######## eth_idma_desc_queue ########
### Wiring by layer, eth_idma_desc_queue

Scale bar: 50 um. Only two layers are drawn.
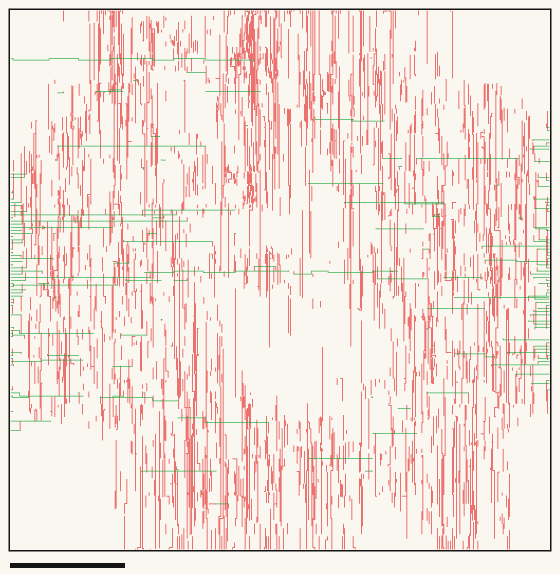
### Cell classes on the final placement, eth_idma_desc_queue

Scale bar: 50 um.
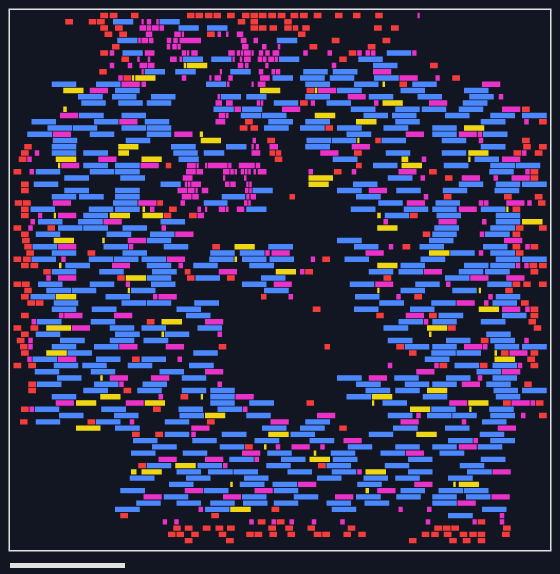
### Placed standard cells, eth_idma_desc_queue

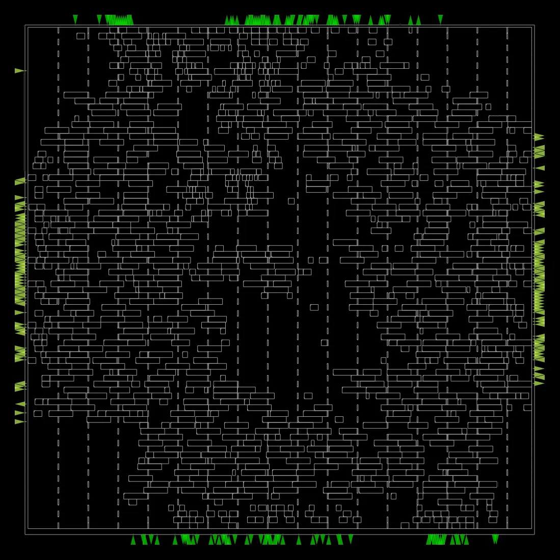
File: config.mk
export PLATFORM = sky130hd
export DESIGN_NAME = eth_idma_desc_queue
export DESIGN_NICKNAME = d
export VERILOG_FILES = /design/src/rtl/eth_idma_desc_pkg.sv /design/src/rtl/eth_idma_desc_fifo.sv /design/src/rtl/eth_idma_desc_queue.sv
export SDC_FILE = /design/constraint.sdc
export NUM_CORES = 1
export LEC_CHECK = 0
export ABC_AREA = 0
export ABC_CLOCK_PERIOD_IN_PS = 10900
export CAP_MARGIN = 30
export CORE_UTILIZATION = 30
export DETAILED_ROUTE_END_ITERATION = 7
export HOLD_SLACK_MARGIN = 0.03
export PLACE_DENSITY = 0.5
export SETUP_SLACK_MARGIN = 0.1
export SLEW_MARGIN = 15
export SYNTH_ARGS = -nofsm -noshare
export SYNTH_HDL_FRONTEND = slang
export SYNTH_SLANG_ARGS = --single-unit
File: constraint.sdc
create_clock -name clk_i -period 10.9 [get_ports clk_i]
set_clock_uncertainty 0.05 [all_clocks]
set_input_delay 2.725 -clock clk_i [delete_from_list [all_inputs] [get_ports clk_i]]
set_output_delay 2.725 -clock clk_i [all_outputs]
set_load 0.02 [all_outputs]
File: src/rtl/eth_idma_desc_pkg.sv
// Shared types for the Ethernet iDMA descriptor queue: descriptor layout,
// direction encoding and sequencer states.
package eth_idma_desc_pkg;

    localparam int unsigned DescAddrWidth = 32;
    localparam int unsigned DescLenWidth  = 32;

    // Direction: TX reads AXI and writes AXIS, RX reads AXIS and writes AXI.
    localparam logic DirTx = 1'b0;
    localparam logic DirRx = 1'b1;

    typedef struct packed {
        logic [DescLenWidth-1:0]  len;
        logic [DescAddrWidth-1:0] src;
        logic [DescAddrWidth-1:0] dst;
        logic                     dir;
    } desc_t;

    typedef enum logic {
        StRun,
        StFlush
    } state_e;

endpackage

File: src/rtl/eth_idma_desc_fifo.sv
// Register-array descriptor FIFO with synchronous flush and occupancy count.
// The head entry is read directly from storage at the read pointer.
module eth_idma_desc_fifo
    import eth_idma_desc_pkg::*;
#(
    parameter int unsigned Depth = 4
) (
    input  logic                   clk_i,
    input  logic                   rst_ni,
    input  logic                   push,
    input  logic                   pop,
    input  logic                   flush,
    input  desc_t                  wdata,
    output desc_t                  rdata,
    output logic                   full,
    output logic                   empty,
    output logic [$clog2(Depth):0] count
);

    localparam int unsigned PtrWidth = $clog2(Depth);

    logic [PtrWidth-1:0] wr_ptr_q;
    logic [PtrWidth-1:0] rd_ptr_q;
    logic [PtrWidth:0]   count_q;
    desc_t               mem_q [Depth];
    logic                do_push;
    logic                do_pop;

    assign full    = (count_q == (PtrWidth+1)'(Depth));
    assign empty   = (count_q == '0);
    assign count   = count_q;
    assign rdata   = mem_q[rd_ptr_q];
    assign do_push = push && !full && !flush;
    assign do_pop  = pop && !empty && !flush;

    // Power-of-two depth lets the pointers wrap by plain overflow.
    always_ff @(posedge clk_i or negedge rst_ni) begin
        if (!rst_ni) begin
            wr_ptr_q <= '0;
            rd_ptr_q <= '0;
            count_q  <= '0;
        end else if (flush) begin
            wr_ptr_q <= '0;
            rd_ptr_q <= '0;
            count_q  <= '0;
        end else begin
            if (do_push) wr_ptr_q <= wr_ptr_q + 1'b1;
            if (do_pop)  rd_ptr_q <= rd_ptr_q + 1'b1;
            case ({do_push, do_pop})
                2'b10:   count_q <= count_q + 1'b1;
                2'b01:   count_q <= count_q - 1'b1;
                default: count_q <= count_q;
            endcase
        end
    end

    // NOTE: storage has no reset; an entry is only observed after it has been
    // written, so resetting the array would only add reset fan-out.
    always_ff @(posedge clk_i) begin
        if (do_push) mem_q[wr_ptr_q] <= wdata;
    end

endmodule

File: src/rtl/eth_idma_desc_queue.sv
// Descriptor queue and sequencer in front of the Ethernet iDMA backend:
// buffers pushed descriptors, issues them with an outstanding limit, counts responses.
module eth_idma_desc_queue
    import eth_idma_desc_pkg::*;
#(
    parameter int unsigned AddrWidth      = DescAddrWidth,
    parameter int unsigned TFLenWidth     = DescLenWidth,
    parameter int unsigned Depth          = 4,
    parameter int unsigned MaxOutstanding = 2,
    parameter int unsigned CntWidth       = 8
) (
    input  logic                            clk_i,
    input  logic                            rst_ni,
    input  logic                            push_i,
    input  logic [TFLenWidth-1:0]           push_len_i,
    input  logic [AddrWidth-1:0]            push_src_i,
    input  logic [AddrWidth-1:0]            push_dst_i,
    input  logic                            push_dir_i,
    output logic                            push_ready_o,
    output logic                            req_valid_o,
    input  logic                            req_ready_i,
    output logic [TFLenWidth-1:0]           req_len_o,
    output logic [AddrWidth-1:0]            req_src_o,
    output logic [AddrWidth-1:0]            req_dst_o,
    output logic                            req_dir_o,
    input  logic                            rsp_valid_i,
    input  logic                            rsp_error_i,
    output logic                            rsp_ready_o,
    input  logic                            flush_i,
    input  logic                            clear_i,
    output logic [$clog2(Depth):0]          pending_o,
    output logic [$clog2(MaxOutstanding):0] outstanding_o,
    output logic [CntWidth-1:0]             done_cnt_o,
    output logic [CntWidth-1:0]             err_cnt_o,
    output logic                            overflow_o,
    output logic                            irq_o,
    output logic                            busy_o
);

    localparam int unsigned OutWidth = $clog2(MaxOutstanding) + 1;

    state_e                state_q, state_d;
    desc_t                 push_desc;
    desc_t                 head;
    logic                  fifo_full;
    logic                  fifo_empty;
    logic                  run;
    logic                  push_acc;
    logic                  push_drop;
    logic                  issue;
    logic                  rsp_acc;
    logic [OutWidth-1:0]   outstanding_q;
    logic [CntWidth-1:0]   done_cnt_q;
    logic [CntWidth-1:0]   err_cnt_q;
    logic                  overflow_q;
    logic                  irq_q;

    assign push_desc = '{len: push_len_i, src: push_src_i, dst: push_dst_i, dir: push_dir_i};

    assign run          = (state_q == StRun);
    assign push_ready_o = run && !fifo_full;
    // A push coinciding with flush_i would be wiped on the same edge, so it is dropped.
    assign push_acc     = push_i && push_ready_o && (push_len_i != '0) && !flush_i;
    assign push_drop    = push_i && !push_acc;

    assign req_valid_o = run && !fifo_empty && (outstanding_q < OutWidth'(MaxOutstanding));
    assign issue       = req_valid_o && req_ready_i;
    assign rsp_acc     = rsp_valid_i && (outstanding_q != '0);
    assign rsp_ready_o = 1'b1;

    eth_idma_desc_fifo #(
        .Depth (Depth)
    ) u_fifo (
        .clk_i  (clk_i),
        .rst_ni (rst_ni),
        .push   (push_acc),
        .pop    (issue),
        .flush  (flush_i),
        .wdata  (push_desc),
        .rdata  (head),
        .full   (fifo_full),
        .empty  (fifo_empty),
        .count  (pending_o)
    );

    // Head fields are masked while idle so the request bus reads zero out of reset.
    assign req_len_o = req_valid_o ? head.len : '0;
    assign req_src_o = req_valid_o ? head.src : '0;
    assign req_dst_o = req_valid_o ? head.dst : '0;
    assign req_dir_o = req_valid_o ? head.dir : 1'b0;

    always_ff @(posedge clk_i or negedge rst_ni) begin
        if (!rst_ni) state_q <= StRun;
        else         state_q <= state_d;
    end

    // NOTE: every combinational output gets a default first so no path infers a latch.
    always_comb begin
        state_d = state_q;
        case (state_q)
            StRun:   if (flush_i) state_d = StFlush;
            StFlush: if (!flush_i && outstanding_q == '0) state_d = StRun;
            default: state_d = StRun;
        endcase
    end

    always_ff @(posedge clk_i or negedge rst_ni) begin
        if (!rst_ni) begin
            outstanding_q <= '0;
        end else begin
            case ({issue, rsp_acc})
                2'b10:   outstanding_q <= outstanding_q + 1'b1;
                2'b01:   outstanding_q <= outstanding_q - 1'b1;
                default: outstanding_q <= outstanding_q;
            endcase
        end
    end

    // Clear zeroes the counters, yet a response on the same edge still lands as 1.
    always_ff @(posedge clk_i or negedge rst_ni) begin
        if (!rst_ni) begin
            done_cnt_q <= '0;
            err_cnt_q  <= '0;
            overflow_q <= 1'b0;
            irq_q      <= 1'b0;
        end else if (clear_i) begin
            done_cnt_q <= (rsp_acc && !rsp_error_i) ? CntWidth'(1) : '0;
            err_cnt_q  <= (rsp_acc && rsp_error_i) ? CntWidth'(1) : '0;
            overflow_q <= 1'b0;
            irq_q      <= 1'b0;
        end else begin
            if (rsp_acc) begin
                irq_q <= 1'b1;
                if (rsp_error_i) begin
                    if (err_cnt_q != '1) err_cnt_q <= err_cnt_q + 1'b1;
                end else begin
                    if (done_cnt_q != '1) done_cnt_q <= done_cnt_q + 1'b1;
                end
            end
            if (push_drop) overflow_q <= 1'b1;
        end
    end

    assign outstanding_o = outstanding_q;
    assign done_cnt_o    = done_cnt_q;
    assign err_cnt_o     = err_cnt_q;
    assign overflow_o    = overflow_q;
    assign irq_o         = irq_q;
    assign busy_o        = (pending_o != '0) || (outstanding_q != '0);

endmodule

==> metrics.cfg <==
[status]
status = finished, final reports clean

[job]
maxCapViolations = 0

[critical_path]
cp.required_ns = 8.12
path_max_fanout = 38
setup.worst_path.start = u_fifo.rd_ptr_q[0]
path_class = reg2out

[power_and_ir_drop]
p_comb_share_pct = 8.2
top_power_group = sequential cells
power.leakage_nw = 6.86
power.total_w = 0.00359
p_clk_share_pct = 41.0

[final_timing]
finalSetupViolCount = 0
worst_slew_pin_slew_ns = 0.896
rsz0062_at_grt = false

[grt]
grt-ovfl-total = 0
gr-usage-met3_pct = 3.21

[logic_synthesis]
top_logic_kind = multiplexers
ys_sh_xor_pct = 0.953
synthAdderAreaFrac_pct = 0.661

[detailed_routing]
totalWireLength_um = 39300
routed.top_layer = met5
drt_iter0_drc = 516
firstDrtPassIters = 4

[layout]
buf_share_pct = 11.4
largest_class = sequential cells
clock_area_share_pct = 6.84
num-clock-buffers = 66

[floorplanning]
coreArea_um2 = 53700
die-area_um2 = 55200

Notes on 'Wiring by layer' of eth_idma_desc_queue above:
| colour | layer | wire length |
|---|---|---|
| red | metal 2 | 18,600 um |
| green | metal 3 | 1,980 um |

Notes on 'Cell classes on the final placement' of eth_idma_desc_queue above:
| colour | class | cells | share of their area |
|---|---|---|---|
| magenta | combinational and other logic | 332 | 19% |
| red | remaining buffers and delay cells | 238 | 12% |
| blue | sequential cells | 416 | 62% |
| yellow | clock drivers and dummy loads | 84 | 7.1% |

Notes on 'Placed standard cells' of eth_idma_desc_queue above:
sequential share of cell area: 59.6%
final core occ: 38.6%
layout filler cell count: 4,882
# Taps: 696
Layout Cells excl Fill: 1,767


######## ex1_b_scan_ctrl ########
### Cell classes on the final placement, ex1_b_scan_ctrl

Scale bar: 20 um.
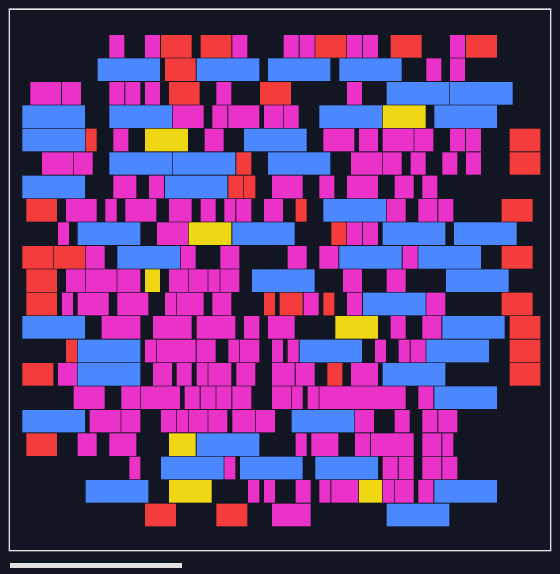
### Wiring by layer, ex1_b_scan_ctrl

Scale bar: 20 um. Only two layers are drawn.
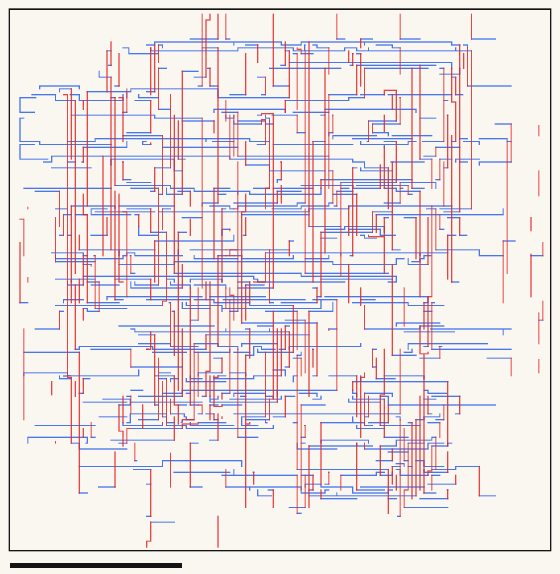
--- src/rtl/ex1_b_pkg.sv ---
// Shared constants, FSM state type and select mapping for the ex1_b mux and its scan sequencer.
package ex1_b_pkg;

    localparam int unsigned NUM_CH = 5;
    localparam int unsigned SEL_W  = 3;
    localparam logic [SEL_W-1:0] CH_Y = 3'b100;

    typedef enum logic [1:0] {IDLE, SCAN, DONE} state_e;

    // Channel indices above 4 never occur; they fold onto Y like the mux does.
    function automatic logic [SEL_W-1:0] ch_to_sel(input logic [SEL_W-1:0] ch);
        return (ch >= CH_Y) ? CH_Y : ch;
    endfunction

endpackage

--- src/rtl/ex1_b_dwell_cnt.sv ---
// Free-running DWELL-cycle counter for the scan sequencer; tc is high on the last cycle of a dwell.
module ex1_b_dwell_cnt #(
    parameter int unsigned DWELL = 4
) (
    input  logic clk,
    input  logic rst,
    input  logic clr,
    output logic tc
);

    localparam logic [7:0] LAST = 8'(DWELL - 1);

    logic [7:0] cnt_q, cnt_d;

    always_comb begin
        cnt_d = cnt_q + 8'd1;
        if (clr || tc) begin
            cnt_d = '0;
        end
    end

    always_ff @(posedge clk) begin
        if (rst) begin
            cnt_q <= '0;
        end else begin
            cnt_q <= cnt_d;
        end
    end

    assign tc = (cnt_q == LAST);

endmodule

--- src/rtl/ex1_b_scan_ctrl.sv ---
// Scan sequencer around the ex1_b mux: steps U..Y, samples M into a shadow, publishes a snapshot.
// Optional SCAN_PARITY_EN adds snap_par, the per-slot even parity of snap.
module ex1_b_scan_ctrl
    import ex1_b_pkg::*;
#(
    parameter int unsigned DATA_WIDTH = 3,
    parameter int unsigned DWELL      = 4
) (
    input  logic                         clk,
    input  logic                         rst,
    input  logic                         start,
    output logic                         s2,
    output logic                         s1,
    output logic                         s0,
    input  logic [DATA_WIDTH-1:0]        M,
    output logic                         busy,
    output logic                         done,
`ifdef SCAN_PARITY_EN
    output logic [NUM_CH-1:0]            snap_par,
`endif
    output logic [NUM_CH*DATA_WIDTH-1:0] snap
);

    localparam int unsigned SNAP_W = NUM_CH * DATA_WIDTH;
    localparam logic [SEL_W-1:0] CH_LAST = SEL_W'(NUM_CH - 1);

    state_e             state_q;
    logic [SEL_W-1:0]   ch_q;
    logic [SEL_W-1:0]   sel_q;
    logic               busy_q;
    logic               done_q;
    logic [SNAP_W-1:0]  shadow_q;
    logic [SNAP_W-1:0]  snap_q;
    logic [SNAP_W-1:0]  shadow_upd;
    logic               tc;

    ex1_b_dwell_cnt #(
        .DWELL(DWELL)
    ) u_dwell_cnt (
        .clk(clk),
        .rst(rst),
        .clr(state_q != SCAN),
        .tc (tc)
    );

    // Shadow with the current slot replaced, so the last capture lands in snap on the same edge.
    always_comb begin
        shadow_upd = shadow_q;
        for (int i = 0; i < NUM_CH; i++) begin
            if (ch_q == SEL_W'(i)) begin
                shadow_upd[i*DATA_WIDTH +: DATA_WIDTH] = M;
            end
        end
    end

`ifdef SCAN_PARITY_EN
    logic [NUM_CH-1:0] par_upd;
    logic [NUM_CH-1:0] snap_par_q;

    always_comb begin
        par_upd = '0;
        for (int i = 0; i < NUM_CH; i++) begin
            par_upd[i] = ^shadow_upd[i*DATA_WIDTH +: DATA_WIDTH];
        end
    end

    assign snap_par = snap_par_q;
`endif

    always_ff @(posedge clk) begin
        if (rst) begin
            state_q  <= IDLE;
            ch_q     <= '0;
            sel_q    <= '0;
            busy_q   <= 1'b0;
            done_q   <= 1'b0;
            shadow_q <= '0;
            snap_q   <= '0;
`ifdef SCAN_PARITY_EN
            snap_par_q <= '0;
`endif
        end else begin
            done_q <= 1'b0;
            unique case (state_q)
                IDLE: begin
                    if (start) begin
                        state_q <= SCAN;
                        ch_q    <= '0;
                        sel_q   <= ch_to_sel('0);
                        busy_q  <= 1'b1;
                    end
                end
                SCAN: begin
                    if (tc) begin
                        shadow_q <= shadow_upd;
                        if (ch_q == CH_LAST) begin
                            state_q <= DONE;
                            sel_q   <= '0;
                            busy_q  <= 1'b0;
                            done_q  <= 1'b1;
                            snap_q  <= shadow_upd;
`ifdef SCAN_PARITY_EN
                            snap_par_q <= par_upd;
`endif
                        end else begin
                            ch_q  <= ch_q + 3'd1;
                            sel_q <= ch_to_sel(ch_q + 3'd1);
                        end
                    end
                end
                DONE: begin
                    state_q <= IDLE;
                end
                default: begin
                    state_q <= IDLE;
                end
            endcase
        end
    end

    assign {s2, s1, s0} = sel_q;
    assign busy         = busy_q;
    assign done         = done_q;
    assign snap         = snap_q;

endmodule

--- config.mk ---
export PLATFORM = sky130hd
export DESIGN_NAME = ex1_b_scan_ctrl
export DESIGN_NICKNAME = d
export VERILOG_FILES = /design/src/rtl/ex1_b_pkg.sv /design/src/rtl/ex1_b_dwell_cnt.sv /design/src/rtl/ex1_b_scan_ctrl.sv
export SDC_FILE = /design/constraint.sdc
export NUM_CORES = 1
export LEC_CHECK = 0
export CAP_MARGIN = 20
export CORE_MARGIN = 1
export CORE_UTILIZATION = 53
export DETAILED_ROUTE_END_ITERATION = 10
export GPL_TIMING_DRIVEN = 0
export PLACE_DENSITY = 0.77
export SETUP_SLACK_MARGIN = 0.05
export SLEW_MARGIN = 20
export SYNTH_ARGS = -nofsm -noshare
export SYNTH_HDL_FRONTEND = slang
export SYNTH_HIERARCHICAL = 1
export SYNTH_SLANG_ARGS = --single-unit
--- constraint.sdc ---
create_clock -name clk -period 2.8 [get_ports clk]
set_clock_uncertainty 0.15 [all_clocks]
set_input_delay 0.56 -clock clk [delete_from_list [all_inputs] [get_ports clk]]
set_output_delay 0.56 -clock clk [all_outputs]
set_load 0.005 [all_outputs]
==> metrics.cfg <==
[status]
status = finished, final reports clean

[detailed_routing]
wl_met3_um = 107
drc_errors = 0
routed.top_layer = met4
firstDrtPassIters = 4

[worst_hold_path]
hold-path-endpoint = u_dwell_cnt/cnt_q[0]
hold_start = u_dwell_cnt/cnt_q[0]

[layout]
largest_reg_flops = 15
nNetsFinal = 256

[clocking]
cts.sinks = 45
cts_buffers = 5

[logic_synthesis]
most_common_cell = dfxtp_1
synthArstFlopShare_pct = 0

[critical_path]
crit_path_cell_trace = ha_1 > or4b_4 > nor4_1 > buf_2 > and3_1 > buf_2 > a21oi_1 > a211oi_1

[power_and_ir_drop]
p_switching_w = 0.000260
p_clk_share_pct = 36.7

[final_timing]
finalCritPeriodShare_pct = 91.1
worst_slew_pin_slew_ns = 0.508

[floorplanning]
placementRows = 21

## Picture notes: 'Cell classes on the final placement' of ex1_b_scan_ctrl
| colour | class | cells | share of their area |
|---|---|---|---|
| blue | sequential cells | 45 | 39% |
| magenta | combinational and other logic | 156 | 44% |
| yellow | clock drivers and dummy loads | 8 | 3.9% |
| red | remaining buffers and delay cells | 36 | 13% |

## Picture notes: 'Wiring by layer' of ex1_b_scan_ctrl
| colour | layer | wire length |
|---|---|---|
| red | metal 2 | 1,710 um |
| blue | metal 1 | 2,000 um |


######## pipelined_reduce_tree_flat ########
File: src/rtl/pipelined_reduce_tree_pkg.sv
// reduce_tree_pkg: op encodings, per-level operator selection and counter width
package reduce_tree_pkg;
  localparam logic [1:0] OP_ALT = 2'd0;
  localparam logic [1:0] OP_AND = 2'd1;
  localparam logic [1:0] OP_OR  = 2'd2;
  localparam logic [1:0] OP_XOR = 2'd3;
  localparam int CNT_W = 16;
  function automatic logic [1:0] level_op(input logic [1:0] op, input int k);
    return op == OP_ALT ? ((k % 2 == 1) ? OP_AND : OP_OR) : op;
  endfunction
  function automatic logic apply_op(input logic [1:0] f, input logic a, input logic b);
    return f == OP_AND ? a & b : f == OP_OR ? a | b : a ^ b;
  endfunction
endpackage

File: src/rtl/pipelined_reduce_tree_if.sv
// pipelined_reduce_tree_if: input/output valid-ready streams of the reduce tree
interface pipelined_reduce_tree_if #(parameter int GATES_NO = 16);
  logic                in_valid;
  logic                in_ready;
  logic [GATES_NO-1:0] x;
  logic [GATES_NO-1:0] y;
  logic [1:0]          op;
  logic                out_valid;
  logic                out_ready;
  logic                out_z;
  logic [1:0]          out_op;
  modport master (output in_valid, x, y, op, out_ready, input in_ready, out_valid, out_z, out_op);
  modport slave  (input in_valid, x, y, op, out_ready, output in_ready, out_valid, out_z, out_op);
endinterface

File: src/rtl/pipelined_reduce_tree_stage.sv
// reduce_stage: pairwise reduce of IN_W bits to IN_W/2, registered with op and valid
module reduce_stage
  import reduce_tree_pkg::*;
#(
  parameter int IN_W      = 2,
  parameter int LEVEL_IDX = 1
) (
  input  logic              clk,
  input  logic              rst,
  input  logic              adv,
  input  logic              in_valid,
  input  logic [1:0]        in_op,
  input  logic [IN_W-1:0]   in_d,
  output logic              valid,
  output logic [1:0]        op,
  output logic [IN_W/2-1:0] d
);
  logic [1:0]        f;
  logic [IN_W/2-1:0] r;
  assign f = level_op(in_op, LEVEL_IDX);
  for (genvar i = 0; i < IN_W / 2; i++) begin : g_red
    assign r[i] = apply_op(f, in_d[2*i], in_d[2*i+1]);
  end
  // shift data, op and valid together whenever the pipeline advances
  always_ff @(posedge clk or posedge rst) begin
    if (rst) begin
      valid <= 1'b0;
      op    <= 2'd0;
      d     <= '0;
    end else if (adv) begin
      valid <= in_valid;
      op    <= in_op;
      d     <= r;
    end
  end
endmodule

File: src/rtl/pipelined_reduce_tree.sv
// pipelined_reduce_tree: LEVELS-stage registered OR/AND/XOR/ALT reduction of x and y to one bit
// Optional completed-transfer counter enabled by REDUCE_TREE_SAMPLE_CNT_EN.
module pipelined_reduce_tree
  import reduce_tree_pkg::*;
#(
  parameter int LEVELS = 5
) (
  input  logic                    clk,
  input  logic                    rst,
  pipelined_reduce_tree_if.slave  bus
`ifdef REDUCE_TREE_SAMPLE_CNT_EN
  ,
  input  logic                    clr_cnt,
  output logic [CNT_W-1:0]        sample_cnt
`endif
);
  localparam int GATES_NO = 2 ** (LEVELS - 1);
  logic                  adv;
  logic [2*GATES_NO-1:0] leaves;
  assign adv          = !bus.out_valid | bus.out_ready;
  assign bus.in_ready = adv;
  for (genvar i = 0; i < GATES_NO; i++) begin : g_leaf
    assign leaves[2*i]   = bus.x[i];
    assign leaves[2*i+1] = bus.y[i];
  end
  for (genvar g = 0; g < LEVELS; g++) begin : lv
    localparam int IW = 2 ** (LEVELS - g);
    logic            v;
    logic [1:0]      o;
    logic [IW/2-1:0] d;
    if (g == 0) begin : s
      reduce_stage #(.IN_W(IW), .LEVEL_IDX(1)) u_stage (
        .clk(clk), .rst(rst), .adv(adv),
        .in_valid(bus.in_valid), .in_op(bus.op), .in_d(leaves),
        .valid(v), .op(o), .d(d)
      );
    end else begin : s
      reduce_stage #(.IN_W(IW), .LEVEL_IDX(g + 1)) u_stage (
        .clk(clk), .rst(rst), .adv(adv),
        .in_valid(lv[g-1].v), .in_op(lv[g-1].o), .in_d(lv[g-1].d),
        .valid(v), .op(o), .d(d)
      );
    end
  end
  assign bus.out_valid = lv[LEVELS-1].v;
  assign bus.out_z     = lv[LEVELS-1].d[0];
  assign bus.out_op    = lv[LEVELS-1].o;
`ifdef REDUCE_TREE_SAMPLE_CNT_EN
  // count completed output transfers, saturating; clear beats increment
  always_ff @(posedge clk or posedge rst) begin
    if (rst) sample_cnt <= '0;
    else if (clr_cnt) sample_cnt <= '0;
    else if (bus.out_valid && bus.out_ready && sample_cnt != '1) sample_cnt <= sample_cnt + 1'b1;
  end
`endif
endmodule

File: src/flat_wrapper.sv
// flat-port wrapper written by rule: the top's interface ports become plain ports
module pipelined_reduce_tree_flat import reduce_tree_pkg::*;
#(
  parameter int LEVELS = 5
)
  (clk, rst, bus_in_valid, bus_x, bus_y, bus_op, bus_out_ready, bus_in_ready, bus_out_valid, bus_out_z, bus_out_op);
  pipelined_reduce_tree_if #(.GATES_NO(16)) bus_i ();
  input  logic clk;
  input  logic rst;
  input wire logic [$bits(bus_i.in_valid)-1:0] bus_in_valid;
  input wire logic [$bits(bus_i.x)-1:0] bus_x;
  input wire logic [$bits(bus_i.y)-1:0] bus_y;
  input wire logic [$bits(bus_i.op)-1:0] bus_op;
  input wire logic [$bits(bus_i.out_ready)-1:0] bus_out_ready;
  output wire logic [$bits(bus_i.in_ready)-1:0] bus_in_ready;
  output wire logic [$bits(bus_i.out_valid)-1:0] bus_out_valid;
  output wire logic [$bits(bus_i.out_z)-1:0] bus_out_z;
  output wire logic [$bits(bus_i.out_op)-1:0] bus_out_op;
  assign bus_i.in_valid = bus_in_valid;
  assign bus_i.x = bus_x;
  assign bus_i.y = bus_y;
  assign bus_i.op = bus_op;
  assign bus_i.out_ready = bus_out_ready;
  assign bus_in_ready = bus_i.in_ready;
  assign bus_out_valid = bus_i.out_valid;
  assign bus_out_z = bus_i.out_z;
  assign bus_out_op = bus_i.out_op;
  pipelined_reduce_tree #(.LEVELS(LEVELS)) u_core (.clk(clk), .rst(rst), .bus(bus_i));
endmodule
File: config.mk
export PLATFORM = sky130hd
export DESIGN_NAME = pipelined_reduce_tree_flat
export DESIGN_NICKNAME = d
export VERILOG_FILES = /design/src/rtl/pipelined_reduce_tree_pkg.sv /design/src/rtl/pipelined_reduce_tree_if.sv /design/src/rtl/pipelined_reduce_tree_stage.sv /design/src/rtl/pipelined_reduce_tree.sv /design/src/flat_wrapper.sv
export SDC_FILE = /design/constraint.sdc
export NUM_CORES = 1
export LEC_CHECK = 0
export CORE_MARGIN = 2
export CORE_UTILIZATION = 50
export DETAILED_ROUTE_END_ITERATION = 7
export GPL_ROUTABILITY_DRIVEN = 0
export GPL_TIMING_DRIVEN = 0
export PLACE_DENSITY = 0.76
export SYNTH_ARGS = -nofsm -noshare
export SYNTH_HDL_FRONTEND = slang
export SYNTH_SLANG_ARGS = --single-unit
File: constraint.sdc
create_clock -name clk -period 1.3 [get_ports clk]
set_clock_uncertainty 0.05 [all_clocks]
set_input_delay 0.195 -clock clk [delete_from_list [all_inputs] [get_ports clk]]
set_output_delay 0.195 -clock clk [all_outputs]
set_load 0.02 [all_outputs]
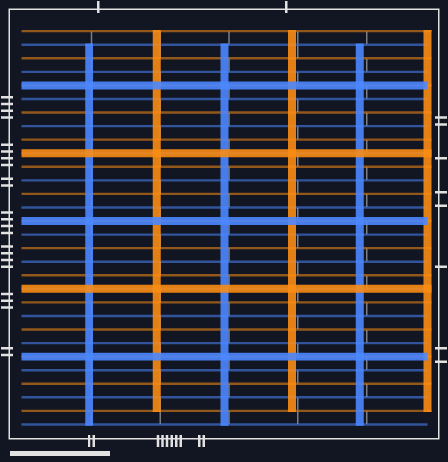
*Power grid, pipelined_reduce_tree_flat*
Scale bar: 20 um. Pins as bars on the die edge. Tap cells in grey.
| colour | net |
|---|---|
| orange | VDD |
| blue | VSS |
met1 rails: 30
signal pins: 43
met5 straps: 5
rows: 29

==> metrics.cfg <==
[job]
openroad.warnings = 59

[logic_synthesis]
netlist_area_um2 = 3350
ys_warn_count = 0

[status]
status = complete, but fails checks
violations = negative setup slack

[final_timing]
finalSetupViolCount = 7
finalCritPeriodShare_pct = 109
hold_ws_ns = 0.389
postLayoutSetupSlackWorst_ns = -0.112

[critical_path]
setup.worst_path.start = u_core.lv[4].s.u_stage.valid

[floorplanning]
die_x_um = 85.8

[power_and_ir_drop]
power_density_nw_per_um2 = 1690

[layout]
area_growth_pct = 30.3
logic_area_um2 = 1980

[grt]
busiest_layer = met2


######## keypad_scan_encoder_flat ########
### src/rtl/keypad_scan_encoder_if.sv
// Key handshake bundle between the keypad scanner and its consumer.
// The master offers pressed_index with key_valid; the slave accepts with key_ready.
interface keypad_scan_encoder_if;
    logic       key_valid;
    logic       key_ready;
    logic [3:0] pressed_index;

    modport master (
        output key_valid,
        output pressed_index,
        input  key_ready
    );

    modport slave (
        input  key_valid,
        input  pressed_index,
        output key_ready
    );
endinterface

### src/rtl/keypad_scan_encoder.sv
// 4x4 active-low keypad scanner with debounce and a valid/ready key offer.
// Define KB_MULTI_KEY_REJECT_EN to discard presses with two or more low rows.
module keypad_scan_encoder #(
    parameter int unsigned DEBOUNCE_CNT = 3,
    parameter int unsigned CNT_W        = 4
) (
    input  logic                  clk,
    input  logic                  rst_n,
    input  logic                  scan_clk,
    input  logic                  en,
    input  logic [3:0]            keyboard_row,
    output logic [3:0]            keyboard_col,
    keypad_scan_encoder_if.master key_if
);

    typedef enum logic [2:0] {
        S_IDLE,
        S_SCAN,
        S_DEBOUNCE,
        S_OFFER,
        S_RELEASE
    } state_e;

    localparam logic [CNT_W-1:0] CNT_MAX  = CNT_W'(DEBOUNCE_CNT);
    localparam logic [CNT_W-1:0] CNT_ONE  = CNT_W'(1);
    localparam logic [CNT_W-1:0] CNT_ZERO = '0;

    state_e           state_q, state_d;
    logic [1:0]       ptr_q, ptr_d;
    logic [CNT_W-1:0] cnt_q, cnt_d;
    logic [3:0]       latch_q, latch_d;
    logic [3:0]       idx_q, idx_d;
    logic             valid_q, valid_d;

    logic [2:0]       scan_sync_q;
    logic [3:0]       row_s1_q, row_s2_q;
    logic             tick;
    logic             rows_idle;

    // Lowest-numbered low row wins when several rows are low.
    function automatic logic [1:0] low_row(input logic [3:0] r);
        logic [1:0] res;
        res = 2'd0;
        if (!r[0]) begin
            res = 2'd0;
        end else if (!r[1]) begin
            res = 2'd1;
        end else if (!r[2]) begin
            res = 2'd2;
        end else if (!r[3]) begin
            res = 2'd3;
        end
        return res;
    endfunction

    function automatic logic multi_low(input logic [3:0] r);
        logic [2:0] n;
        n = 3'd0;
        for (int i = 0; i < 4; i++) begin
            n = n + {2'b00, ~r[i]};
        end
        return (n >= 3'd2);
    endfunction

    function automatic logic [CNT_W-1:0] cnt_inc(input logic [CNT_W-1:0] c);
        return (c >= CNT_MAX) ? CNT_MAX : c + CNT_ONE;
    endfunction

    // Slow-domain inputs: two flops to settle, a third for scan_clk edge detect.
    always_ff @(posedge clk or negedge rst_n) begin
        if (!rst_n) begin
            scan_sync_q <= 3'b000;
            row_s1_q    <= 4'b1111;
            row_s2_q    <= 4'b1111;
        end else begin
            scan_sync_q <= {scan_sync_q[1:0], scan_clk};
            row_s1_q    <= keyboard_row;
            row_s2_q    <= row_s1_q;
        end
    end

    assign tick      = scan_sync_q[1] & ~scan_sync_q[2];
    assign rows_idle = (row_s2_q == 4'b1111);

    always_ff @(posedge clk or negedge rst_n) begin
        if (!rst_n) begin
            state_q <= S_IDLE;
            ptr_q   <= 2'd0;
            cnt_q   <= CNT_ZERO;
            latch_q <= 4'b1111;
            idx_q   <= 4'h0;
            valid_q <= 1'b0;
        end else begin
            state_q <= state_d;
            ptr_q   <= ptr_d;
            cnt_q   <= cnt_d;
            latch_q <= latch_d;
            idx_q   <= idx_d;
            valid_q <= valid_d;
        end
    end

    always_comb begin
        state_d = state_q;
        ptr_d   = ptr_q;
        cnt_d   = cnt_q;
        latch_d = latch_q;
        idx_d   = idx_q;
        valid_d = valid_q;

        // Disable wins over everything, including a coincident tick.
        if (!en) begin
            state_d = S_IDLE;
            cnt_d   = CNT_ZERO;
            valid_d = 1'b0;
        end else begin
            unique case (state_q)
                S_IDLE: begin
                    state_d = S_SCAN;
                    ptr_d   = 2'd0;
                    cnt_d   = CNT_ZERO;
                    valid_d = 1'b0;
                end
                S_SCAN: begin
                    if (tick) begin
                        if (rows_idle) begin
                            ptr_d = ptr_q + 2'd1;
                        end else begin
                            latch_d = row_s2_q;
                            cnt_d   = CNT_ONE;
                            state_d = S_DEBOUNCE;
                        end
                    end
                end
                S_DEBOUNCE: begin
                    if (cnt_q >= CNT_MAX) begin
                        cnt_d = CNT_ZERO;
`ifdef KB_MULTI_KEY_REJECT_EN
                        if (multi_low(latch_q)) begin
                            state_d = S_RELEASE;
                        end else begin
                            idx_d   = {ptr_q, low_row(latch_q)};
                            valid_d = 1'b1;
                            state_d = S_OFFER;
                        end
`else
                        idx_d   = {ptr_q, low_row(latch_q)};
                        valid_d = 1'b1;
                        state_d = S_OFFER;
`endif
                    end else if (tick) begin
                        if (row_s2_q == latch_q) begin
                            cnt_d = cnt_inc(cnt_q);
                        end else begin
                            cnt_d   = CNT_ZERO;
                            state_d = S_SCAN;
                        end
                    end
                end
                S_OFFER: begin
                    valid_d = 1'b1;
                    if (key_if.key_ready) begin
                        valid_d = 1'b0;
                        cnt_d   = CNT_ZERO;
                        state_d = S_RELEASE;
                    end
                end
                S_RELEASE: begin
                    if (cnt_q >= CNT_MAX) begin
                        ptr_d   = ptr_q + 2'd1;
                        cnt_d   = CNT_ZERO;
                        state_d = S_SCAN;
                    end else if (tick) begin
                        cnt_d = rows_idle ? cnt_inc(cnt_q) : CNT_ZERO;
                    end
                end
                default: begin
                    state_d = S_IDLE;
                    cnt_d   = CNT_ZERO;
                    valid_d = 1'b0;
                end
            endcase
        end
    end

    logic unused_multi;
    assign unused_multi = multi_low(latch_q);

    assign keyboard_col         = (state_q == S_IDLE) ? 4'b1111
                                                      : ~(4'b0001 << ptr_q);
    assign key_if.key_valid     = valid_q;
    assign key_if.pressed_index = idx_q;

endmodule

### src/flat_wrapper.sv
// flat-port wrapper written by rule: the top's interface ports become plain ports
module keypad_scan_encoder_flat 
#(
    parameter int unsigned DEBOUNCE_CNT = 3,
    parameter int unsigned CNT_W        = 4
)
  (clk, rst_n, scan_clk, en, keyboard_row, keyboard_col, key_if_key_valid, key_if_pressed_index, key_if_key_ready);
  keypad_scan_encoder_if key_if_i ();
  input  logic clk;
  input  logic rst_n;
  input  logic scan_clk;
  input  logic en;
  input  logic [3:0] keyboard_row;
  output logic [3:0] keyboard_col;
  output wire logic [$bits(key_if_i.key_valid)-1:0] key_if_key_valid;
  output wire logic [$bits(key_if_i.pressed_index)-1:0] key_if_pressed_index;
  input wire logic [$bits(key_if_i.key_ready)-1:0] key_if_key_ready;
  assign key_if_key_valid = key_if_i.key_valid;
  assign key_if_pressed_index = key_if_i.pressed_index;
  assign key_if_i.key_ready = key_if_key_ready;
  keypad_scan_encoder #(.DEBOUNCE_CNT(DEBOUNCE_CNT), .CNT_W(CNT_W)) u_core (.clk(clk), .rst_n(rst_n), .scan_clk(scan_clk), .en(en), .keyboard_row(keyboard_row), .keyboard_col(keyboard_col), .key_if(key_if_i));
endmodule
### config.mk
export PLATFORM = sky130hd
export DESIGN_NAME = keypad_scan_encoder_flat
export DESIGN_NICKNAME = d
export VERILOG_FILES = /design/src/rtl/keypad_scan_encoder_if.sv /design/src/rtl/keypad_scan_encoder.sv /design/src/flat_wrapper.sv
export SDC_FILE = /design/constraint.sdc
export NUM_CORES = 1
export LEC_CHECK = 0
export CORE_MARGIN = 1.5
export CORE_UTILIZATION = 45
export CTS_BUF_LIST = sky130_fd_sc_hd__clkbuf_4
export DETAILED_ROUTE_END_ITERATION = 6
export GPL_ROUTABILITY_DRIVEN = 0
export MAX_ROUTING_LAYER = met4
export PLACE_DENSITY = 0.79
export SYNTH_ARGS = -nofsm -noshare
export SYNTH_HDL_FRONTEND = slang
export SYNTH_SLANG_ARGS = --single-unit
export TNS_END_PERCENT = 10
### constraint.sdc
create_clock -name clk -period 2.3 [get_ports clk]
set_input_delay 0.23 -clock clk [delete_from_list [all_inputs] [get_ports clk]]
set_output_delay 0.23 -clock clk [all_outputs]
set_load 0.005 [all_outputs]
==> metrics.cfg <==
[clocking]
ctsResizeCount = 0

[final_timing]
max_slew_margin_pct = 71.1
finalSetupViolCount = 0
post-route-min-period_ns = 2.12
postLayoutSetupSlackWorst_ns = 0.178

[detailed_routing]
vias_per_cell = 5.57
drc_errors = 2
routed.top_layer = met4

[critical_path]
rr_startpoint = u_core.cnt_q[0]

[logic_synthesis]
top_area_cell = dfrtp_1
synth.top_cells.by_count = dfrtp_1, nand2_1, dfstp_2, o21ai_0, a21oi_1
syn_nets = 138
ys_warn_count = 0
synth_stat.cells = 124
synthAdderAreaFrac_pct = 4.55

[place]
io_buffers = 17

[status]
status = complete, but fails checks
violations = design-rule violations

[floorplanning]
fp_util_pct = 48.6

[grt]
antenna_found_initial = 0

[power_and_ir_drop]
powerComb_w = 0.000258
top_power_group = sequential cells

[layout]
n_all_inverters = 4

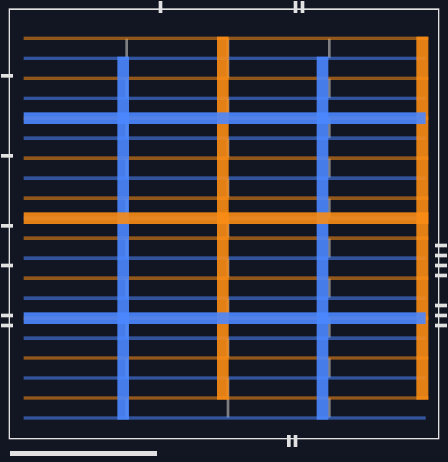
*Power grid, keypad_scan_encoder_flat*
Scale bar: 20 um. Pins as bars on the die edge. Tap cells in grey.
| colour | net |
|---|---|
| orange | VDD |
| blue | VSS |
rows: 19
met4 straps: 4
tap cells: 31

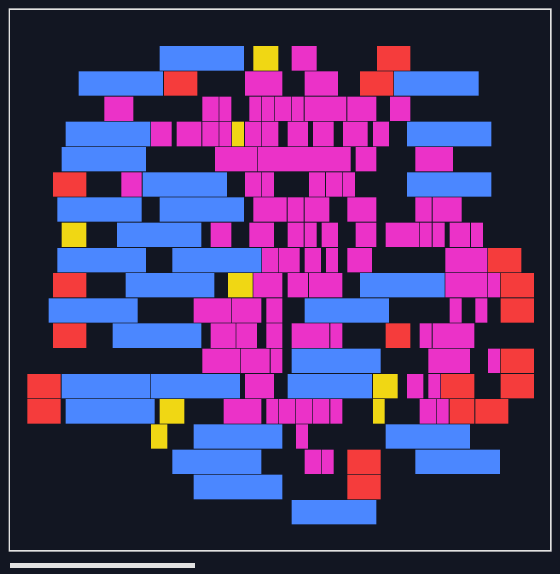
*Cell classes on the final placement, keypad_scan_encoder_flat*
Scale bar: 20 um.
| colour | class | cells | share of their area |
|---|---|---|---|
| yellow | clock drivers and dummy loads | 8 | 3.1% |
| magenta | combinational and other logic | 92 | 39% |
| red | remaining buffers and delay cells | 19 | 12% |
| blue | sequential cells | 29 | 47% |


######## skew_feeder ########
### Power grid, skew_feeder

Scale bar: 50 um. Pins as bars on the die edge. Tap cells in grey.
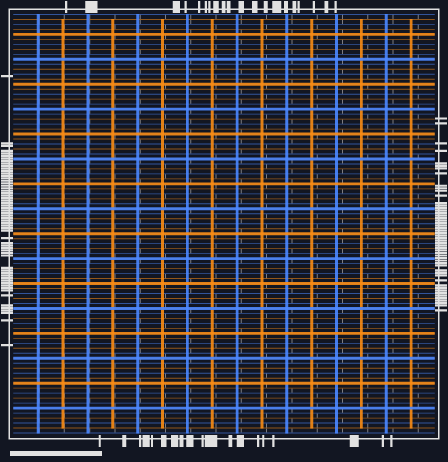
### Cell classes on the final placement, skew_feeder

Scale bar: 50 um.
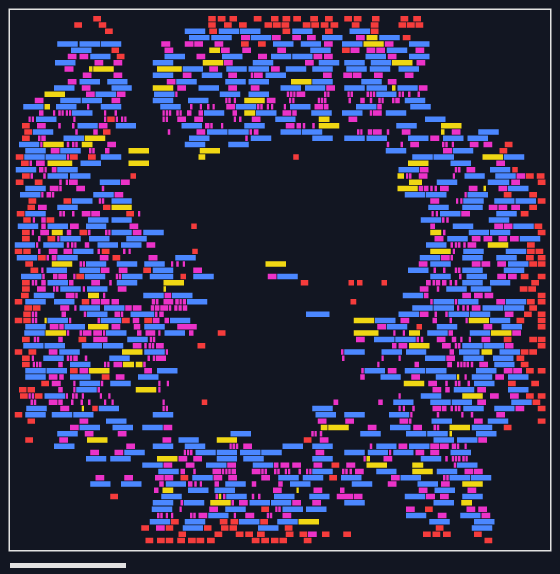
### Clock network drawn from the DEF, skew_feeder

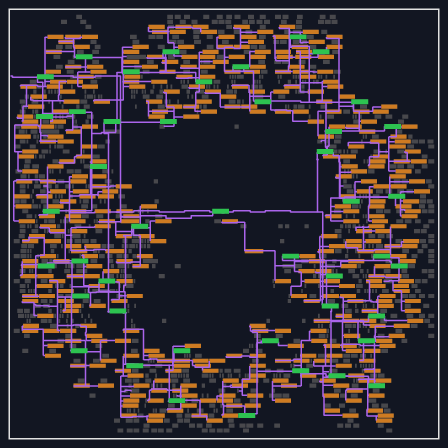
[config.mk]
export PLATFORM = sky130hd
export DESIGN_NAME = skew_feeder
export DESIGN_NICKNAME = d
export VERILOG_FILES = /design/src/rtl/accel_pkg.sv /design/src/rtl/lane_delay.sv /design/src/rtl/skew_feeder.sv
export SDC_FILE = /design/constraint.sdc
export NUM_CORES = 1
export LEC_CHECK = 0
export ABC_CLOCK_PERIOD_IN_PS = 13000
export CORE_MARGIN = 1.5
export CORE_UTILIZATION = 30
export CTS_CLUSTER_DIAMETER = 80
export DETAILED_ROUTE_END_ITERATION = 12
export SLEW_MARGIN = 10
export SYNTH_ARGS = -nofsm -noshare
export SYNTH_HDL_FRONTEND = slang
export SYNTH_SLANG_ARGS = --single-unit
[constraint.sdc]
create_clock -name clk -period 13 [get_ports clk]
set_input_delay 1.3 -clock clk [delete_from_list [all_inputs] [get_ports clk]]
set_output_delay 1.3 -clock clk [all_outputs]
set_load 0.03 [all_outputs]
[src/rtl/accel_pkg.sv]
// Shared definitions for the accelerator feed path: word width, feeder FSM
// encoding and lane slicing helper.
package accel_pkg;

    localparam int unsigned WordW = 32;

    typedef enum logic [1:0] {
        StIdle,
        StFill,
        StDrain
    } feed_state_e;

    // Low bit index of lane `lane` inside a flat N*w lane bus.
    function automatic int unsigned lane_lsb(input int unsigned lane, input int unsigned w);
        return lane * w;
    endfunction

endpackage

[src/rtl/lane_delay.sv]
// One systolic lane input: DEPTH+1 register stages carrying a word and its valid.
// Each stage loads data only with a valid word, so outputs hold their last value.
module lane_delay #(
    parameter int unsigned DEPTH = 0,
    parameter int unsigned W     = 32
) (
    input  logic         clk,
    input  logic         reset,
    input  logic         valid_i,
    input  logic [W-1:0] data_i,
    output logic         valid_o,
    output logic [W-1:0] data_o
);

    logic [DEPTH:0]        valid_q;
    logic [DEPTH:0][W-1:0] data_q;

    always_ff @(posedge clk or posedge reset) begin
        if (reset) begin
            valid_q <= '0;
            data_q  <= '0;
        end else begin
            valid_q[0] <= valid_i;
            if (valid_i) begin
                data_q[0] <= data_i;
            end
            for (int s = 1; s <= int'(DEPTH); s++) begin
                valid_q[s] <= valid_q[s-1];
                if (valid_q[s-1]) begin
                    data_q[s] <= data_q[s-1];
                end
            end
        end
    end

    assign valid_o = valid_q[DEPTH];
    assign data_o  = data_q[DEPTH];

endmodule

[src/rtl/skew_feeder.sv]
// Collects word pairs from the dual-port ROM into N-word vectors and launches
// each one into the systolic array edge with lane i delayed by i cycles.
module skew_feeder
    import accel_pkg::*;
#(
    parameter int unsigned N    = 4,
    parameter int unsigned W    = WordW,
    parameter int unsigned ROWS = 8
) (
    input  logic           clk,
    input  logic           reset,
    input  logic           start_i,
    input  logic           in_valid_i,
    output logic           in_ready_o,
    input  logic [2*W-1:0] in_data_i,
    output logic [N*W-1:0] out_data_o,
    output logic [N-1:0]   out_valid_o,
    output logic           busy_o,
    output logic           done_o
);

    localparam int unsigned PairW  = $clog2(N / 2) + 1;
    localparam int unsigned RowW   = $clog2(ROWS) + 1;
    localparam int unsigned DrainW = $clog2(N) + 1;

    localparam logic [PairW-1:0]  LastPair  = PairW'(N / 2 - 1);
    localparam logic [RowW-1:0]   LastRow   = RowW'(ROWS - 1);
    localparam logic [DrainW-1:0] DrainInit = DrainW'(N - 1);

    feed_state_e           state_q, state_d;
    logic [PairW-1:0]      pair_q, pair_d;
    logic [RowW-1:0]       row_q, row_d;
    logic [DrainW-1:0]     drain_q, drain_d;
    logic                  done_q, done_d;
    logic [N-1:0][W-1:0]   vec_q, vec_d;
    logic                  accept;
    logic                  launch;

    assign accept = (state_q == StFill) && in_valid_i;
    assign launch = accept && (pair_q == LastPair);

    always_comb begin
        state_d = state_q;
        pair_d  = pair_q;
        row_d   = row_q;
        drain_d = drain_q;
        done_d  = 1'b0;
        vec_d   = vec_q;
        unique case (state_q)
            StIdle: begin
                // done_q high means DRAIN is still being left; a start then is dropped.
                if (start_i && !done_q) begin
                    state_d = StFill;
                    pair_d  = '0;
                    row_d   = '0;
                end
            end
            StFill: begin
                if (accept) begin
                    for (int unsigned k = 0; k < N / 2; k++) begin
                        if (pair_q == PairW'(k)) begin
                            vec_d[2*k]   = in_data_i[W-1:0];
                            vec_d[2*k+1] = in_data_i[2*W-1:W];
                        end
                    end
                    if (launch) begin
                        pair_d = '0;
                        row_d  = row_q + 1'b1;
                        if (row_q == LastRow) begin
                            state_d = StDrain;
                            drain_d = DrainInit;
                        end
                    end else begin
                        pair_d = pair_q + 1'b1;
                    end
                end
            end
            StDrain: begin
                if (drain_q == '0) begin
                    state_d = StIdle;
                    done_d  = 1'b1;
                end else begin
                    drain_d = drain_q - 1'b1;
                end
            end
            default: state_d = StIdle;
        endcase
    end

    always_ff @(posedge clk or posedge reset) begin
        if (reset) begin
            state_q <= StIdle;
            pair_q  <= '0;
            row_q   <= '0;
            drain_q <= '0;
            done_q  <= 1'b0;
            vec_q   <= '0;
        end else begin
            state_q <= state_d;
            pair_q  <= pair_d;
            row_q   <= row_d;
            drain_q <= drain_d;
            done_q  <= done_d;
            vec_q   <= vec_d;
        end
    end

    assign in_ready_o = (state_q == StFill);
    assign busy_o     = (state_q != StIdle);
    assign done_o     = done_q;

    // vec_d already merges the current pair, so it is the complete vector on a launch beat.
    for (genvar i = 0; i < N; i++) begin : g_lane
        lane_delay #(
            .DEPTH(i),
            .W    (W)
        ) u_lane (
            .clk    (clk),
            .reset  (reset),
            .valid_i(launch),
            .data_i (vec_d[i]),
            .valid_o(out_valid_o[i]),
            .data_o (out_data_o[lane_lsb(i, W) +: W])
        );
    end

endmodule

==> metrics.cfg <==
[layout]
lay_top_count = dfrtp_1
final_area_um2 = 19400
buffers_excl_clock = 215
flops = 400

[final_timing]
rsz0062_at_grt = false
max_freq_mhz = 238
post-route-min-period_ns = 4.20
finalSetupViolCount = 0

[floorplanning]
die-area_um2 = 54600

[logic_synthesis]
top_area_cell = dfrtp_1
syn_nets = 1333
ys_warn_count = 0
ys_top_cells_by_area = dfrtp_1, mux2_2, nand2_1
mux_share_pct = 18.3
synthFlopType = dfrtp_1

[power_and_ir_drop]
p_sw_share_pct = 34.5
seqPwrFrac_pct = 41.4

[grt]
grt_max_degree = 125

[clocking]
cts_max_level = 2
clk_pin_slew_ns = 0.06

[critical_path]
slowest_delay_ns = 0.79
crit_top_cell = nand2_1

[worst_hold_path]
hold-path-endpoint = g_lane[1].u_lane.data_q[10]

[status]
status = finished, final reports clean

Notes on 'Power grid' of skew_feeder above:
| colour | net |
|---|---|
| orange | VDD |
| blue | VSS |
rows: 84
met5 straps: 16
signal pins: 203

Notes on 'Cell classes on the final placement' of skew_feeder above:
| colour | class | cells | share of their area |
|---|---|---|---|
| magenta | combinational and other logic | 689 | 26% |
| yellow | clock drivers and dummy loads | 80 | 8.2% |
| blue | sequential cells | 400 | 54% |
| red | remaining buffers and delay cells | 215 | 11% |

Notes on 'Clock network drawn from the DEF' of skew_feeder above:
[green] clock drivers | count: 44
[purple] clock wires | length: 5,250 um
[orange] flip-flops | count: 400
routed clock nets: 45


######## tap_controller ########
### Power grid, tap_controller

Scale bar: 10 um. Pins as bars on the die edge. Tap cells in grey.
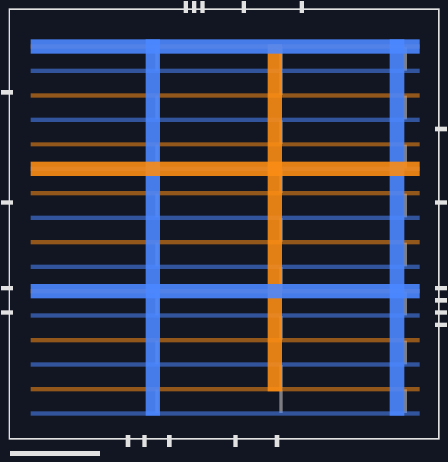
===== src/rtl/tap_pkg.sv =====
// Shared TAP definitions: IEEE 1149.1 state encodings and default opcodes.
package tap_pkg;

   typedef enum logic [3:0] {
      TLR      = 4'hF,
      RTI      = 4'hC,
      SEL_DR   = 4'h7,
      CAP_DR   = 4'h6,
      SH_DR    = 4'h2,
      EX1_DR   = 4'h1,
      PAUSE_DR = 4'h3,
      EX2_DR   = 4'h0,
      UPD_DR   = 4'h5,
      SEL_IR   = 4'h4,
      CAP_IR   = 4'hE,
      SH_IR    = 4'hA,
      EX1_IR   = 4'h9,
      PAUSE_IR = 4'hB,
      EX2_IR   = 4'h8,
      UPD_IR   = 4'hD
   } tap_state_e;

   localparam int         IR_W_DEF      = 4;
   localparam logic [3:0] OP_EXTEST_DEF = 4'b0000;
   localparam logic [3:0] OP_SAMPLE_DEF = 4'b0001;
   localparam logic [3:0] OP_BYPASS_DEF = 4'b1111;

endpackage


===== src/rtl/tap_fsm.sv =====
// 16-state TAP FSM: TMS sampled on each TCK rising edge, state register is the only output.
//
//  state    | meaning
//  TLR      | test-logic-reset, IR forced to BYPASS
//  RTI      | run-test/idle
//  SEL_DR   | select DR scan
//  CAP_DR   | capture into selected data register
//  SH_DR    | shift data register, one bit per cycle
//  EX1_DR   | exit1 DR
//  PAUSE_DR | pause DR, all registers hold
//  EX2_DR   | exit2 DR, may resume shifting
//  UPD_DR   | update data register
//  SEL_IR .. UPD_IR | instruction-register mirror of the DR side
module tap_fsm (
   input  logic       TCK,
   input  logic       Reset,
   input  logic       TMS,
   output logic [3:0] State
);
   import tap_pkg::*;

   tap_state_e state_q, state_d;

   always_comb begin
      state_d = state_q;
      case (state_q)
         TLR:      state_d = TMS ? TLR    : RTI;
         RTI:      state_d = TMS ? SEL_DR : RTI;
         SEL_DR:   state_d = TMS ? SEL_IR : CAP_DR;
         CAP_DR:   state_d = TMS ? EX1_DR : SH_DR;
         SH_DR:    state_d = TMS ? EX1_DR : SH_DR;
         EX1_DR:   state_d = TMS ? UPD_DR : PAUSE_DR;
         PAUSE_DR: state_d = TMS ? EX2_DR : PAUSE_DR;
         EX2_DR:   state_d = TMS ? UPD_DR : SH_DR;
         UPD_DR:   state_d = TMS ? SEL_DR : RTI;
         SEL_IR:   state_d = TMS ? TLR    : CAP_IR;
         CAP_IR:   state_d = TMS ? EX1_IR : SH_IR;
         SH_IR:    state_d = TMS ? EX1_IR : SH_IR;
         EX1_IR:   state_d = TMS ? UPD_IR : PAUSE_IR;
         PAUSE_IR: state_d = TMS ? EX2_IR : PAUSE_IR;
         EX2_IR:   state_d = TMS ? UPD_IR : SH_IR;
         UPD_IR:   state_d = TMS ? SEL_DR : RTI;
         default:  state_d = TLR;
      endcase
   end

   always_ff @(posedge TCK) begin
      if (Reset) state_q <= TLR;
      else       state_q <= state_d;
   end

   assign State = state_q;

endmodule


===== src/rtl/tap_controller.sv =====
// TAP controller: FSM, instruction register, bypass bit and boundary-chain control decode.
// Chain strobes are Moore decodes of the state register so TMS never reaches them combinationally.
module tap_controller
   import tap_pkg::*;
#(
   parameter int              IR_W      = IR_W_DEF,
   parameter logic [IR_W-1:0] OP_EXTEST = IR_W'(OP_EXTEST_DEF),
   parameter logic [IR_W-1:0] OP_SAMPLE = IR_W'(OP_SAMPLE_DEF),
   parameter logic [IR_W-1:0] OP_BYPASS = '1
) (
   input  logic            TCK,
   input  logic            Reset,
   input  logic            TMS,
   input  logic            TDI,
   input  logic            ChainSO,
   output logic            TDO,
   output logic            TDO_en,
   output logic            SI,
   output logic            ShiftDR,
   output logic            ClockDR,
   output logic            UpdateDR,
   output logic            Mode,
   output logic [IR_W-1:0] IR_out,
   output logic [3:0]      State
);

   logic [3:0]      state;
   logic [IR_W-1:0] ir_q, ir_d;
   logic [IR_W-1:0] irsh_q, irsh_d;
   logic            byp_q, byp_d;
   logic            sel_bsr;

   tap_fsm u_fsm (
      .TCK   (TCK),
      .Reset (Reset),
      .TMS   (TMS),
      .State (state)
   );

   assign sel_bsr = (ir_q == OP_EXTEST) || (ir_q == OP_SAMPLE);

   // Register actions happen on the edge that leaves the named state.
   always_comb begin
      ir_d   = ir_q;
      irsh_d = irsh_q;
      byp_d  = byp_q;
      case (state)
         CAP_IR:  irsh_d = IR_W'(2'b01);
         SH_IR:   irsh_d = {TDI, irsh_q[IR_W-1:1]};
         UPD_IR:  ir_d   = irsh_q;
         CAP_DR:  byp_d  = 1'b0;
         SH_DR:   if (!sel_bsr) byp_d = TDI;
         default: ;
      endcase
      // TLR is only entered from SEL_IR (or held), so this covers every TMS route into it.
      if ((state == TLR) || ((state == SEL_IR) && TMS)) ir_d = OP_BYPASS;
   end

   always_ff @(posedge TCK) begin
      if (Reset) begin
         ir_q   <= OP_BYPASS;
         irsh_q <= '0;
         byp_q  <= 1'b0;
      end else begin
         ir_q   <= ir_d;
         irsh_q <= irsh_d;
         byp_q  <= byp_d;
      end
   end

   always_comb begin
      TDO = 1'b0;
      if (state == SH_IR)      TDO = irsh_q[0];
      else if (state == SH_DR) TDO = sel_bsr ? ChainSO : byp_q;
   end

   assign TDO_en   = (state == SH_IR) || (state == SH_DR);
   assign SI       = TDI;
   assign ShiftDR  = (state == SH_DR);
   assign ClockDR  = sel_bsr && ((state == CAP_DR) || (state == SH_DR));
   assign UpdateDR = sel_bsr && (state == UPD_DR);
   assign Mode     = (ir_q == OP_EXTEST);
   assign IR_out   = ir_q;
   assign State    = state;

endmodule

===== config.mk =====
export PLATFORM = sky130hd
export DESIGN_NAME = tap_controller
export DESIGN_NICKNAME = d
export VERILOG_FILES = /design/src/rtl/tap_pkg.sv /design/src/rtl/tap_fsm.sv /design/src/rtl/tap_controller.sv
export SDC_FILE = /design/constraint.sdc
export NUM_CORES = 1
export LEC_CHECK = 0
export ABC_AREA = 1
export CAP_MARGIN = 20
export CORE_MARGIN = 2
export CORE_UTILIZATION = 35
export CTS_CLUSTER_SIZE = 8
export DETAILED_ROUTE_END_ITERATION = 8
export PLACE_DENSITY = 0.63
export SLEW_MARGIN = 10
export SYNTH_ARGS = -nofsm -noshare
export SYNTH_HDL_FRONTEND = slang
export SYNTH_SLANG_ARGS = --single-unit

===== constraint.sdc =====
create_clock -name TCK -period 1.05 [get_ports TCK]
set_input_delay 0.21 -clock TCK [delete_from_list [all_inputs] [get_ports TCK]]
set_output_delay 0.21 -clock TCK [all_outputs]
set_load 0.005 [all_outputs]

==> metrics.cfg <==
[final_timing]
postLayoutSetupSlackWorst_ns = -0.402
finalSetupViolCount = 25
rsz0062_at_grt = true

[critical_path]
crit_path_cell_trace = inv_4 > buf_6 > nor4_4 > buf_2
reg2reg_to = u_fsm.State[3]
slowest_stage = dfxtp_2
slowest_delay_ns = 0.37
rr_worst_depth = 8

[status]
status = complete, but fails checks
violations = negative setup slack

[logic_synthesis]
yosys.area.top_type_share_pct = 39.2
synth_flops = 13
synthAdderAreaFrac_pct = 0
synthFlopType = dfxtp_1
edf_count = 0

[floorplanning]
nWellTaps = 25

[clocking]
clockBufferDepth = 2

[detailed_routing]
drtAntennaViolNets = 0
wl_met2_um = 1600

[grt]
gr-usage-met3_pct = 5.66

[layout]
antenna_cells = 0
buffers_excl_clock = 67

[power_and_ir_drop]
power.total_w = 0.00395
p_int_w = 0.00229

About 'Power grid' of tap_controller:
| colour | net |
|---|---|
| blue | VSS |
| orange | VDD |
signal pins: 20
met5 straps: 3
rows: 15
tap cells: 25
met4 straps: 3


######## rtc_bus_arbiter ########
### Power grid, rtc_bus_arbiter

Scale bar: 20 um. Pins as bars on the die edge. Tap cells in grey.
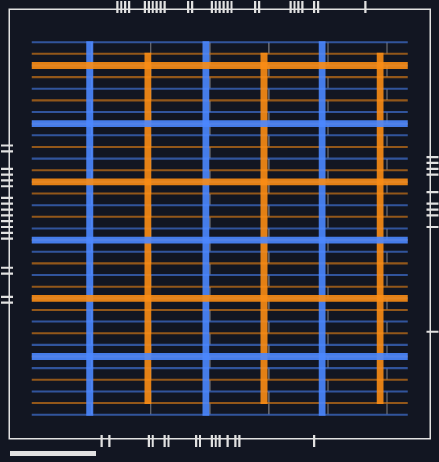
**config.mk**
```make
export PLATFORM = sky130hd
export DESIGN_NAME = rtc_bus_arbiter
export DESIGN_NICKNAME = d
export VERILOG_FILES = /design/src/rtl/rtc_bus_pkg.sv /design/src/rtl/rtc_phase_timer.sv /design/src/rtl/rtc_bus_arbiter.sv
export SDC_FILE = /design/constraint.sdc
export NUM_CORES = 1
export LEC_CHECK = 0
export ABC_AREA = 0
export CAP_MARGIN = 20
export CORE_AREA = 5 5 93 95
export DETAILED_ROUTE_END_ITERATION = 8
export DIE_AREA = 0 0 98 100
export PLACE_DENSITY = 0.58
export SLEW_MARGIN = 20
export SYNTH_ARGS = -nofsm -noshare
export SYNTH_HDL_FRONTEND = slang
export SYNTH_HIERARCHICAL = 1
export SYNTH_SLANG_ARGS = --single-unit
```
**constraint.sdc**
```tcl
create_clock -name CLK -period 2.5 [get_ports CLK]
set_input_delay 0.5 -clock CLK [delete_from_list [all_inputs] [get_ports CLK]]
set_output_delay 0.5 -clock CLK [all_outputs]
set_load 0.005 [all_outputs]
```
**src/rtl/rtc_bus_pkg.sv**
```systemverilog
// Shared types and constants for the RTC bus arbiter slice.
// The arbitration policy is selected with the RTC_ARB_RR_EN macro in rtc_bus_arbiter.sv.
package rtc_bus_pkg;

    typedef enum logic [2:0] {
        ST_IDLE = 3'd0,
        ST_A_SU = 3'd1,
        ST_A_ST = 3'd2,
        ST_A_HD = 3'd3,
        ST_D_SU = 3'd4,
        ST_D_ST = 3'd5,
        ST_D_HD = 3'd6,
        ST_DONE = 3'd7
    } state_t;

    localparam logic ID_MENU    = 1'b0;
    localparam logic ID_REFRESH = 1'b1;

    typedef struct packed {
        logic       cs_n;
        logic       rd_n;
        logic       wr_n;
        logic       ad_n;
        logic       ad_oe;
        logic [7:0] ad_out;
    } pins_t;

    // Bus levels while no transaction is in flight
    localparam pins_t PINS_IDLE = '{cs_n: 1'b1, rd_n: 1'b1, wr_n: 1'b1,
                                    ad_n: 1'b1, ad_oe: 1'b0, ad_out: 8'h00};

    function automatic int unsigned max3(input int unsigned a,
                                         input int unsigned b,
                                         input int unsigned c);
        int unsigned m;
        m = a;
        if (b > m) m = b;
        if (c > m) m = c;
        return m;
    endfunction

endpackage

```
**src/rtl/rtc_phase_timer.sv**
```systemverilog
// Loadable down-counter used to time each bus phase; zero is high when the count is exhausted.
module rtc_phase_timer #(
    parameter int unsigned W = 3
) (
    input  logic         CLK,
    input  logic         RST,
    input  logic         load,
    input  logic [W-1:0] load_val,
    output logic         zero
);

    logic [W-1:0] cnt;

    always_ff @(posedge CLK) begin
        if (RST) begin
            cnt <= '0;
        end else if (load) begin
            cnt <= load_val;
        end else if (cnt != '0) begin
            cnt <= cnt - W'(1);
        end
    end

    assign zero = (cnt == '0);

endmodule

```
**src/rtl/rtc_bus_arbiter.sv**
```systemverilog
// Two-requester arbiter and transaction sequencer for the RTC multiplexed AD bus.
// Define RTC_ARB_RR_EN for round-robin tie-breaking; otherwise req0 has fixed priority.
module rtc_bus_arbiter
    import rtc_bus_pkg::*;
#(
    parameter int unsigned T_SETUP = 2,
    parameter int unsigned T_PULSE = 4,
    parameter int unsigned T_HOLD  = 2
) (
    input  logic       CLK,
    input  logic       RST,
    input  logic       req0,
    input  logic       req1,
    input  logic       we0,
    input  logic       we1,
    input  logic [7:0] addr0,
    input  logic [7:0] addr1,
    input  logic [7:0] wdata0,
    input  logic [7:0] wdata1,
    output logic       done0,
    output logic       done1,
    output logic [7:0] rdata,
    output logic       busy,
    output logic       CS_n,
    output logic       RD_n,
    output logic       WR_n,
    output logic       AD_n,
    output logic [7:0] AD_out,
    output logic       AD_oe,
    input  logic [7:0] AD_in
);

    localparam int unsigned CW = $clog2(max3(T_SETUP, T_PULSE, T_HOLD) + 1);

    state_t       state_q, state_d;
    logic         grant_q, grant_d;
    logic         we_q, we_d;
    logic [7:0]   addr_q, addr_d;
    logic [7:0]   wdata_q, wdata_d;
    logic         win;
    pins_t        pins_q, pins_d;
    logic [7:0]   cap_q;
    logic [7:0]   rdata_q;
    logic         done0_q, done1_q, busy_q;
    logic         t_load, t_zero;
    logic [CW-1:0] t_val;

`ifdef RTC_ARB_RR_EN
    logic last_q;

    always_comb begin
        win = ID_MENU;
        if (req0 && req1) win = ~last_q;
        else if (req1)    win = ID_REFRESH;
    end

    always_ff @(posedge CLK) begin
        if (RST)                                        last_q <= 1'b1;
        else if (state_q == ST_IDLE && state_d != ST_IDLE) last_q <= grant_d;
    end
`else
    always_comb begin
        win = req0 ? ID_MENU : ID_REFRESH;
    end
`endif

    rtc_phase_timer #(.W(CW)) u_timer (
        .CLK      (CLK),
        .RST      (RST),
        .load     (t_load),
        .load_val (t_val),
        .zero     (t_zero)
    );

    always_comb begin
        state_d = state_q;
        grant_d = grant_q;
        we_d    = we_q;
        addr_d  = addr_q;
        wdata_d = wdata_q;
        case (state_q)
            ST_IDLE: if (req0 || req1) begin
                state_d = ST_A_SU;
                grant_d = win;
                we_d    = (win == ID_REFRESH) ? we1    : we0;
                addr_d  = (win == ID_REFRESH) ? addr1  : addr0;
                wdata_d = (win == ID_REFRESH) ? wdata1 : wdata0;
            end
            ST_A_SU: if (t_zero) state_d = ST_A_ST;
            ST_A_ST: if (t_zero) state_d = ST_A_HD;
            ST_A_HD: if (t_zero) state_d = ST_D_SU;
            ST_D_SU: if (t_zero) state_d = ST_D_ST;
            ST_D_ST: if (t_zero) state_d = ST_D_HD;
            ST_D_HD: if (t_zero) state_d = ST_DONE;
            ST_DONE: state_d = ST_IDLE;
            default: state_d = ST_IDLE;
        endcase

        t_load = (state_d != state_q);
        case (state_d)
            ST_A_SU, ST_D_SU: t_val = CW'(T_SETUP - 1);
            ST_A_ST, ST_D_ST: t_val = CW'(T_PULSE - 1);
            ST_A_HD, ST_D_HD: t_val = CW'(T_HOLD - 1);
            default:          t_val = '0;
        endcase
    end

    // Pin values are decoded from the next state so the registered pins line up with the state
    always_comb begin
        pins_d = pins_q;
        case (state_d)
            ST_A_SU, ST_A_ST, ST_A_HD: begin
                pins_d.cs_n   = 1'b0;
                pins_d.ad_n   = 1'b0;
                pins_d.ad_oe  = 1'b1;
                pins_d.ad_out = addr_d;
                pins_d.rd_n   = 1'b1;
                pins_d.wr_n   = (state_d != ST_A_ST);
            end
            ST_D_SU, ST_D_ST, ST_D_HD: begin
                pins_d.cs_n  = 1'b0;
                pins_d.ad_n  = 1'b1;
                pins_d.ad_oe = we_d;
                if (we_d) pins_d.ad_out = wdata_d;
                pins_d.wr_n  = !(state_d == ST_D_ST && we_d);
                pins_d.rd_n  = !(state_d == ST_D_ST && !we_d);
            end
            default: begin
                pins_d.cs_n  = 1'b1;
                pins_d.ad_n  = 1'b1;
                pins_d.ad_oe = 1'b0;
                pins_d.rd_n  = 1'b1;
                pins_d.wr_n  = 1'b1;
            end
        endcase
    end

    always_ff @(posedge CLK) begin
        if (RST) begin
            state_q <= ST_IDLE;
            grant_q <= ID_MENU;
            we_q    <= 1'b0;
            addr_q  <= '0;
            wdata_q <= '0;
            pins_q  <= PINS_IDLE;
            cap_q   <= '0;
            rdata_q <= '0;
            done0_q <= 1'b0;
            done1_q <= 1'b0;
            busy_q  <= 1'b0;
        end else begin
            state_q <= state_d;
            grant_q <= grant_d;
            we_q    <= we_d;
            addr_q  <= addr_d;
            wdata_q <= wdata_d;
            pins_q  <= pins_d;
            if (state_q == ST_D_ST && t_zero && !we_q) cap_q <= AD_in;
            if (state_d == ST_DONE && !we_q)           rdata_q <= cap_q;
            done0_q <= (state_d == ST_DONE) && (grant_d == ID_MENU);
            done1_q <= (state_d == ST_DONE) && (grant_d == ID_REFRESH);
            busy_q  <= (state_d != ST_IDLE);
        end
    end

    assign CS_n   = pins_q.cs_n;
    assign RD_n   = pins_q.rd_n;
    assign WR_n   = pins_q.wr_n;
    assign AD_n   = pins_q.ad_n;
    assign AD_oe  = pins_q.ad_oe;
    assign AD_out = pins_q.ad_out;
    assign rdata  = rdata_q;
    assign done0  = done0_q;
    assign done1  = done1_q;
    assign busy   = busy_q;

endmodule
```
==> metrics.cfg <==
[power_and_ir_drop]
p_comb_share_pct = 41.5
p_sw_share_pct = 36.7

[place]
placed_area_um2 = 3430

[logic_synthesis]
mux_share_pct = 12.5
synth_flops = 56
synth_cells = 285
ys_area_um2 = 2640
ys_sh_xor_pct = 0.332
edf_count = 0

[worst_hold_path]
hold_start = cap_q[4]

[layout]
area_growth_pct = 33.6
largest_class = multi-input combinational cells

[clocking]
ctsResizeCount = 0

[status]
status = finished, final reports clean

[floorplanning]
dieHeight_um = 100

[final_timing]
fin_skew_ns = 0.0107

[grt]
grt-ovfl-total = 0

[detailed_routing]
wl_met1_um = 3100

Notes on 'Power grid' of rtc_bus_arbiter above:
| colour | net |
|---|---|
| orange | VDD |
| blue | VSS |
tap cells: 102
signal pins: 70
rows: 32
met4 straps: 6


######## piso ########
[config.mk]
export PLATFORM = sky130hd
export DESIGN_NAME = piso
export DESIGN_NICKNAME = d
export VERILOG_FILES = /design/src/rtl/piso.sv
export SDC_FILE = /design/constraint.sdc
export NUM_CORES = 1
export LEC_CHECK = 0
export CORE_AREA = 2 2 39 41
export DETAILED_ROUTE_END_ITERATION = 7
export DIE_AREA = 0 0 41 43
export PLACE_DENSITY = 0.42
export SETUP_SLACK_MARGIN = 0.3
export SYNTH_ARGS = -nofsm -noshare
export SYNTH_HDL_FRONTEND = slang
export SYNTH_SLANG_ARGS = --single-unit
[constraint.sdc]
create_clock -name i_clk -period 2.8 [get_ports i_clk]
set_clock_uncertainty 0.15 [all_clocks]
set_input_delay 0.42 -clock i_clk [delete_from_list [all_inputs] [get_ports i_clk]]
set_output_delay 0.42 -clock i_clk [all_outputs]
set_load 0.02 [all_outputs]
[src/rtl/piso.sv]
// Parallel-in serial-out shifter with valid/ready load handshake and clock enable.
// Define PISO_LSB_FIRST_EN to send elements least-significant first (default MSB first).
module piso #(
  parameter int WIDTH  = 1,
  parameter int LENGTH = 2
) (
  input  logic                    i_clk,
  input  logic                    i_rst,
  input  logic                    i_en,
  input  logic                    i_valid,
  input  logic [LENGTH*WIDTH-1:0] i_par,
  output logic                    o_ready,
  output logic [WIDTH-1:0]        o_ser,
  output logic                    o_valid,
  output logic                    o_first,
  output logic                    o_last
);
  localparam int TW = LENGTH * WIDTH;
  localparam int CW = $clog2(LENGTH);
  localparam logic [CW-1:0] LAST = CW'(LENGTH - 1);

  typedef enum logic {IDLE, SHIFT} state_t;

  state_t          state_q, state_d;
  logic [TW-1:0]   sreg_q, sreg_d;
  logic [CW-1:0]   cnt_q, cnt_d;
  logic            at_last;
  logic            xfer;
  logic [WIDTH-1:0] head;
  logic [TW-1:0]   advanced;

`ifdef PISO_LSB_FIRST_EN
  assign head     = sreg_q[WIDTH-1:0];
  assign advanced = sreg_q >> WIDTH;
`else
  assign head     = sreg_q[TW-1 -: WIDTH];
  assign advanced = sreg_q << WIDTH;
`endif

  assign at_last = (cnt_q == LAST);
  assign o_ready = (state_q == IDLE) || at_last;
  assign xfer    = i_valid && o_ready && i_en;

  assign o_valid = (state_q == SHIFT);
  assign o_ser   = o_valid ? head : '0;
  assign o_first = o_valid && (cnt_q == '0);
  assign o_last  = o_valid && at_last;

  always_comb begin
    state_d = state_q;
    sreg_d  = sreg_q;
    cnt_d   = cnt_q;
    if (i_en) begin
      // A load on the final element wins over the return to IDLE, so words abut.
      if (xfer) begin
        state_d = SHIFT;
        sreg_d  = i_par;
        cnt_d   = '0;
      end else if (state_q == SHIFT) begin
        if (at_last) begin
          state_d = IDLE;
          sreg_d  = '0;
          cnt_d   = '0;
        end else begin
          sreg_d = advanced;
          cnt_d  = cnt_q + 1'b1;
        end
      end
    end
  end

  always_ff @(posedge i_clk) begin
    if (i_rst) begin
      state_q <= IDLE;
      sreg_q  <= '0;
      cnt_q   <= '0;
    end else begin
      state_q <= state_d;
      sreg_q  <= sreg_d;
      cnt_q   <= cnt_d;
    end
  end
endmodule

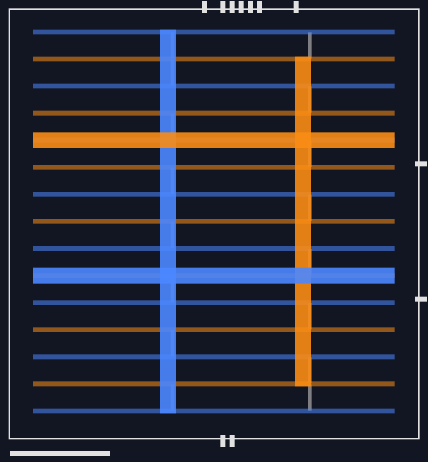
*Power grid, piso*
Scale bar: 10 um. Pins as bars on the die edge. Tap cells in grey.
| colour | net |
|---|---|
| orange | VDD |
| blue | VSS |
tap cells: 16
met4 straps: 2
met1 rails: 15
met5 straps: 2

==> metrics.cfg <==
[worst_hold_path]
hold_start = sreg_q[1]

[clocking]
ctsResizeCount = 0
cts_max_level = 1

[logic_synthesis]
top_area_cell = dfxtp_1
synth_seq_share_pct = 38.8
synthArstFlopShare_pct = 0
ys_area_um2 = 206
top_logic_kind = simple AND/OR/NAND/NOR gates
ys_types = 17

[layout]
final_area_um2 = 349

[detailed_routing]
vias_per_cell = 4.35
wl_met1_um = 186
wl_met3_um = 24

[critical_path]
crit_path_cell_trace = and2b_4 > clkdlybuf4s50_1

[grt]
gr-usage-met3_pct = 3.14

[power_and_ir_drop]
powerComb_w = 0.0000321
p_switching_w = 0.0000422
p_int_w = 0.000127

[final_timing]
hold_ws_ns = 0.322

[status]
status = finished, final reports clean


######## u_cska24_acc_stage ########
### Power grid, u_cska24_acc_stage

Scale bar: 20 um. Pins as bars on the die edge. Tap cells in grey.
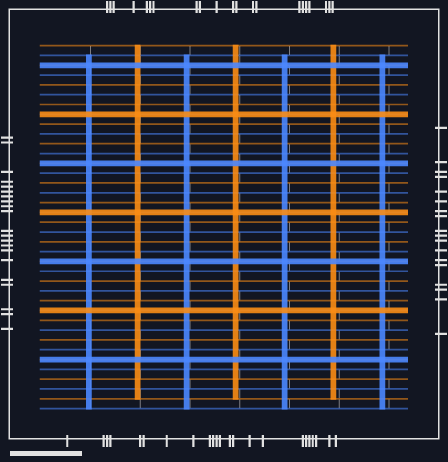
### Cell classes on the final placement, u_cska24_acc_stage

Scale bar: 20 um.
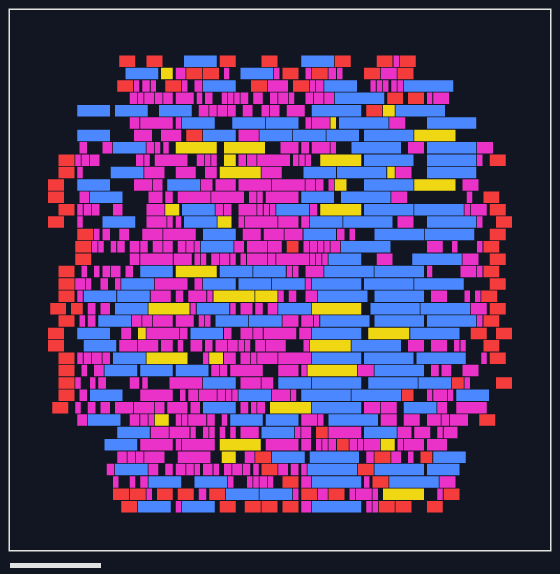
[config.mk]
export PLATFORM = sky130hd
export DESIGN_NAME = u_cska24_acc_stage
export DESIGN_NICKNAME = d
export VERILOG_FILES = /design/src/rtl/cska_stage_pkg.sv /design/src/rtl/cska_res_fifo.sv /design/src/rtl/h_u_cska24.sv /design/src/rtl/u_cska24_acc_stage.sv
export SDC_FILE = /design/constraint.sdc
export NUM_CORES = 1
export LEC_CHECK = 0
export CORE_MARGIN = 8
export CORE_UTILIZATION = 59
export DETAILED_ROUTE_END_ITERATION = 10
export PLACE_DENSITY = 0.85
export SLEW_MARGIN = 20
export SYNTH_ARGS = -nofsm -noshare
export SYNTH_HDL_FRONTEND = slang
export SYNTH_SLANG_ARGS = --single-unit
[constraint.sdc]
create_clock -name clk -period 29.4 [get_ports clk]
set_input_delay 5.88 -clock clk [delete_from_list [all_inputs] [get_ports clk]]
set_output_delay 5.88 -clock clk [all_outputs]
set_load 0.05 [all_outputs]
[src/rtl/cska_stage_pkg.sv]
// Shared constants and the result record for the carry-skip adder operand/result stage.
package cska_stage_pkg;

  localparam int WIDTH_C = 24;

  localparam logic OP_ADD = 1'b0;
  localparam logic OP_ACC = 1'b1;

  typedef struct packed {
    logic             op;
    logic             ovf;
    logic [WIDTH_C:0] sum;
  } res_t;

endpackage

[src/rtl/cska_res_fifo.sv]
// First-word-fall-through result FIFO; a push into a full FIFO is accepted only alongside a pop.
module cska_res_fifo
  import cska_stage_pkg::*;
#(
  parameter int DEPTH = 2
) (
  input  logic clk,
  input  logic rst,
  input  logic push_i,
  input  res_t push_data_i,
  input  logic pop_i,
  output logic full_o,
  output logic empty_o,
  output res_t pop_data_o
);

  localparam int PW = $clog2(DEPTH);

  res_t          mem_q [DEPTH];
  logic [PW-1:0] wrPtr_q, wrPtr_d;
  logic [PW-1:0] rdPtr_q, rdPtr_d;
  logic [PW:0]   count_q, count_d;
  logic          doPush, doPop;

  assign full_o     = (count_q == (PW+1)'(DEPTH));
  assign empty_o    = (count_q == '0);
  assign pop_data_o = mem_q[rdPtr_q];
  assign doPop      = pop_i && !empty_o;
  assign doPush     = push_i && (!full_o || doPop);

  always_comb begin
    wrPtr_d = doPush ? wrPtr_q + 1'b1 : wrPtr_q;
    rdPtr_d = doPop ? rdPtr_q + 1'b1 : rdPtr_q;
    count_d = count_q;
    case ({doPush, doPop})
      2'b10:   count_d = count_q + 1'b1;
      2'b01:   count_d = count_q - 1'b1;
      default: count_d = count_q;
    endcase
  end

  always_ff @(posedge clk) begin
    if (rst) begin
      wrPtr_q <= '0;
      rdPtr_q <= '0;
      count_q <= '0;
    end else begin
      wrPtr_q <= wrPtr_d;
      rdPtr_q <= rdPtr_d;
      count_q <= count_d;
      if (doPush) mem_q[wrPtr_q] <= push_data_i;
    end
  end

endmodule

[src/rtl/h_u_cska24.sv]
// 24-bit unsigned carry-skip adder built from six 4-bit ripple blocks.
module h_u_cska24 (
  input  logic [23:0] a,
  input  logic [23:0] b,
  output logic [24:0] out
);

  logic carry;
  logic rip;

  // A block whose bits all propagate passes its incoming carry straight through.
  always_comb begin
    carry = 1'b0;
    rip   = 1'b0;
    out   = '0;
    for (int blk = 0; blk < 6; blk++) begin
      rip = carry;
      for (int i = 0; i < 4; i++) begin
        out[blk*4+i] = a[blk*4+i] ^ b[blk*4+i] ^ rip;
        rip = (a[blk*4+i] & b[blk*4+i]) | (rip & (a[blk*4+i] ^ b[blk*4+i]));
      end
      carry = (&(a[blk*4 +: 4] ^ b[blk*4 +: 4])) ? carry : rip;
    end
    out[24] = carry;
  end

endmodule

[src/rtl/u_cska24_acc_stage.sv]
// Operand register stage feeding the 24-bit carry-skip adder, with an accumulate mode
// and a result FIFO on a valid/ready output stream.
module u_cska24_acc_stage
  import cska_stage_pkg::*;
#(
  parameter int WIDTH     = 24,
  parameter int OUT_DEPTH = 2
) (
  input  logic             clk,
  input  logic             rst,
  input  logic             in_valid,
  output logic             in_ready,
  input  logic             in_op,
  input  logic [WIDTH-1:0] in_a,
  input  logic [WIDTH-1:0] in_b,
  input  logic             acc_clr,
  output logic             out_valid,
  input  logic             out_ready,
  output logic [WIDTH:0]   out_sum,
  output logic             out_op,
  output logic             out_ovf
);

  if (WIDTH != WIDTH_C) begin : gBadWidth
    $error("u_cska24_acc_stage: WIDTH must be 24");
  end
  if (OUT_DEPTH < 2 || (OUT_DEPTH & (OUT_DEPTH - 1)) != 0) begin : gBadDepth
    $error("u_cska24_acc_stage: OUT_DEPTH must be a power of two >= 2");
  end

  logic             s1Valid_q, s1Valid_d;
  logic             s1Op_q, s1Op_d;
  logic [WIDTH-1:0] s1A_q, s1A_d;
  logic [WIDTH-1:0] s1B_q, s1B_d;
  logic [WIDTH-1:0] acc_q, acc_d;
  logic             ovf_q, ovf_d;

  logic [WIDTH-1:0] addB;
  logic [WIDTH:0]   sum;
  logic             fifoFull, fifoEmpty, pop, s1Fire, isAcc;
  res_t             resPush, resHead;

  assign pop      = !fifoEmpty && out_ready;
  assign s1Fire   = s1Valid_q && (!fifoFull || pop);
  assign in_ready = !rst && (!s1Valid_q || s1Fire);
  assign isAcc    = (s1Op_q == OP_ACC);
  assign addB     = isAcc ? acc_q : s1B_q;

  h_u_cska24 uAdder (
    .a  (s1A_q),
    .b  (addB),
    .out(sum)
  );

  // Result carries the pre-clear accumulator state even when acc_clr coincides with the fire.
  always_comb begin
    resPush.op  = s1Op_q;
    resPush.sum = sum;
    resPush.ovf = isAcc ? (ovf_q | sum[WIDTH]) : 1'b0;
  end

  always_comb begin
    s1Valid_d = in_ready ? in_valid : s1Valid_q;
    s1Op_d    = s1Op_q;
    s1A_d     = s1A_q;
    s1B_d     = s1B_q;
    if (in_ready && in_valid) begin
      s1Op_d = in_op;
      s1A_d  = in_a;
      s1B_d  = in_b;
    end
    acc_d = acc_q;
    ovf_d = ovf_q;
    if (acc_clr) begin
      acc_d = '0;
      ovf_d = 1'b0;
    end else if (s1Fire && isAcc) begin
      acc_d = sum[WIDTH-1:0];
      ovf_d = resPush.ovf;
    end
  end

  always_ff @(posedge clk) begin
    if (rst) begin
      s1Valid_q <= 1'b0;
      s1Op_q    <= 1'b0;
      s1A_q     <= '0;
      s1B_q     <= '0;
      acc_q     <= '0;
      ovf_q     <= 1'b0;
    end else begin
      s1Valid_q <= s1Valid_d;
      s1Op_q    <= s1Op_d;
      s1A_q     <= s1A_d;
      s1B_q     <= s1B_d;
      acc_q     <= acc_d;
      ovf_q     <= ovf_d;
    end
  end

  cska_res_fifo #(
    .DEPTH(OUT_DEPTH)
  ) uFifo (
    .clk        (clk),
    .rst        (rst),
    .push_i     (s1Fire),
    .push_data_i(resPush),
    .pop_i      (pop),
    .full_o     (fifoFull),
    .empty_o    (fifoEmpty),
    .pop_data_o (resHead)
  );

  // Outputs read as zero whenever no result is presented.
  assign out_valid = !fifoEmpty;
  assign out_sum   = out_valid ? resHead.sum : '0;
  assign out_op    = out_valid ? resHead.op : 1'b0;
  assign out_ovf   = out_valid ? resHead.ovf : 1'b0;

endmodule

==> metrics.cfg <==
[logic_synthesis]
synth.top_cells.by_count = nand2_1, dfxtp_1, edfxtp_1, nand2b_1, o21ai_0
ys_top_cells_by_area = edfxtp_1, dfxtp_1, fa_1

[clocking]
cts_setup_buffers = 0
cts_max_level = 4
cts_tree = yes

[layout]
n_fill_cell = 658
final_util_pct = 74.9
regArea_um2 = 3220
nNetsFinal = 754
largest_reg_flops = 54

[power_and_ir_drop]
powerClk_w = 0.000202
p_int_w = 0.000388
power.total_w = 0.000585

[detailed_routing]
vias = 4396

[place]
placedCellCount = 769

[grt]
grt-ovfl-total = 0
grtUsageMet1_pct = 23.4
grt_pass1_vias = 4616

[status]
status = finished, final reports clean

[final_timing]
slew_violations = 0

Notes on 'Power grid' of u_cska24_acc_stage above:
| colour | net |
|---|---|
| orange | VDD |
| blue | VSS |
tap cells: 136
signal pins: 83
met5 straps: 7
rows: 37

Notes on 'Cell classes on the final placement' of u_cska24_acc_stage above:
| colour | class | cells | share of their area |
|---|---|---|---|
| blue | sequential cells | 134 | 43% |
| yellow | clock drivers and dummy loads | 32 | 7.6% |
| magenta | combinational and other logic | 410 | 38% |
| red | remaining buffers and delay cells | 89 | 12% |


######## sipo_rx ########
### Power grid, sipo_rx

Scale bar: 10 um. Pins as bars on the die edge. Tap cells in grey.
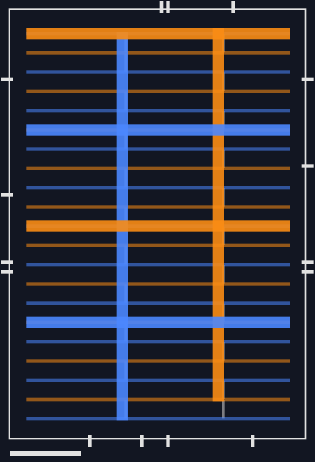
### Cell classes on the final placement, sipo_rx

Scale bar: 10 um.
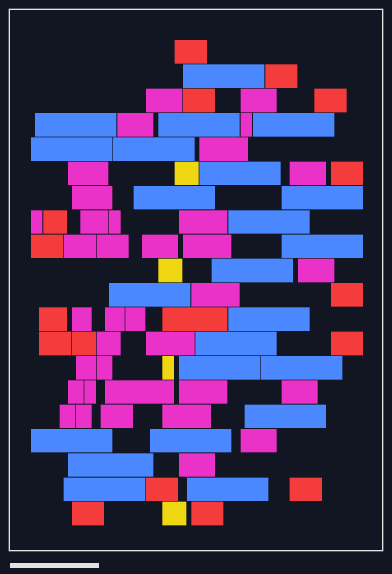
--- config.mk ---
export PLATFORM = sky130hd
export DESIGN_NAME = sipo_rx
export DESIGN_NICKNAME = d
export VERILOG_FILES = /design/src/rtl/sipo_rx_pkg.sv /design/src/rtl/sipo_shreg.sv /design/src/rtl/sipo_rx.sv
export SDC_FILE = /design/constraint.sdc
export NUM_CORES = 1
export LEC_CHECK = 0
export CORE_ASPECT_RATIO = 1.5
export CORE_MARGIN = 2
export CORE_UTILIZATION = 45
export DETAILED_ROUTE_END_ITERATION = 8
export PLACE_DENSITY_LB_ADDON = 0.15
export REMOVE_ABC_BUFFERS = 1
export SYNTH_ARGS = -nofsm -noshare
export SYNTH_HDL_FRONTEND = slang
export SYNTH_SLANG_ARGS = --single-unit
--- constraint.sdc ---
create_clock -name clk -period 2.3 [get_ports clk]
set_clock_uncertainty 0.2 [all_clocks]
set_input_delay 0.46 -clock clk [delete_from_list [all_inputs] [get_ports clk]]
set_output_delay 0.46 -clock clk [all_outputs]
set_load 0.02 [all_outputs]
--- src/rtl/sipo_rx_pkg.sv ---
// Shared types and constants for the sipo_rx serial frame receiver.
package sipo_rx_pkg;

    typedef enum logic [1:0] {
        IDLE = 2'd0,
        DATA = 2'd1,
        PAR  = 2'd2,
        STOP = 2'd3
    } state_e;

    localparam int   DATA_W    = 8;
    localparam logic START_BIT = 1'b0;
    localparam logic STOP_BIT  = 1'b1;

endpackage

--- src/rtl/sipo_shreg.sv ---
// WIDTH-bit serial-in shift register; LSB_FIRST places the first bit shifted in at dout[0].
// One bit enters per shift_en edge; the full word is valid after WIDTH shifts.
module sipo_shreg #(
    parameter int WIDTH     = 8,
    parameter bit LSB_FIRST = 1'b1
) (
    input  logic             clk,
    input  logic             rst,
    input  logic             shift_en,
    input  logic             din,
    output logic [WIDTH-1:0] dout
);

    logic [WIDTH-1:0] sr_q;
    logic [WIDTH-1:0] sr_d;

    always_comb begin
        sr_d = sr_q;
        if (shift_en) begin
            // Shifting toward bit 0 leaves the oldest bit in the LSB once the word is full.
            if (LSB_FIRST) begin
                sr_d = {din, sr_q[WIDTH-1:1]};
            end else begin
                sr_d = {sr_q[WIDTH-2:0], din};
            end
        end
    end

    always_ff @(posedge clk or posedge rst) begin
        if (rst) begin
            sr_q <= '0;
        end else begin
            sr_q <= sr_d;
        end
    end

    assign dout = sr_q;

endmodule

--- src/rtl/sipo_rx.sv ---
// Strobed start/data/stop frame receiver feeding a parallel-load register via pdata/load.
// pdata and load update on the stop-bit edge; define SIPO_RX_PARITY_EN to add an even-parity bit.
import sipo_rx_pkg::*;

module sipo_rx #(
    parameter int WIDTH     = DATA_W,
    parameter bit LSB_FIRST = 1'b1
) (
    input  logic             clk,
    input  logic             reset,
    input  logic             sin_valid,
    input  logic             sin,
    output logic [WIDTH-1:0] pdata,
    output logic             load,
    output logic             frame_err,
    output logic             busy
);

    localparam int CNT_W = (WIDTH > 1) ? $clog2(WIDTH) : 1;
    localparam logic [CNT_W-1:0] CNT_LAST = CNT_W'(WIDTH - 1);

    state_e           state_q, state_d;
    logic [CNT_W-1:0] cnt_q, cnt_d;
    logic [WIDTH-1:0] pdata_q, pdata_d;
    logic             load_q, load_d;
    logic             ferr_q, ferr_d;
    logic             par_err_q, par_err_d;
    logic [WIDTH-1:0] sr_word;
    logic             shift_en;

    assign shift_en = sin_valid && (state_q == DATA);

    sipo_shreg #(
        .WIDTH     (WIDTH),
        .LSB_FIRST (LSB_FIRST)
    ) u_shreg (
        .clk      (clk),
        .rst      (reset),
        .shift_en (shift_en),
        .din      (sin),
        .dout     (sr_word)
    );

    always_comb begin
        state_d   = state_q;
        cnt_d     = cnt_q;
        pdata_d   = pdata_q;
        load_d    = 1'b0;
        ferr_d    = 1'b0;
        par_err_d = par_err_q;
        if (sin_valid) begin
            case (state_q)
                IDLE: begin
                    if (sin == START_BIT) begin
                        state_d   = DATA;
                        cnt_d     = '0;
                        par_err_d = 1'b0;
                    end
                end
                DATA: begin
                    if (cnt_q == CNT_LAST) begin
                        cnt_d = '0;
`ifdef SIPO_RX_PARITY_EN
                        state_d = PAR;
`else
                        state_d = STOP;
`endif
                    end else begin
                        cnt_d = cnt_q + CNT_W'(1);
                    end
                end
`ifdef SIPO_RX_PARITY_EN
                PAR: begin
                    // Even parity: data ones plus the parity bit must total an even count.
                    par_err_d = (sin != ^sr_word);
                    state_d   = STOP;
                end
`endif
                STOP: begin
                    // A low stop bit is only an error; it never doubles as a start bit.
                    if ((sin == STOP_BIT) && !par_err_q) begin
                        pdata_d = sr_word;
                        load_d  = 1'b1;
                    end else begin
                        ferr_d = 1'b1;
                    end
                    state_d = IDLE;
                end
                default: state_d = IDLE;
            endcase
        end
    end

    always_ff @(posedge clk or posedge reset) begin
        if (reset) begin
            state_q   <= IDLE;
            cnt_q     <= '0;
            pdata_q   <= '0;
            load_q    <= 1'b0;
            ferr_q    <= 1'b0;
            par_err_q <= 1'b0;
        end else begin
            state_q   <= state_d;
            cnt_q     <= cnt_d;
            pdata_q   <= pdata_d;
            load_q    <= load_d;
            ferr_q    <= ferr_d;
            par_err_q <= par_err_d;
        end
    end

    assign pdata     = pdata_q;
    assign load      = load_q;
    assign frame_err = ferr_q;
    assign busy      = (state_q != IDLE);

endmodule
==> metrics.cfg <==
[status]
status = finished, final reports clean

[place]
placedCellCount = 98
placed_area_um2 = 1140

[grt]
grt_max_degree = 24

[layout]
n_all_inverters = 3
area_growth_pct = 21.7

[floorplanning]
nWellTaps = 22
io_pins = 15

[logic_synthesis]
synth_flops = 23
synthArstFlopShare_pct = 100

[detailed_routing]
wl_met3_um = 33
routed.top_layer = met4

[power_and_ir_drop]
powerClk_w = 0.000177
power.total_w = 0.00137

[clocking]
cts.sinks = 23
cts_buffers = 3

[critical_path]
reg2reg_to = u_shreg.dout[0]
rr_worst_depth = 4
startpoint_type = register

[final_timing]
hold_ws_ns = 0.282

About 'Power grid' of sipo_rx:
| colour | net |
|---|---|
| orange | VDD |
| blue | VSS |
met5 straps: 4
met1 rails: 21

About 'Cell classes on the final placement' of sipo_rx:
| colour | class | cells | share of their area |
|---|---|---|---|
| yellow | clock drivers and dummy loads | 4 | 2.3% |
| magenta | combinational and other logic | 36 | 32% |
| red | remaining buffers and delay cells | 17 | 15% |
| blue | sequential cells | 23 | 51% |


######## flog_arbiter ########
### Power grid, flog_arbiter

Scale bar: 20 um. Pins as bars on the die edge. Tap cells in grey.
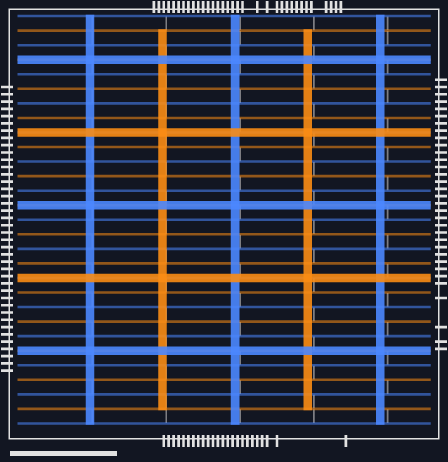
===== config.mk =====
export PLATFORM = sky130hd
export DESIGN_NAME = flog_arbiter
export DESIGN_NICKNAME = d
export VERILOG_FILES = /design/src/rtl/flog_pkg.sv /design/src/rtl/flog_rr_picker.sv /design/src/rtl/flog_arbiter.sv
export SDC_FILE = /design/constraint.sdc
export NUM_CORES = 1
export LEC_CHECK = 0
export CORE_UTILIZATION = 45
export DETAILED_ROUTE_END_ITERATION = 16
export PLACE_DENSITY = 0.87
export SETUP_SLACK_MARGIN = 0.15
export SLEW_MARGIN = 20
export SYNTH_ARGS = -nofsm -noshare
export SYNTH_HDL_FRONTEND = slang
export SYNTH_HIERARCHICAL = 1
export SYNTH_SLANG_ARGS = --single-unit

===== constraint.sdc =====
create_clock -name clk -period 9.5 [get_ports clk]
set_input_delay 1.9 -clock clk [delete_from_list [all_inputs] [get_ports clk]]
set_output_delay 1.9 -clock clk [all_outputs]
set_load 0.01 [all_outputs]

===== src/rtl/flog_pkg.sv =====
// Shared types, bfloat16 constants and the special-operand classifier for the flog arbiter.
package flog_pkg;

    localparam int unsigned FLOG_W = 16;

    typedef enum logic [1:0] {
        IDLE = 2'd0,
        BUSY = 2'd1,
        RESP = 2'd2
    } flog_state_e;

    localparam logic [FLOG_W-1:0] QNAN    = 16'h7FC0;
    localparam logic [FLOG_W-1:0] POS_INF = 16'h7F80;
    localparam logic [FLOG_W-1:0] NEG_INF = 16'hFF80;
    localparam logic [FLOG_W-1:0] ONE     = 16'h3F80;
    localparam logic [FLOG_W-1:0] ZERO    = 16'h0000;

    typedef struct packed {
        logic              bypass;
        logic [FLOG_W-1:0] value;
    } flog_cls_t;

    // Resolve operands whose log2 is known without iterating; first match wins.
    function automatic flog_cls_t flog_classify(input logic [FLOG_W-1:0] op);
        flog_cls_t c;
        c.bypass = 1'b1;
        c.value  = ZERO;
        if (op[14:7] == 8'h00) begin
            c.value = NEG_INF;
        end else if (op[15]) begin
            c.value = QNAN;
        end else if (op[14:7] == 8'hFF) begin
            c.value = (op[6:0] == 7'd0) ? POS_INF : QNAN;
        end else if (op == ONE) begin
            c.value = ZERO;
        end else begin
            c.bypass = 1'b0;
        end
        return c;
    endfunction

endpackage


===== src/rtl/flog_rr_picker.sv =====
// Rotating-priority picker: first set request at or above ptr_i, wrapping to 0.
module flog_rr_picker #(
    parameter int unsigned N_REQ = 4,
    parameter int unsigned ID_W  = 2
) (
    input  logic [N_REQ-1:0] req_i,
    input  logic [ID_W-1:0]  ptr_i,
    output logic [N_REQ-1:0] grant_o,
    output logic [ID_W-1:0]  id_o,
    output logic             any_o
);

    always_comb begin
        int idx;
        grant_o = '0;
        id_o    = '0;
        any_o   = 1'b0;
        idx     = 0;
        for (int i = 0; i < int'(N_REQ); i++) begin
            idx = (int'(ptr_i) + i) % int'(N_REQ);
            if (!any_o && req_i[ID_W'(idx)]) begin
                any_o               = 1'b1;
                grant_o[ID_W'(idx)] = 1'b1;
                id_o                = ID_W'(idx);
            end
        end
    end

endmodule


===== src/rtl/flog_arbiter.sv =====
// Round-robin arbiter/sequencer sharing one iterative bfloat16 log2 core among N_REQ clients.
// Optional core watchdog enabled by defining FLOG_ARB_TIMEOUT_EN.
module flog_arbiter
    import flog_pkg::*;
#(
    parameter int unsigned N_REQ          = 4,
    parameter int unsigned W              = 16,
    parameter int unsigned TIMEOUT_CYCLES = 64
) (
    input  logic               clk,
    input  logic               rst,
    input  logic [N_REQ-1:0]   req_valid_i,
    input  logic [N_REQ*W-1:0] req_data_i,
    output logic [N_REQ-1:0]   req_ready_o,
    output logic               core_start_o,
    output logic [W-1:0]       core_operand_o,
    input  logic [W-1:0]       core_result_i,
    input  logic               core_done_i,
    output logic [N_REQ-1:0]   res_valid_o,
    output logic [W-1:0]       res_data_o,
    output logic               res_err_o,
    output logic               busy_o
);

    localparam int unsigned ID_W = $clog2(N_REQ);

    flog_state_e      r_state;
    flog_state_e      w_state_nxt;
    logic [ID_W-1:0]  r_ptr;
    logic [ID_W-1:0]  w_ptr_nxt;
    logic [ID_W-1:0]  r_gid;
    logic [ID_W-1:0]  w_gid_nxt;
    logic [ID_W-1:0]  w_pick_id;
    logic [N_REQ-1:0] w_pick_oh;
    logic             w_pick_any;
    logic [N_REQ-1:0] w_ready;
    logic [N_REQ-1:0] r_res_valid;
    logic [W-1:0]     r_operand;
    logic [W-1:0]     w_operand_nxt;
    logic [W-1:0]     r_result;
    logic [W-1:0]     w_result_nxt;
    logic [W-1:0]     w_req_op;
    logic             r_core_start;
    logic             r_busy;
    logic             w_tmo;
    flog_cls_t        w_cls;

    flog_rr_picker #(
        .N_REQ (N_REQ),
        .ID_W  (ID_W)
    ) u_picker (
        .req_i   (req_valid_i),
        .ptr_i   (r_ptr),
        .grant_o (w_pick_oh),
        .id_o    (w_pick_id),
        .any_o   (w_pick_any)
    );

    assign w_req_op = req_data_i[int'(w_pick_id) * int'(W) +: W];
    assign w_cls    = flog_classify(FLOG_W'(w_req_op));

    always_ff @(posedge clk) begin
        if (rst) begin
            r_state <= IDLE;
        end else begin
            r_state <= w_state_nxt;
        end
    end

    // Next state plus the operand/result/grant bookkeeping that rides on each transition.
    always_comb begin
        w_state_nxt   = r_state;
        w_ready       = '0;
        w_ptr_nxt     = r_ptr;
        w_gid_nxt     = r_gid;
        w_operand_nxt = r_operand;
        w_result_nxt  = r_result;
        unique case (r_state)
            IDLE: begin
                if (w_pick_any) begin
                    w_ready       = w_pick_oh;
                    w_gid_nxt     = w_pick_id;
                    w_operand_nxt = w_req_op;
                    w_ptr_nxt     = (w_pick_id == ID_W'(N_REQ - 1)) ? '0 : w_pick_id + ID_W'(1);
                    if (w_cls.bypass) begin
                        w_result_nxt = W'(w_cls.value);
                        w_state_nxt  = RESP;
                    end else begin
                        w_state_nxt  = BUSY;
                    end
                end
            end
            BUSY: begin
                if (core_done_i) begin
                    w_result_nxt = core_result_i;
                    w_state_nxt  = RESP;
                end else if (w_tmo) begin
                    w_result_nxt = W'(QNAN);
                    w_state_nxt  = RESP;
                end
            end
            RESP: begin
                w_state_nxt = IDLE;
            end
            default: begin
                w_state_nxt = IDLE;
            end
        endcase
    end

    // Registered outputs are derived from the state being entered so they align with it.
    always_ff @(posedge clk) begin
        if (rst) begin
            r_ptr        <= '0;
            r_gid        <= '0;
            r_operand    <= '0;
            r_result     <= '0;
            r_core_start <= 1'b0;
            r_busy       <= 1'b0;
            r_res_valid  <= '0;
        end else begin
            r_ptr        <= w_ptr_nxt;
            r_gid        <= w_gid_nxt;
            r_operand    <= w_operand_nxt;
            r_result     <= w_result_nxt;
            r_core_start <= (w_state_nxt == BUSY);
            r_busy       <= (w_state_nxt != IDLE);
            r_res_valid  <= (w_state_nxt == RESP) ? (N_REQ'(1) << w_gid_nxt) : '0;
        end
    end

`ifdef FLOG_ARB_TIMEOUT_EN
    localparam int unsigned TMO_W = ($clog2(TIMEOUT_CYCLES + 1) > 8) ?
                                    $clog2(TIMEOUT_CYCLES + 1) : 8;

    logic [TMO_W-1:0] r_tmo_cnt;
    logic             r_err;

    // Counts BUSY cycles; held at zero outside BUSY so every entry starts fresh.
    always_ff @(posedge clk) begin
        if (rst) begin
            r_tmo_cnt <= '0;
        end else if (r_state != BUSY) begin
            r_tmo_cnt <= '0;
        end else begin
            r_tmo_cnt <= r_tmo_cnt + TMO_W'(1);
        end
    end

    assign w_tmo = (r_state == BUSY) && (r_tmo_cnt == TMO_W'(TIMEOUT_CYCLES - 1));

    // Error flag follows the result it qualifies; a same-cycle done beats the watchdog.
    always_ff @(posedge clk) begin
        if (rst) begin
            r_err <= 1'b0;
        end else if (w_state_nxt == RESP) begin
            r_err <= (r_state == BUSY) && !core_done_i && w_tmo;
        end
    end

    assign res_err_o = r_err;
`else
    assign w_tmo     = 1'b0;
    assign res_err_o = 1'b0;
`endif

    assign req_ready_o    = w_ready;
    assign core_start_o   = r_core_start;
    assign core_operand_o = r_operand;
    assign res_valid_o    = r_res_valid;
    assign res_data_o     = r_result;
    assign busy_o         = r_busy;

endmodule

==> metrics.cfg <==
[worst_hold_path]
hold_start = core_operand_o[10]

[layout]
num-clock-buffers = 6
final_util_pct = 70.3
area_growth_pct = 51.2

[final_timing]
fin_tns_setup_ns = 0
post-route-min-period_ns = 6.83

[clocking]
cts_tree = yes
insertion_delay_ns = 0.29
cts.sinks = 44

[detailed_routing]
routedWlPerCell_um = 16.0
wl_met2_um = 3840
totalWireLength_um = 7660
vias = 2715
drtAntennaViolNets = 0

[power_and_ir_drop]
p_comb_share_pct = 64.6
power.leakage_nw = 1.56

[critical_path]
rr_startpoint = r_ptr[0]
cp.required_ns = 7.60
slowest_delay_ns = 0.78
end_kind = primary output

[grt]
grt-ovfl-total = 0
met2_usage_pct = 43.0
gr-usage-met3_pct = 6.74

[floorplanning]
placementRows = 28
dieHeight_um = 80.0

[place]
placed_area_um2 = 4020

[logic_synthesis]
netlist_area_um2 = 2740
most_common_cell = nand2_1

[status]
status = finished, final reports clean

Notes on 'Power grid' of flog_arbiter above:
| colour | net |
|---|---|
| blue | VSS |
| orange | VDD |
met1 rails: 29
signal pins: 130
met4 straps: 5


######## led_rate_select ########
===== config.mk =====
export PLATFORM = sky130hd
export DESIGN_NAME = led_rate_select
export DESIGN_NICKNAME = d
export VERILOG_FILES = /design/src/rtl/led_rate_select.sv
export SDC_FILE = /design/constraint.sdc
export NUM_CORES = 1
export LEC_CHECK = 0
export CORE_MARGIN = 1
export CORE_UTILIZATION = 55
export DETAILED_ROUTE_END_ITERATION = 8
export PLACE_DENSITY = 0.85
export SLEW_MARGIN = 10
export SYNTH_ARGS = -nofsm -noshare
export SYNTH_HDL_FRONTEND = slang
export SYNTH_SLANG_ARGS = --single-unit

===== constraint.sdc =====
create_clock -name i_Clk -period 3.6 [get_ports i_Clk]
set_input_delay 0.72 -clock i_Clk [delete_from_list [all_inputs] [get_ports i_Clk]]
set_output_delay 0.72 -clock i_Clk [all_outputs]
set_load 0.01 [all_outputs]

===== src/rtl/led_rate_select.sv =====
// led_rate_select: debounced push-button steps a rate-select FSM
// that routes one blinker wave, or off, to the board LED.
module led_rate_select #(
  parameter int g_DEBOUNCE_LIMIT = 250000,
  parameter int g_LONG_PRESS     = 25000000
) (
  input  logic       i_Clk,
  input  logic       i_Rst_L,
  input  logic       i_Switch,
  input  logic       i_LED_1,
  input  logic       i_LED_2,
  input  logic       i_LED_3,
  input  logic       i_LED_4,
  output logic       o_LED,
  output logic [2:0] o_Mode,
  output logic       o_Press
);

  localparam int CW = $clog2(g_DEBOUNCE_LIMIT);
  localparam int HW = $clog2(g_LONG_PRESS + 1);
  localparam logic [CW-1:0] CNT_MAX  = CW'(g_DEBOUNCE_LIMIT - 1);
  localparam logic [HW-1:0] HOLD_MAX = HW'(g_LONG_PRESS);

  typedef enum logic [2:0] {
    OFF  = 3'd0,
    HZ1  = 3'd1,
    HZ2  = 3'd2,
    HZ5  = 3'd3,
    HZ10 = 3'd4
  } mode_t;

  logic          r_Sync1;
  logic          r_Sync2;
  logic          r_Deb;
  logic          r_Deb_d;
  logic [CW-1:0] r_Cnt;
  logic [HW-1:0] r_Hold;
  logic          r_Long;
  mode_t         r_Mode;

  mode_t         mode_nxt;
  logic          long_nxt;
  logic          press_nxt;
  logic          led_sel;
  logic          long_hit;
  logic          deb_fall;

  always_ff @(posedge i_Clk or negedge i_Rst_L) begin
    if (!i_Rst_L) begin
      r_Sync1 <= 1'b0;
      r_Sync2 <= 1'b0;
    end else begin
      r_Sync1 <= i_Switch;
      r_Sync2 <= r_Sync1;
    end
  end

  always_ff @(posedge i_Clk or negedge i_Rst_L) begin
    if (!i_Rst_L) begin
      r_Deb   <= 1'b0;
      r_Deb_d <= 1'b0;
      r_Cnt   <= '0;
    end else begin
      r_Deb_d <= r_Deb;
      if (r_Sync2 == r_Deb) begin
        r_Cnt <= '0;
      end else if (r_Cnt == CNT_MAX) begin
        r_Deb <= r_Sync2;
        r_Cnt <= '0;
      end else begin
        r_Cnt <= r_Cnt + CW'(1);
      end
    end
  end

  // Saturating hold time of the debounced level
  always_ff @(posedge i_Clk or negedge i_Rst_L) begin
    if (!i_Rst_L) begin
      r_Hold <= '0;
    end else if (!r_Deb) begin
      r_Hold <= '0;
    end else if (r_Hold != HOLD_MAX) begin
      r_Hold <= r_Hold + HW'(1);
    end
  end

  assign long_hit = (r_Hold == HOLD_MAX) && !r_Long;
  assign deb_fall = r_Deb_d && !r_Deb;

  always_ff @(posedge i_Clk or negedge i_Rst_L) begin
    if (!i_Rst_L) begin
      r_Mode  <= OFF;
      r_Long  <= 1'b0;
      o_Press <= 1'b0;
    end else begin
      r_Mode  <= mode_nxt;
      r_Long  <= long_nxt;
      o_Press <= press_nxt;
    end
  end

  // A release coinciding with the long hit is consumed by it
  always_comb begin
    mode_nxt  = r_Mode;
    long_nxt  = r_Long;
    press_nxt = 1'b0;
    if (long_hit) begin
      mode_nxt = OFF;
      long_nxt = r_Deb;
    end else if (deb_fall) begin
      long_nxt = 1'b0;
      if (!r_Long) begin
        press_nxt = 1'b1;
        case (r_Mode)
          OFF:     mode_nxt = HZ1;
          HZ1:     mode_nxt = HZ2;
          HZ2:     mode_nxt = HZ5;
          HZ5:     mode_nxt = HZ10;
          HZ10:    mode_nxt = OFF;
          default: mode_nxt = HZ1;
        endcase
      end
    end
  end

  always_comb begin
    led_sel = 1'b0;
    unique case (1'b1)
      r_Mode == HZ1:  led_sel = i_LED_4;
      r_Mode == HZ2:  led_sel = i_LED_3;
      r_Mode == HZ5:  led_sel = i_LED_2;
      r_Mode == HZ10: led_sel = i_LED_1;
      default:        led_sel = 1'b0;
    endcase
  end

  always_ff @(posedge i_Clk or negedge i_Rst_L) begin
    if (!i_Rst_L) begin
      o_LED <= 1'b0;
    end else begin
      o_LED <= led_sel;
    end
  end

  assign o_Mode = r_Mode;

endmodule


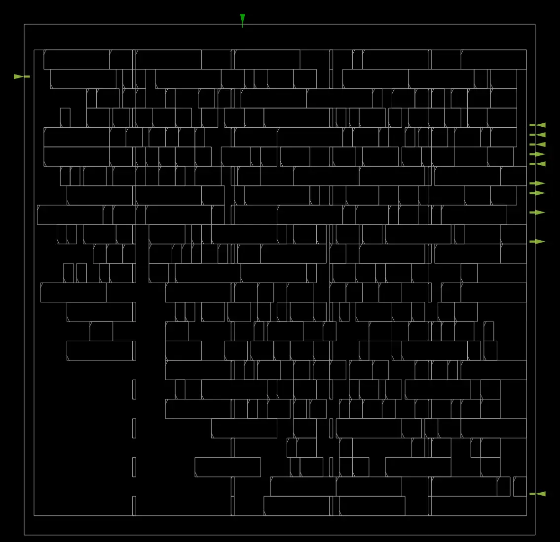
*Placed standard cells, led_rate_select*
# Taps: 52
Layout Cells excl Fill: 334
layout filler cell count: 346

==> metrics.cfg <==
[detailed_routing]
routedWlPerCell_um = 14.7
drt_iter0_drc = 124
vias = 2019

[layout]
n_all_inverters = 10
logic_area_um2 = 1260
num-clock-buffers = 5
largest_class = sequential cells
final_cell_mix = dfrtp_1, nor2_1, nand2_1, xnor2_1, nand4_1
seqAreaFraction_pct = 45.8
comb_area_share_pct = 43.5

[status]
status = finished, final reports clean

[grt]
antenna_found_initial = 0

[logic_synthesis]
ys_top_cells_by_area = dfrtp_1, nor2_1, xnor2_1
synth_flops = 53
yosys.area.top_type_share_pct = 49.8
mux_share_pct = 1.97
most_common_cell = dfrtp_1

[clocking]
clockBufferDepth = 2
cts_max_level = 2
postCtsHoldBufs = 0

[critical_path]
path_class = reg2reg
crit_cells = 4
rr_startpoint = r_Cnt[13]
crit_family = simple AND/OR/NAND/NOR gates

[worst_hold_path]
hold_start = r_Sync1

[job]
maxCapViolations = 0

[floorplanning]
placementRows = 24

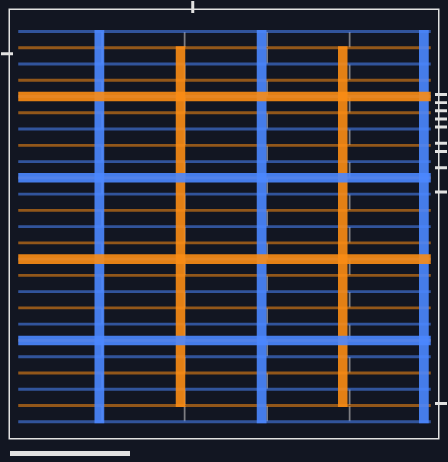
*Power grid, led_rate_select*
Scale bar: 20 um. Pins as bars on the die edge. Tap cells in grey.
| colour | net |
|---|---|
| blue | VSS |
| orange | VDD |
met1 rails: 25
signal pins: 12
met5 straps: 4
tap cells: 52


######## multi_pit_flat ########
### config.mk
export PLATFORM = sky130hd
export DESIGN_NAME = multi_pit_flat
export DESIGN_NICKNAME = d
export VERILOG_FILES = /design/src/rtl/multi_pit_if.sv /design/src/rtl/multi_pit.sv /design/src/flat_wrapper.sv
export SDC_FILE = /design/constraint.sdc
export NUM_CORES = 1
export LEC_CHECK = 0
export ABC_CLOCK_PERIOD_IN_PS = 4000
export CORE_UTILIZATION = 47
export CTS_CLUSTER_SIZE = 25
export DETAILED_ROUTE_END_ITERATION = 10
export PLACE_DENSITY = 0.73
export SETUP_SLACK_MARGIN = 0.5
export SYNTH_ARGS = -nofsm -noshare
export SYNTH_HDL_FRONTEND = slang
export SYNTH_SLANG_ARGS = --single-unit
### constraint.sdc
create_clock -name clk -period 4 [get_ports clk]
set_input_delay 0.8 -clock clk [delete_from_list [all_inputs] [get_ports clk]]
set_output_delay 0.8 -clock clk [all_outputs]
set_load 0.01 [all_outputs]
### src/rtl/multi_pit_if.sv
// Register-write, interrupt-acknowledge and readback bus of the multi-channel PIT.
// The master drives writes, acks and the readback select; the timer is the slave.
interface multi_pit_if #(
   parameter int unsigned NUM_CH = 4,
   parameter int unsigned CNT_W  = 16
);
   localparam int unsigned CH_W = (NUM_CH > 1) ? $clog2(NUM_CH) : 1;

   logic              wr_en;
   logic [1:0]        wr_sel;
   logic [CH_W-1:0]   wr_ch;
   logic [CNT_W-1:0]  wr_data;
   logic [NUM_CH-1:0] irq_ack;
   logic [CH_W-1:0]   rd_ch;
   logic [CNT_W-1:0]  rd_count;
   logic [NUM_CH-1:0] irq_pending;
   logic              irq;

   modport master (
      output wr_en, wr_sel, wr_ch, wr_data, irq_ack, rd_ch,
      input  rd_count, irq_pending, irq
   );

   modport slave (
      input  wr_en, wr_sel, wr_ch, wr_data, irq_ack, rd_ch,
      output rd_count, irq_pending, irq
   );
endinterface

### src/rtl/multi_pit.sv
// Multi-channel programmable interval timer: shared prescaler, per-channel
// one-shot/periodic down-counters, sticky interrupts with acknowledge.
module multi_pit #(
   parameter int unsigned NUM_CH = 4,
   parameter int unsigned CNT_W  = 16,
   parameter int unsigned PRE_W  = 8
) (
   input  logic       clk,
   input  logic       rst_n,
   multi_pit_if.slave bus
);
   localparam int unsigned CH_W = (NUM_CH > 1) ? $clog2(NUM_CH) : 1;
   localparam logic [1:0] SEL_RELOAD = 2'd0;
   localparam logic [1:0] SEL_CTRL   = 2'd1;
   localparam logic [1:0] SEL_PRE    = 2'd2;

   logic [PRE_W-1:0]  prescale_q, prescale_d;
   logic [PRE_W-1:0]  pre_cnt_q, pre_cnt_d;
   logic              tick_c;
   logic              pre_wr_c;

   logic [CNT_W-1:0]  reload_q [NUM_CH];
   logic [CNT_W-1:0]  reload_d [NUM_CH];
   logic [CNT_W-1:0]  count_q  [NUM_CH];
   logic [CNT_W-1:0]  count_d  [NUM_CH];
   logic [NUM_CH-1:0] en_q, en_d;
   logic [NUM_CH-1:0] per_q, per_d;
   logic [NUM_CH-1:0] pend_q, pend_d;
   logic              irq_q, irq_d;

   // Shared prescaler; a divisor write restarts the phase and suppresses that cycle's tick
   always_comb begin
      pre_wr_c   = bus.wr_en && (bus.wr_sel == SEL_PRE);
      tick_c     = 1'b0;
      prescale_d = prescale_q;
      pre_cnt_d  = pre_cnt_q;
      if (pre_wr_c) begin
         prescale_d = PRE_W'(bus.wr_data);
         pre_cnt_d  = '0;
      end else if (pre_cnt_q == prescale_q) begin
         tick_c    = 1'b1;
         pre_cnt_d = '0;
      end else begin
         pre_cnt_d = pre_cnt_q + PRE_W'(1);
      end
   end

   // Channel counters: expiry is judged on pre-write state, then a control write overrides count/enable
   always_comb begin
      reload_d = reload_q;
      count_d  = count_q;
      en_d     = en_q;
      per_d    = per_q;
      pend_d   = pend_q;
      for (int unsigned i = 0; i < NUM_CH; i++) begin
         if (tick_c && en_q[i]) begin
            if (count_q[i] != '0) begin
               count_d[i] = count_q[i] - CNT_W'(1);
            end else if (per_q[i]) begin
               count_d[i] = reload_q[i];
            end else begin
               en_d[i] = 1'b0;
            end
         end

         if (tick_c && en_q[i] && (count_q[i] == '0)) begin
            pend_d[i] = 1'b1;
         end else if (bus.irq_ack[i]) begin
            pend_d[i] = 1'b0;
         end

         if (bus.wr_en && (bus.wr_ch == CH_W'(i))) begin
            if (bus.wr_sel == SEL_RELOAD) begin
               reload_d[i] = bus.wr_data;
            end else if (bus.wr_sel == SEL_CTRL) begin
               if (bus.wr_data[0]) begin
                  en_d[i]    = 1'b1;
                  per_d[i]   = bus.wr_data[1];
                  count_d[i] = reload_q[i];
               end else begin
                  en_d[i]    = 1'b0;
                  count_d[i] = count_q[i];
               end
            end
         end
      end
      irq_d = |pend_d;
   end

   // Readback mux; an out-of-range select reads zero
   always_comb begin
      bus.rd_count = '0;
      for (int unsigned i = 0; i < NUM_CH; i++) begin
         if (bus.rd_ch == CH_W'(i)) begin
            bus.rd_count = count_q[i];
         end
      end
   end

   assign bus.irq_pending = pend_q;
   assign bus.irq         = irq_q;

   always_ff @(posedge clk) begin
      if (!rst_n) begin
         prescale_q <= '0;
         pre_cnt_q  <= '0;
         en_q       <= '0;
         per_q      <= '0;
         pend_q     <= '0;
         irq_q      <= 1'b0;
         for (int unsigned i = 0; i < NUM_CH; i++) begin
            reload_q[i] <= '0;
            count_q[i]  <= '0;
         end
      end else begin
         prescale_q <= prescale_d;
         pre_cnt_q  <= pre_cnt_d;
         en_q       <= en_d;
         per_q      <= per_d;
         pend_q     <= pend_d;
         irq_q      <= irq_d;
         reload_q   <= reload_d;
         count_q    <= count_d;
      end
   end
endmodule

### src/flat_wrapper.sv
// flat-port wrapper written by rule: the top's interface ports become plain ports
module multi_pit_flat 
#(
   parameter int unsigned NUM_CH = 4,
   parameter int unsigned CNT_W  = 16,
   parameter int unsigned PRE_W  = 8
)
  (clk, rst_n, bus_wr_en, bus_wr_sel, bus_wr_ch, bus_wr_data, bus_irq_ack, bus_rd_ch, bus_rd_count, bus_irq_pending, bus_irq);
  multi_pit_if #(.NUM_CH(NUM_CH), .CNT_W(CNT_W)) bus_i ();
  input  logic clk;
  input  logic rst_n;
  input wire logic [$bits(bus_i.wr_en)-1:0] bus_wr_en;
  input wire logic [$bits(bus_i.wr_sel)-1:0] bus_wr_sel;
  input wire logic [$bits(bus_i.wr_ch)-1:0] bus_wr_ch;
  input wire logic [$bits(bus_i.wr_data)-1:0] bus_wr_data;
  input wire logic [$bits(bus_i.irq_ack)-1:0] bus_irq_ack;
  input wire logic [$bits(bus_i.rd_ch)-1:0] bus_rd_ch;
  output wire logic [$bits(bus_i.rd_count)-1:0] bus_rd_count;
  output wire logic [$bits(bus_i.irq_pending)-1:0] bus_irq_pending;
  output wire logic [$bits(bus_i.irq)-1:0] bus_irq;
  assign bus_i.wr_en = bus_wr_en;
  assign bus_i.wr_sel = bus_wr_sel;
  assign bus_i.wr_ch = bus_wr_ch;
  assign bus_i.wr_data = bus_wr_data;
  assign bus_i.irq_ack = bus_irq_ack;
  assign bus_i.rd_ch = bus_rd_ch;
  assign bus_rd_count = bus_i.rd_count;
  assign bus_irq_pending = bus_i.irq_pending;
  assign bus_irq = bus_i.irq;
  multi_pit #(.NUM_CH(NUM_CH), .CNT_W(CNT_W), .PRE_W(PRE_W)) u_core (.clk(clk), .rst_n(rst_n), .bus(bus_i));
endmodule
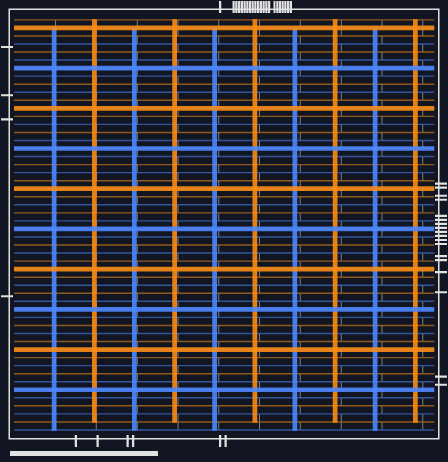
*Power grid, multi_pit_flat*
Scale bar: 50 um. Pins as bars on the die edge. Tap cells in grey.
| colour | net |
|---|---|
| orange | VDD |
| blue | VSS |
tap cells: 265
signal pins: 50
rows: 51
met5 straps: 10

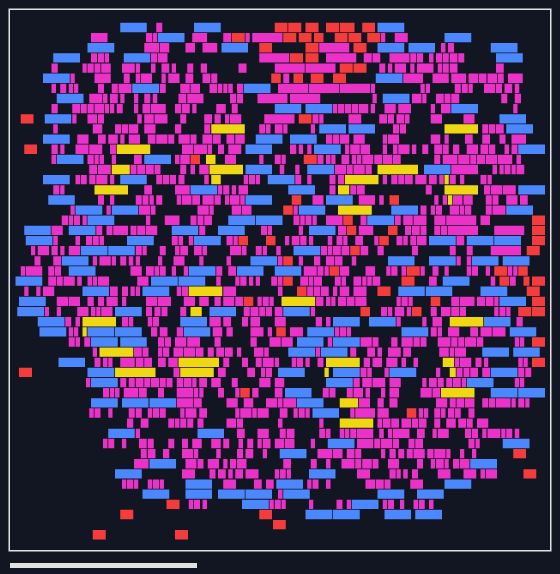
*Cell classes on the final placement, multi_pit_flat*
Scale bar: 50 um.
| colour | class | cells | share of their area |
|---|---|---|---|
| magenta | combinational and other logic | 1,015 | 58% |
| blue | sequential cells | 157 | 30% |
| red | remaining buffers and delay cells | 77 | 6.6% |
| yellow | clock drivers and dummy loads | 32 | 5.7% |

==> metrics.cfg <==
[status]
status = finished, final reports clean

[logic_synthesis]
synthAdderAreaFrac_pct = 1.18
synth.top_cells.by_count = nand2_1, dfxtp_1, a21oi_1, o21ai_0, clkbuf_1

[power_and_ir_drop]
power_density_nw_per_um2 = 359
p_clk_share_pct = 43.6
power.total_w = 0.00390

[detailed_routing]
drtAntennaViolNets = 0

[final_timing]
slew_violations = 0
finalSetupViolCount = 0
post-route-min-period_ns = 3.34

[place]
placedCellCount = 1514

[critical_path]
cp.required_ns = 3.20
slowest_stage = mux4_2

[grt]
antenna_found_initial = 3
grt_usage_pct = 34.8

[layout]
n_fill_cell = 1814
antenna_cells = 0
buf_share_pct = 6.43

[floorplanning]
io_pins = 50



==> notes/layouts.md <==
Pictures saved along the way, in no particular order.

Wiring by layer.
shot_01.png
Scale bar: 10 um. Only two layers are drawn.
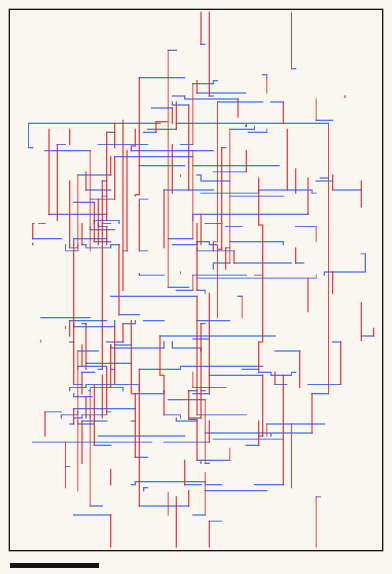
shot_02.png
Scale bar: 20 um. Only two layers are drawn.
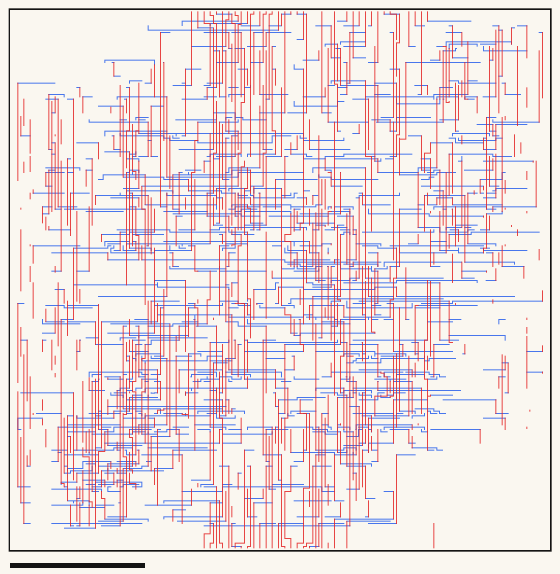
shot_03.png
Scale bar: 20 um. Only two layers are drawn.
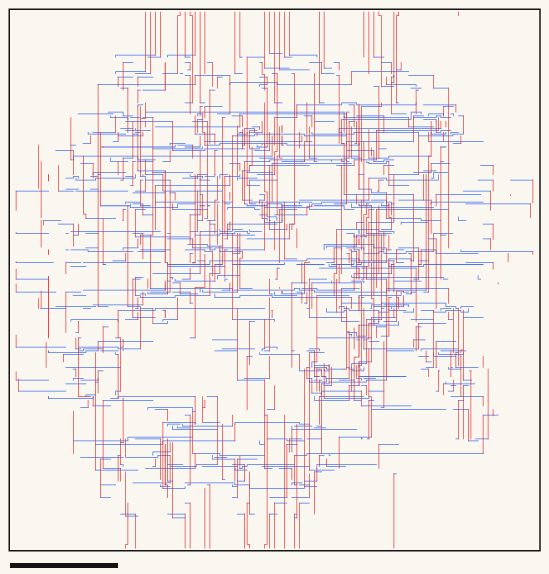
shot_04.png
Scale bar: 20 um. Only two layers are drawn.
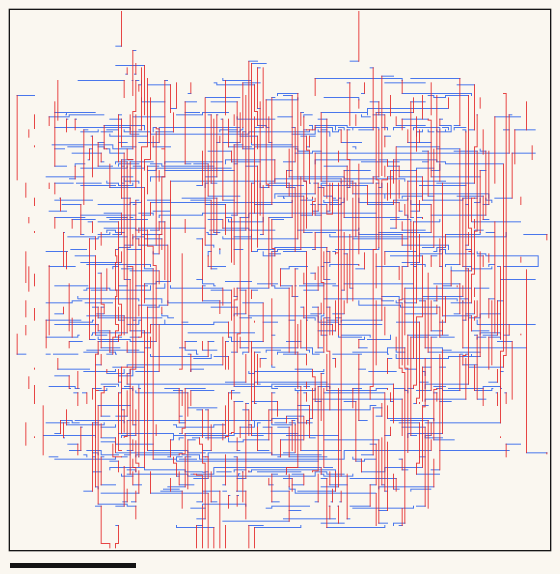
shot_05.png
Scale bar: 20 um. Only two layers are drawn.
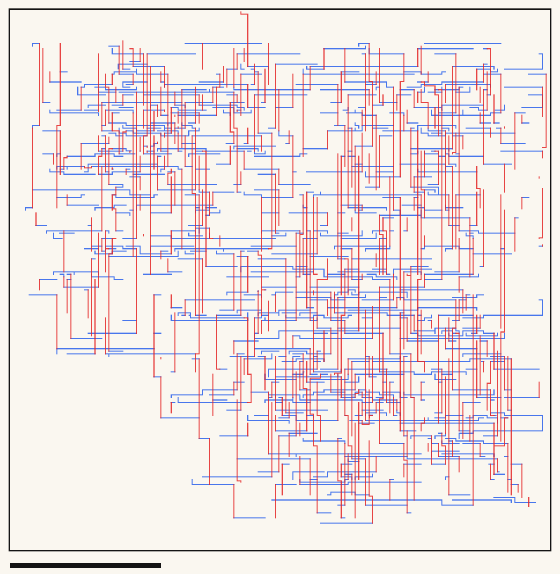
shot_06.png
Scale bar: 20 um. Only two layers are drawn.
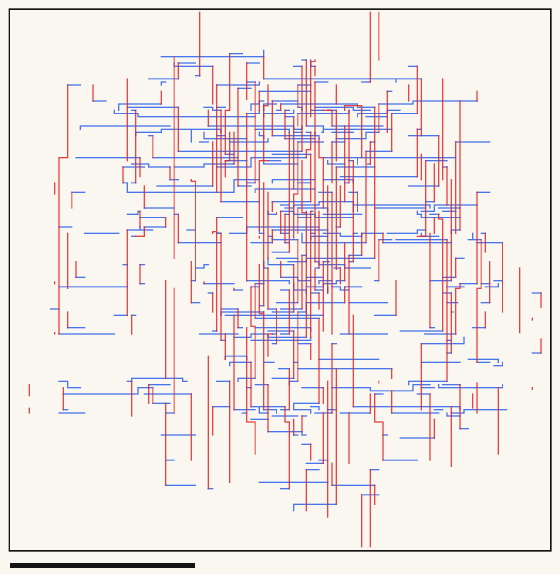
shot_02.png: flog_arbiter
shot_01.png: sipo_rx
shot_03.png: rtc_bus_arbiter
shot_05.png: led_rate_select
shot_06.png: keypad_scan_encoder_flat
shot_04.png: pipelined_reduce_tree_flat
- smallest die: shot_01.png
- least wire: shot_01.png

Key to shot_05.png:
| colour | layer | wire length |
|---|---|---|
| red | metal 2 | 2,380 um |
| blue | metal 1 | 2,340 um |


==> screenshots <==
Clock network drawn from the DEF.
image #1
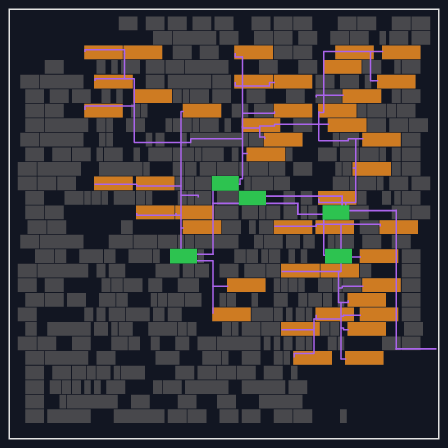
image #2
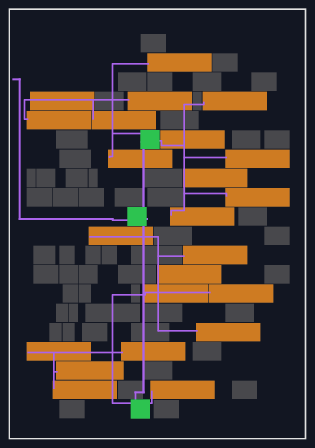
image #3
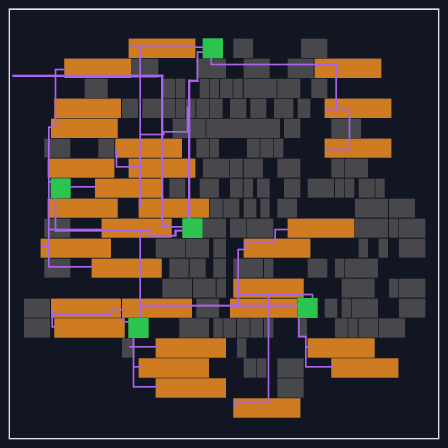
image #4
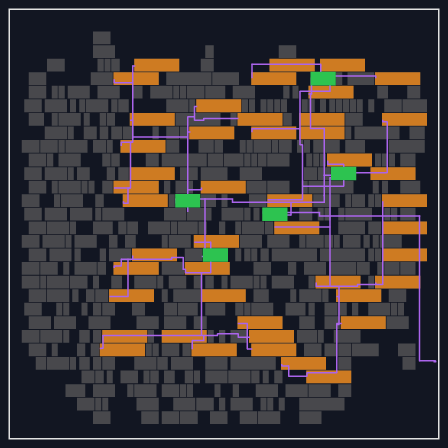
image #5
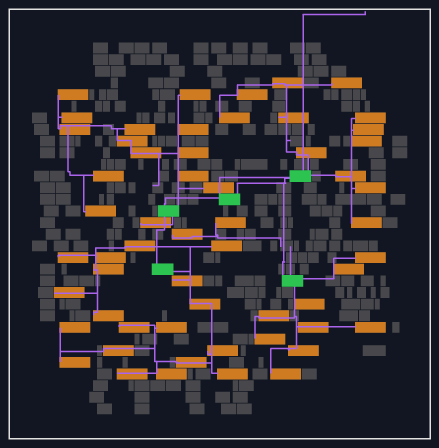
image #6
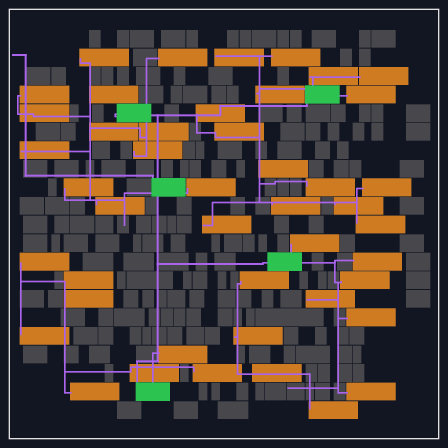
The one with the fewest sequential cells is image #2.
| from | picture |
|---|---|
| ex1_b_scan_ctrl | image #6 |
| sipo_rx | image #2 |
| keypad_scan_encoder_flat | image #3 |
| pipelined_reduce_tree_flat | image #4 |
| rtc_bus_arbiter | image #5 |
| flog_arbiter | image #1 |

Key to image #3:
[green] clock drivers | count: 5
[purple] clock wires | length: 366 um
[orange] flip-flops | count: 29
flops lie: widely spread
routed clock nets: 6

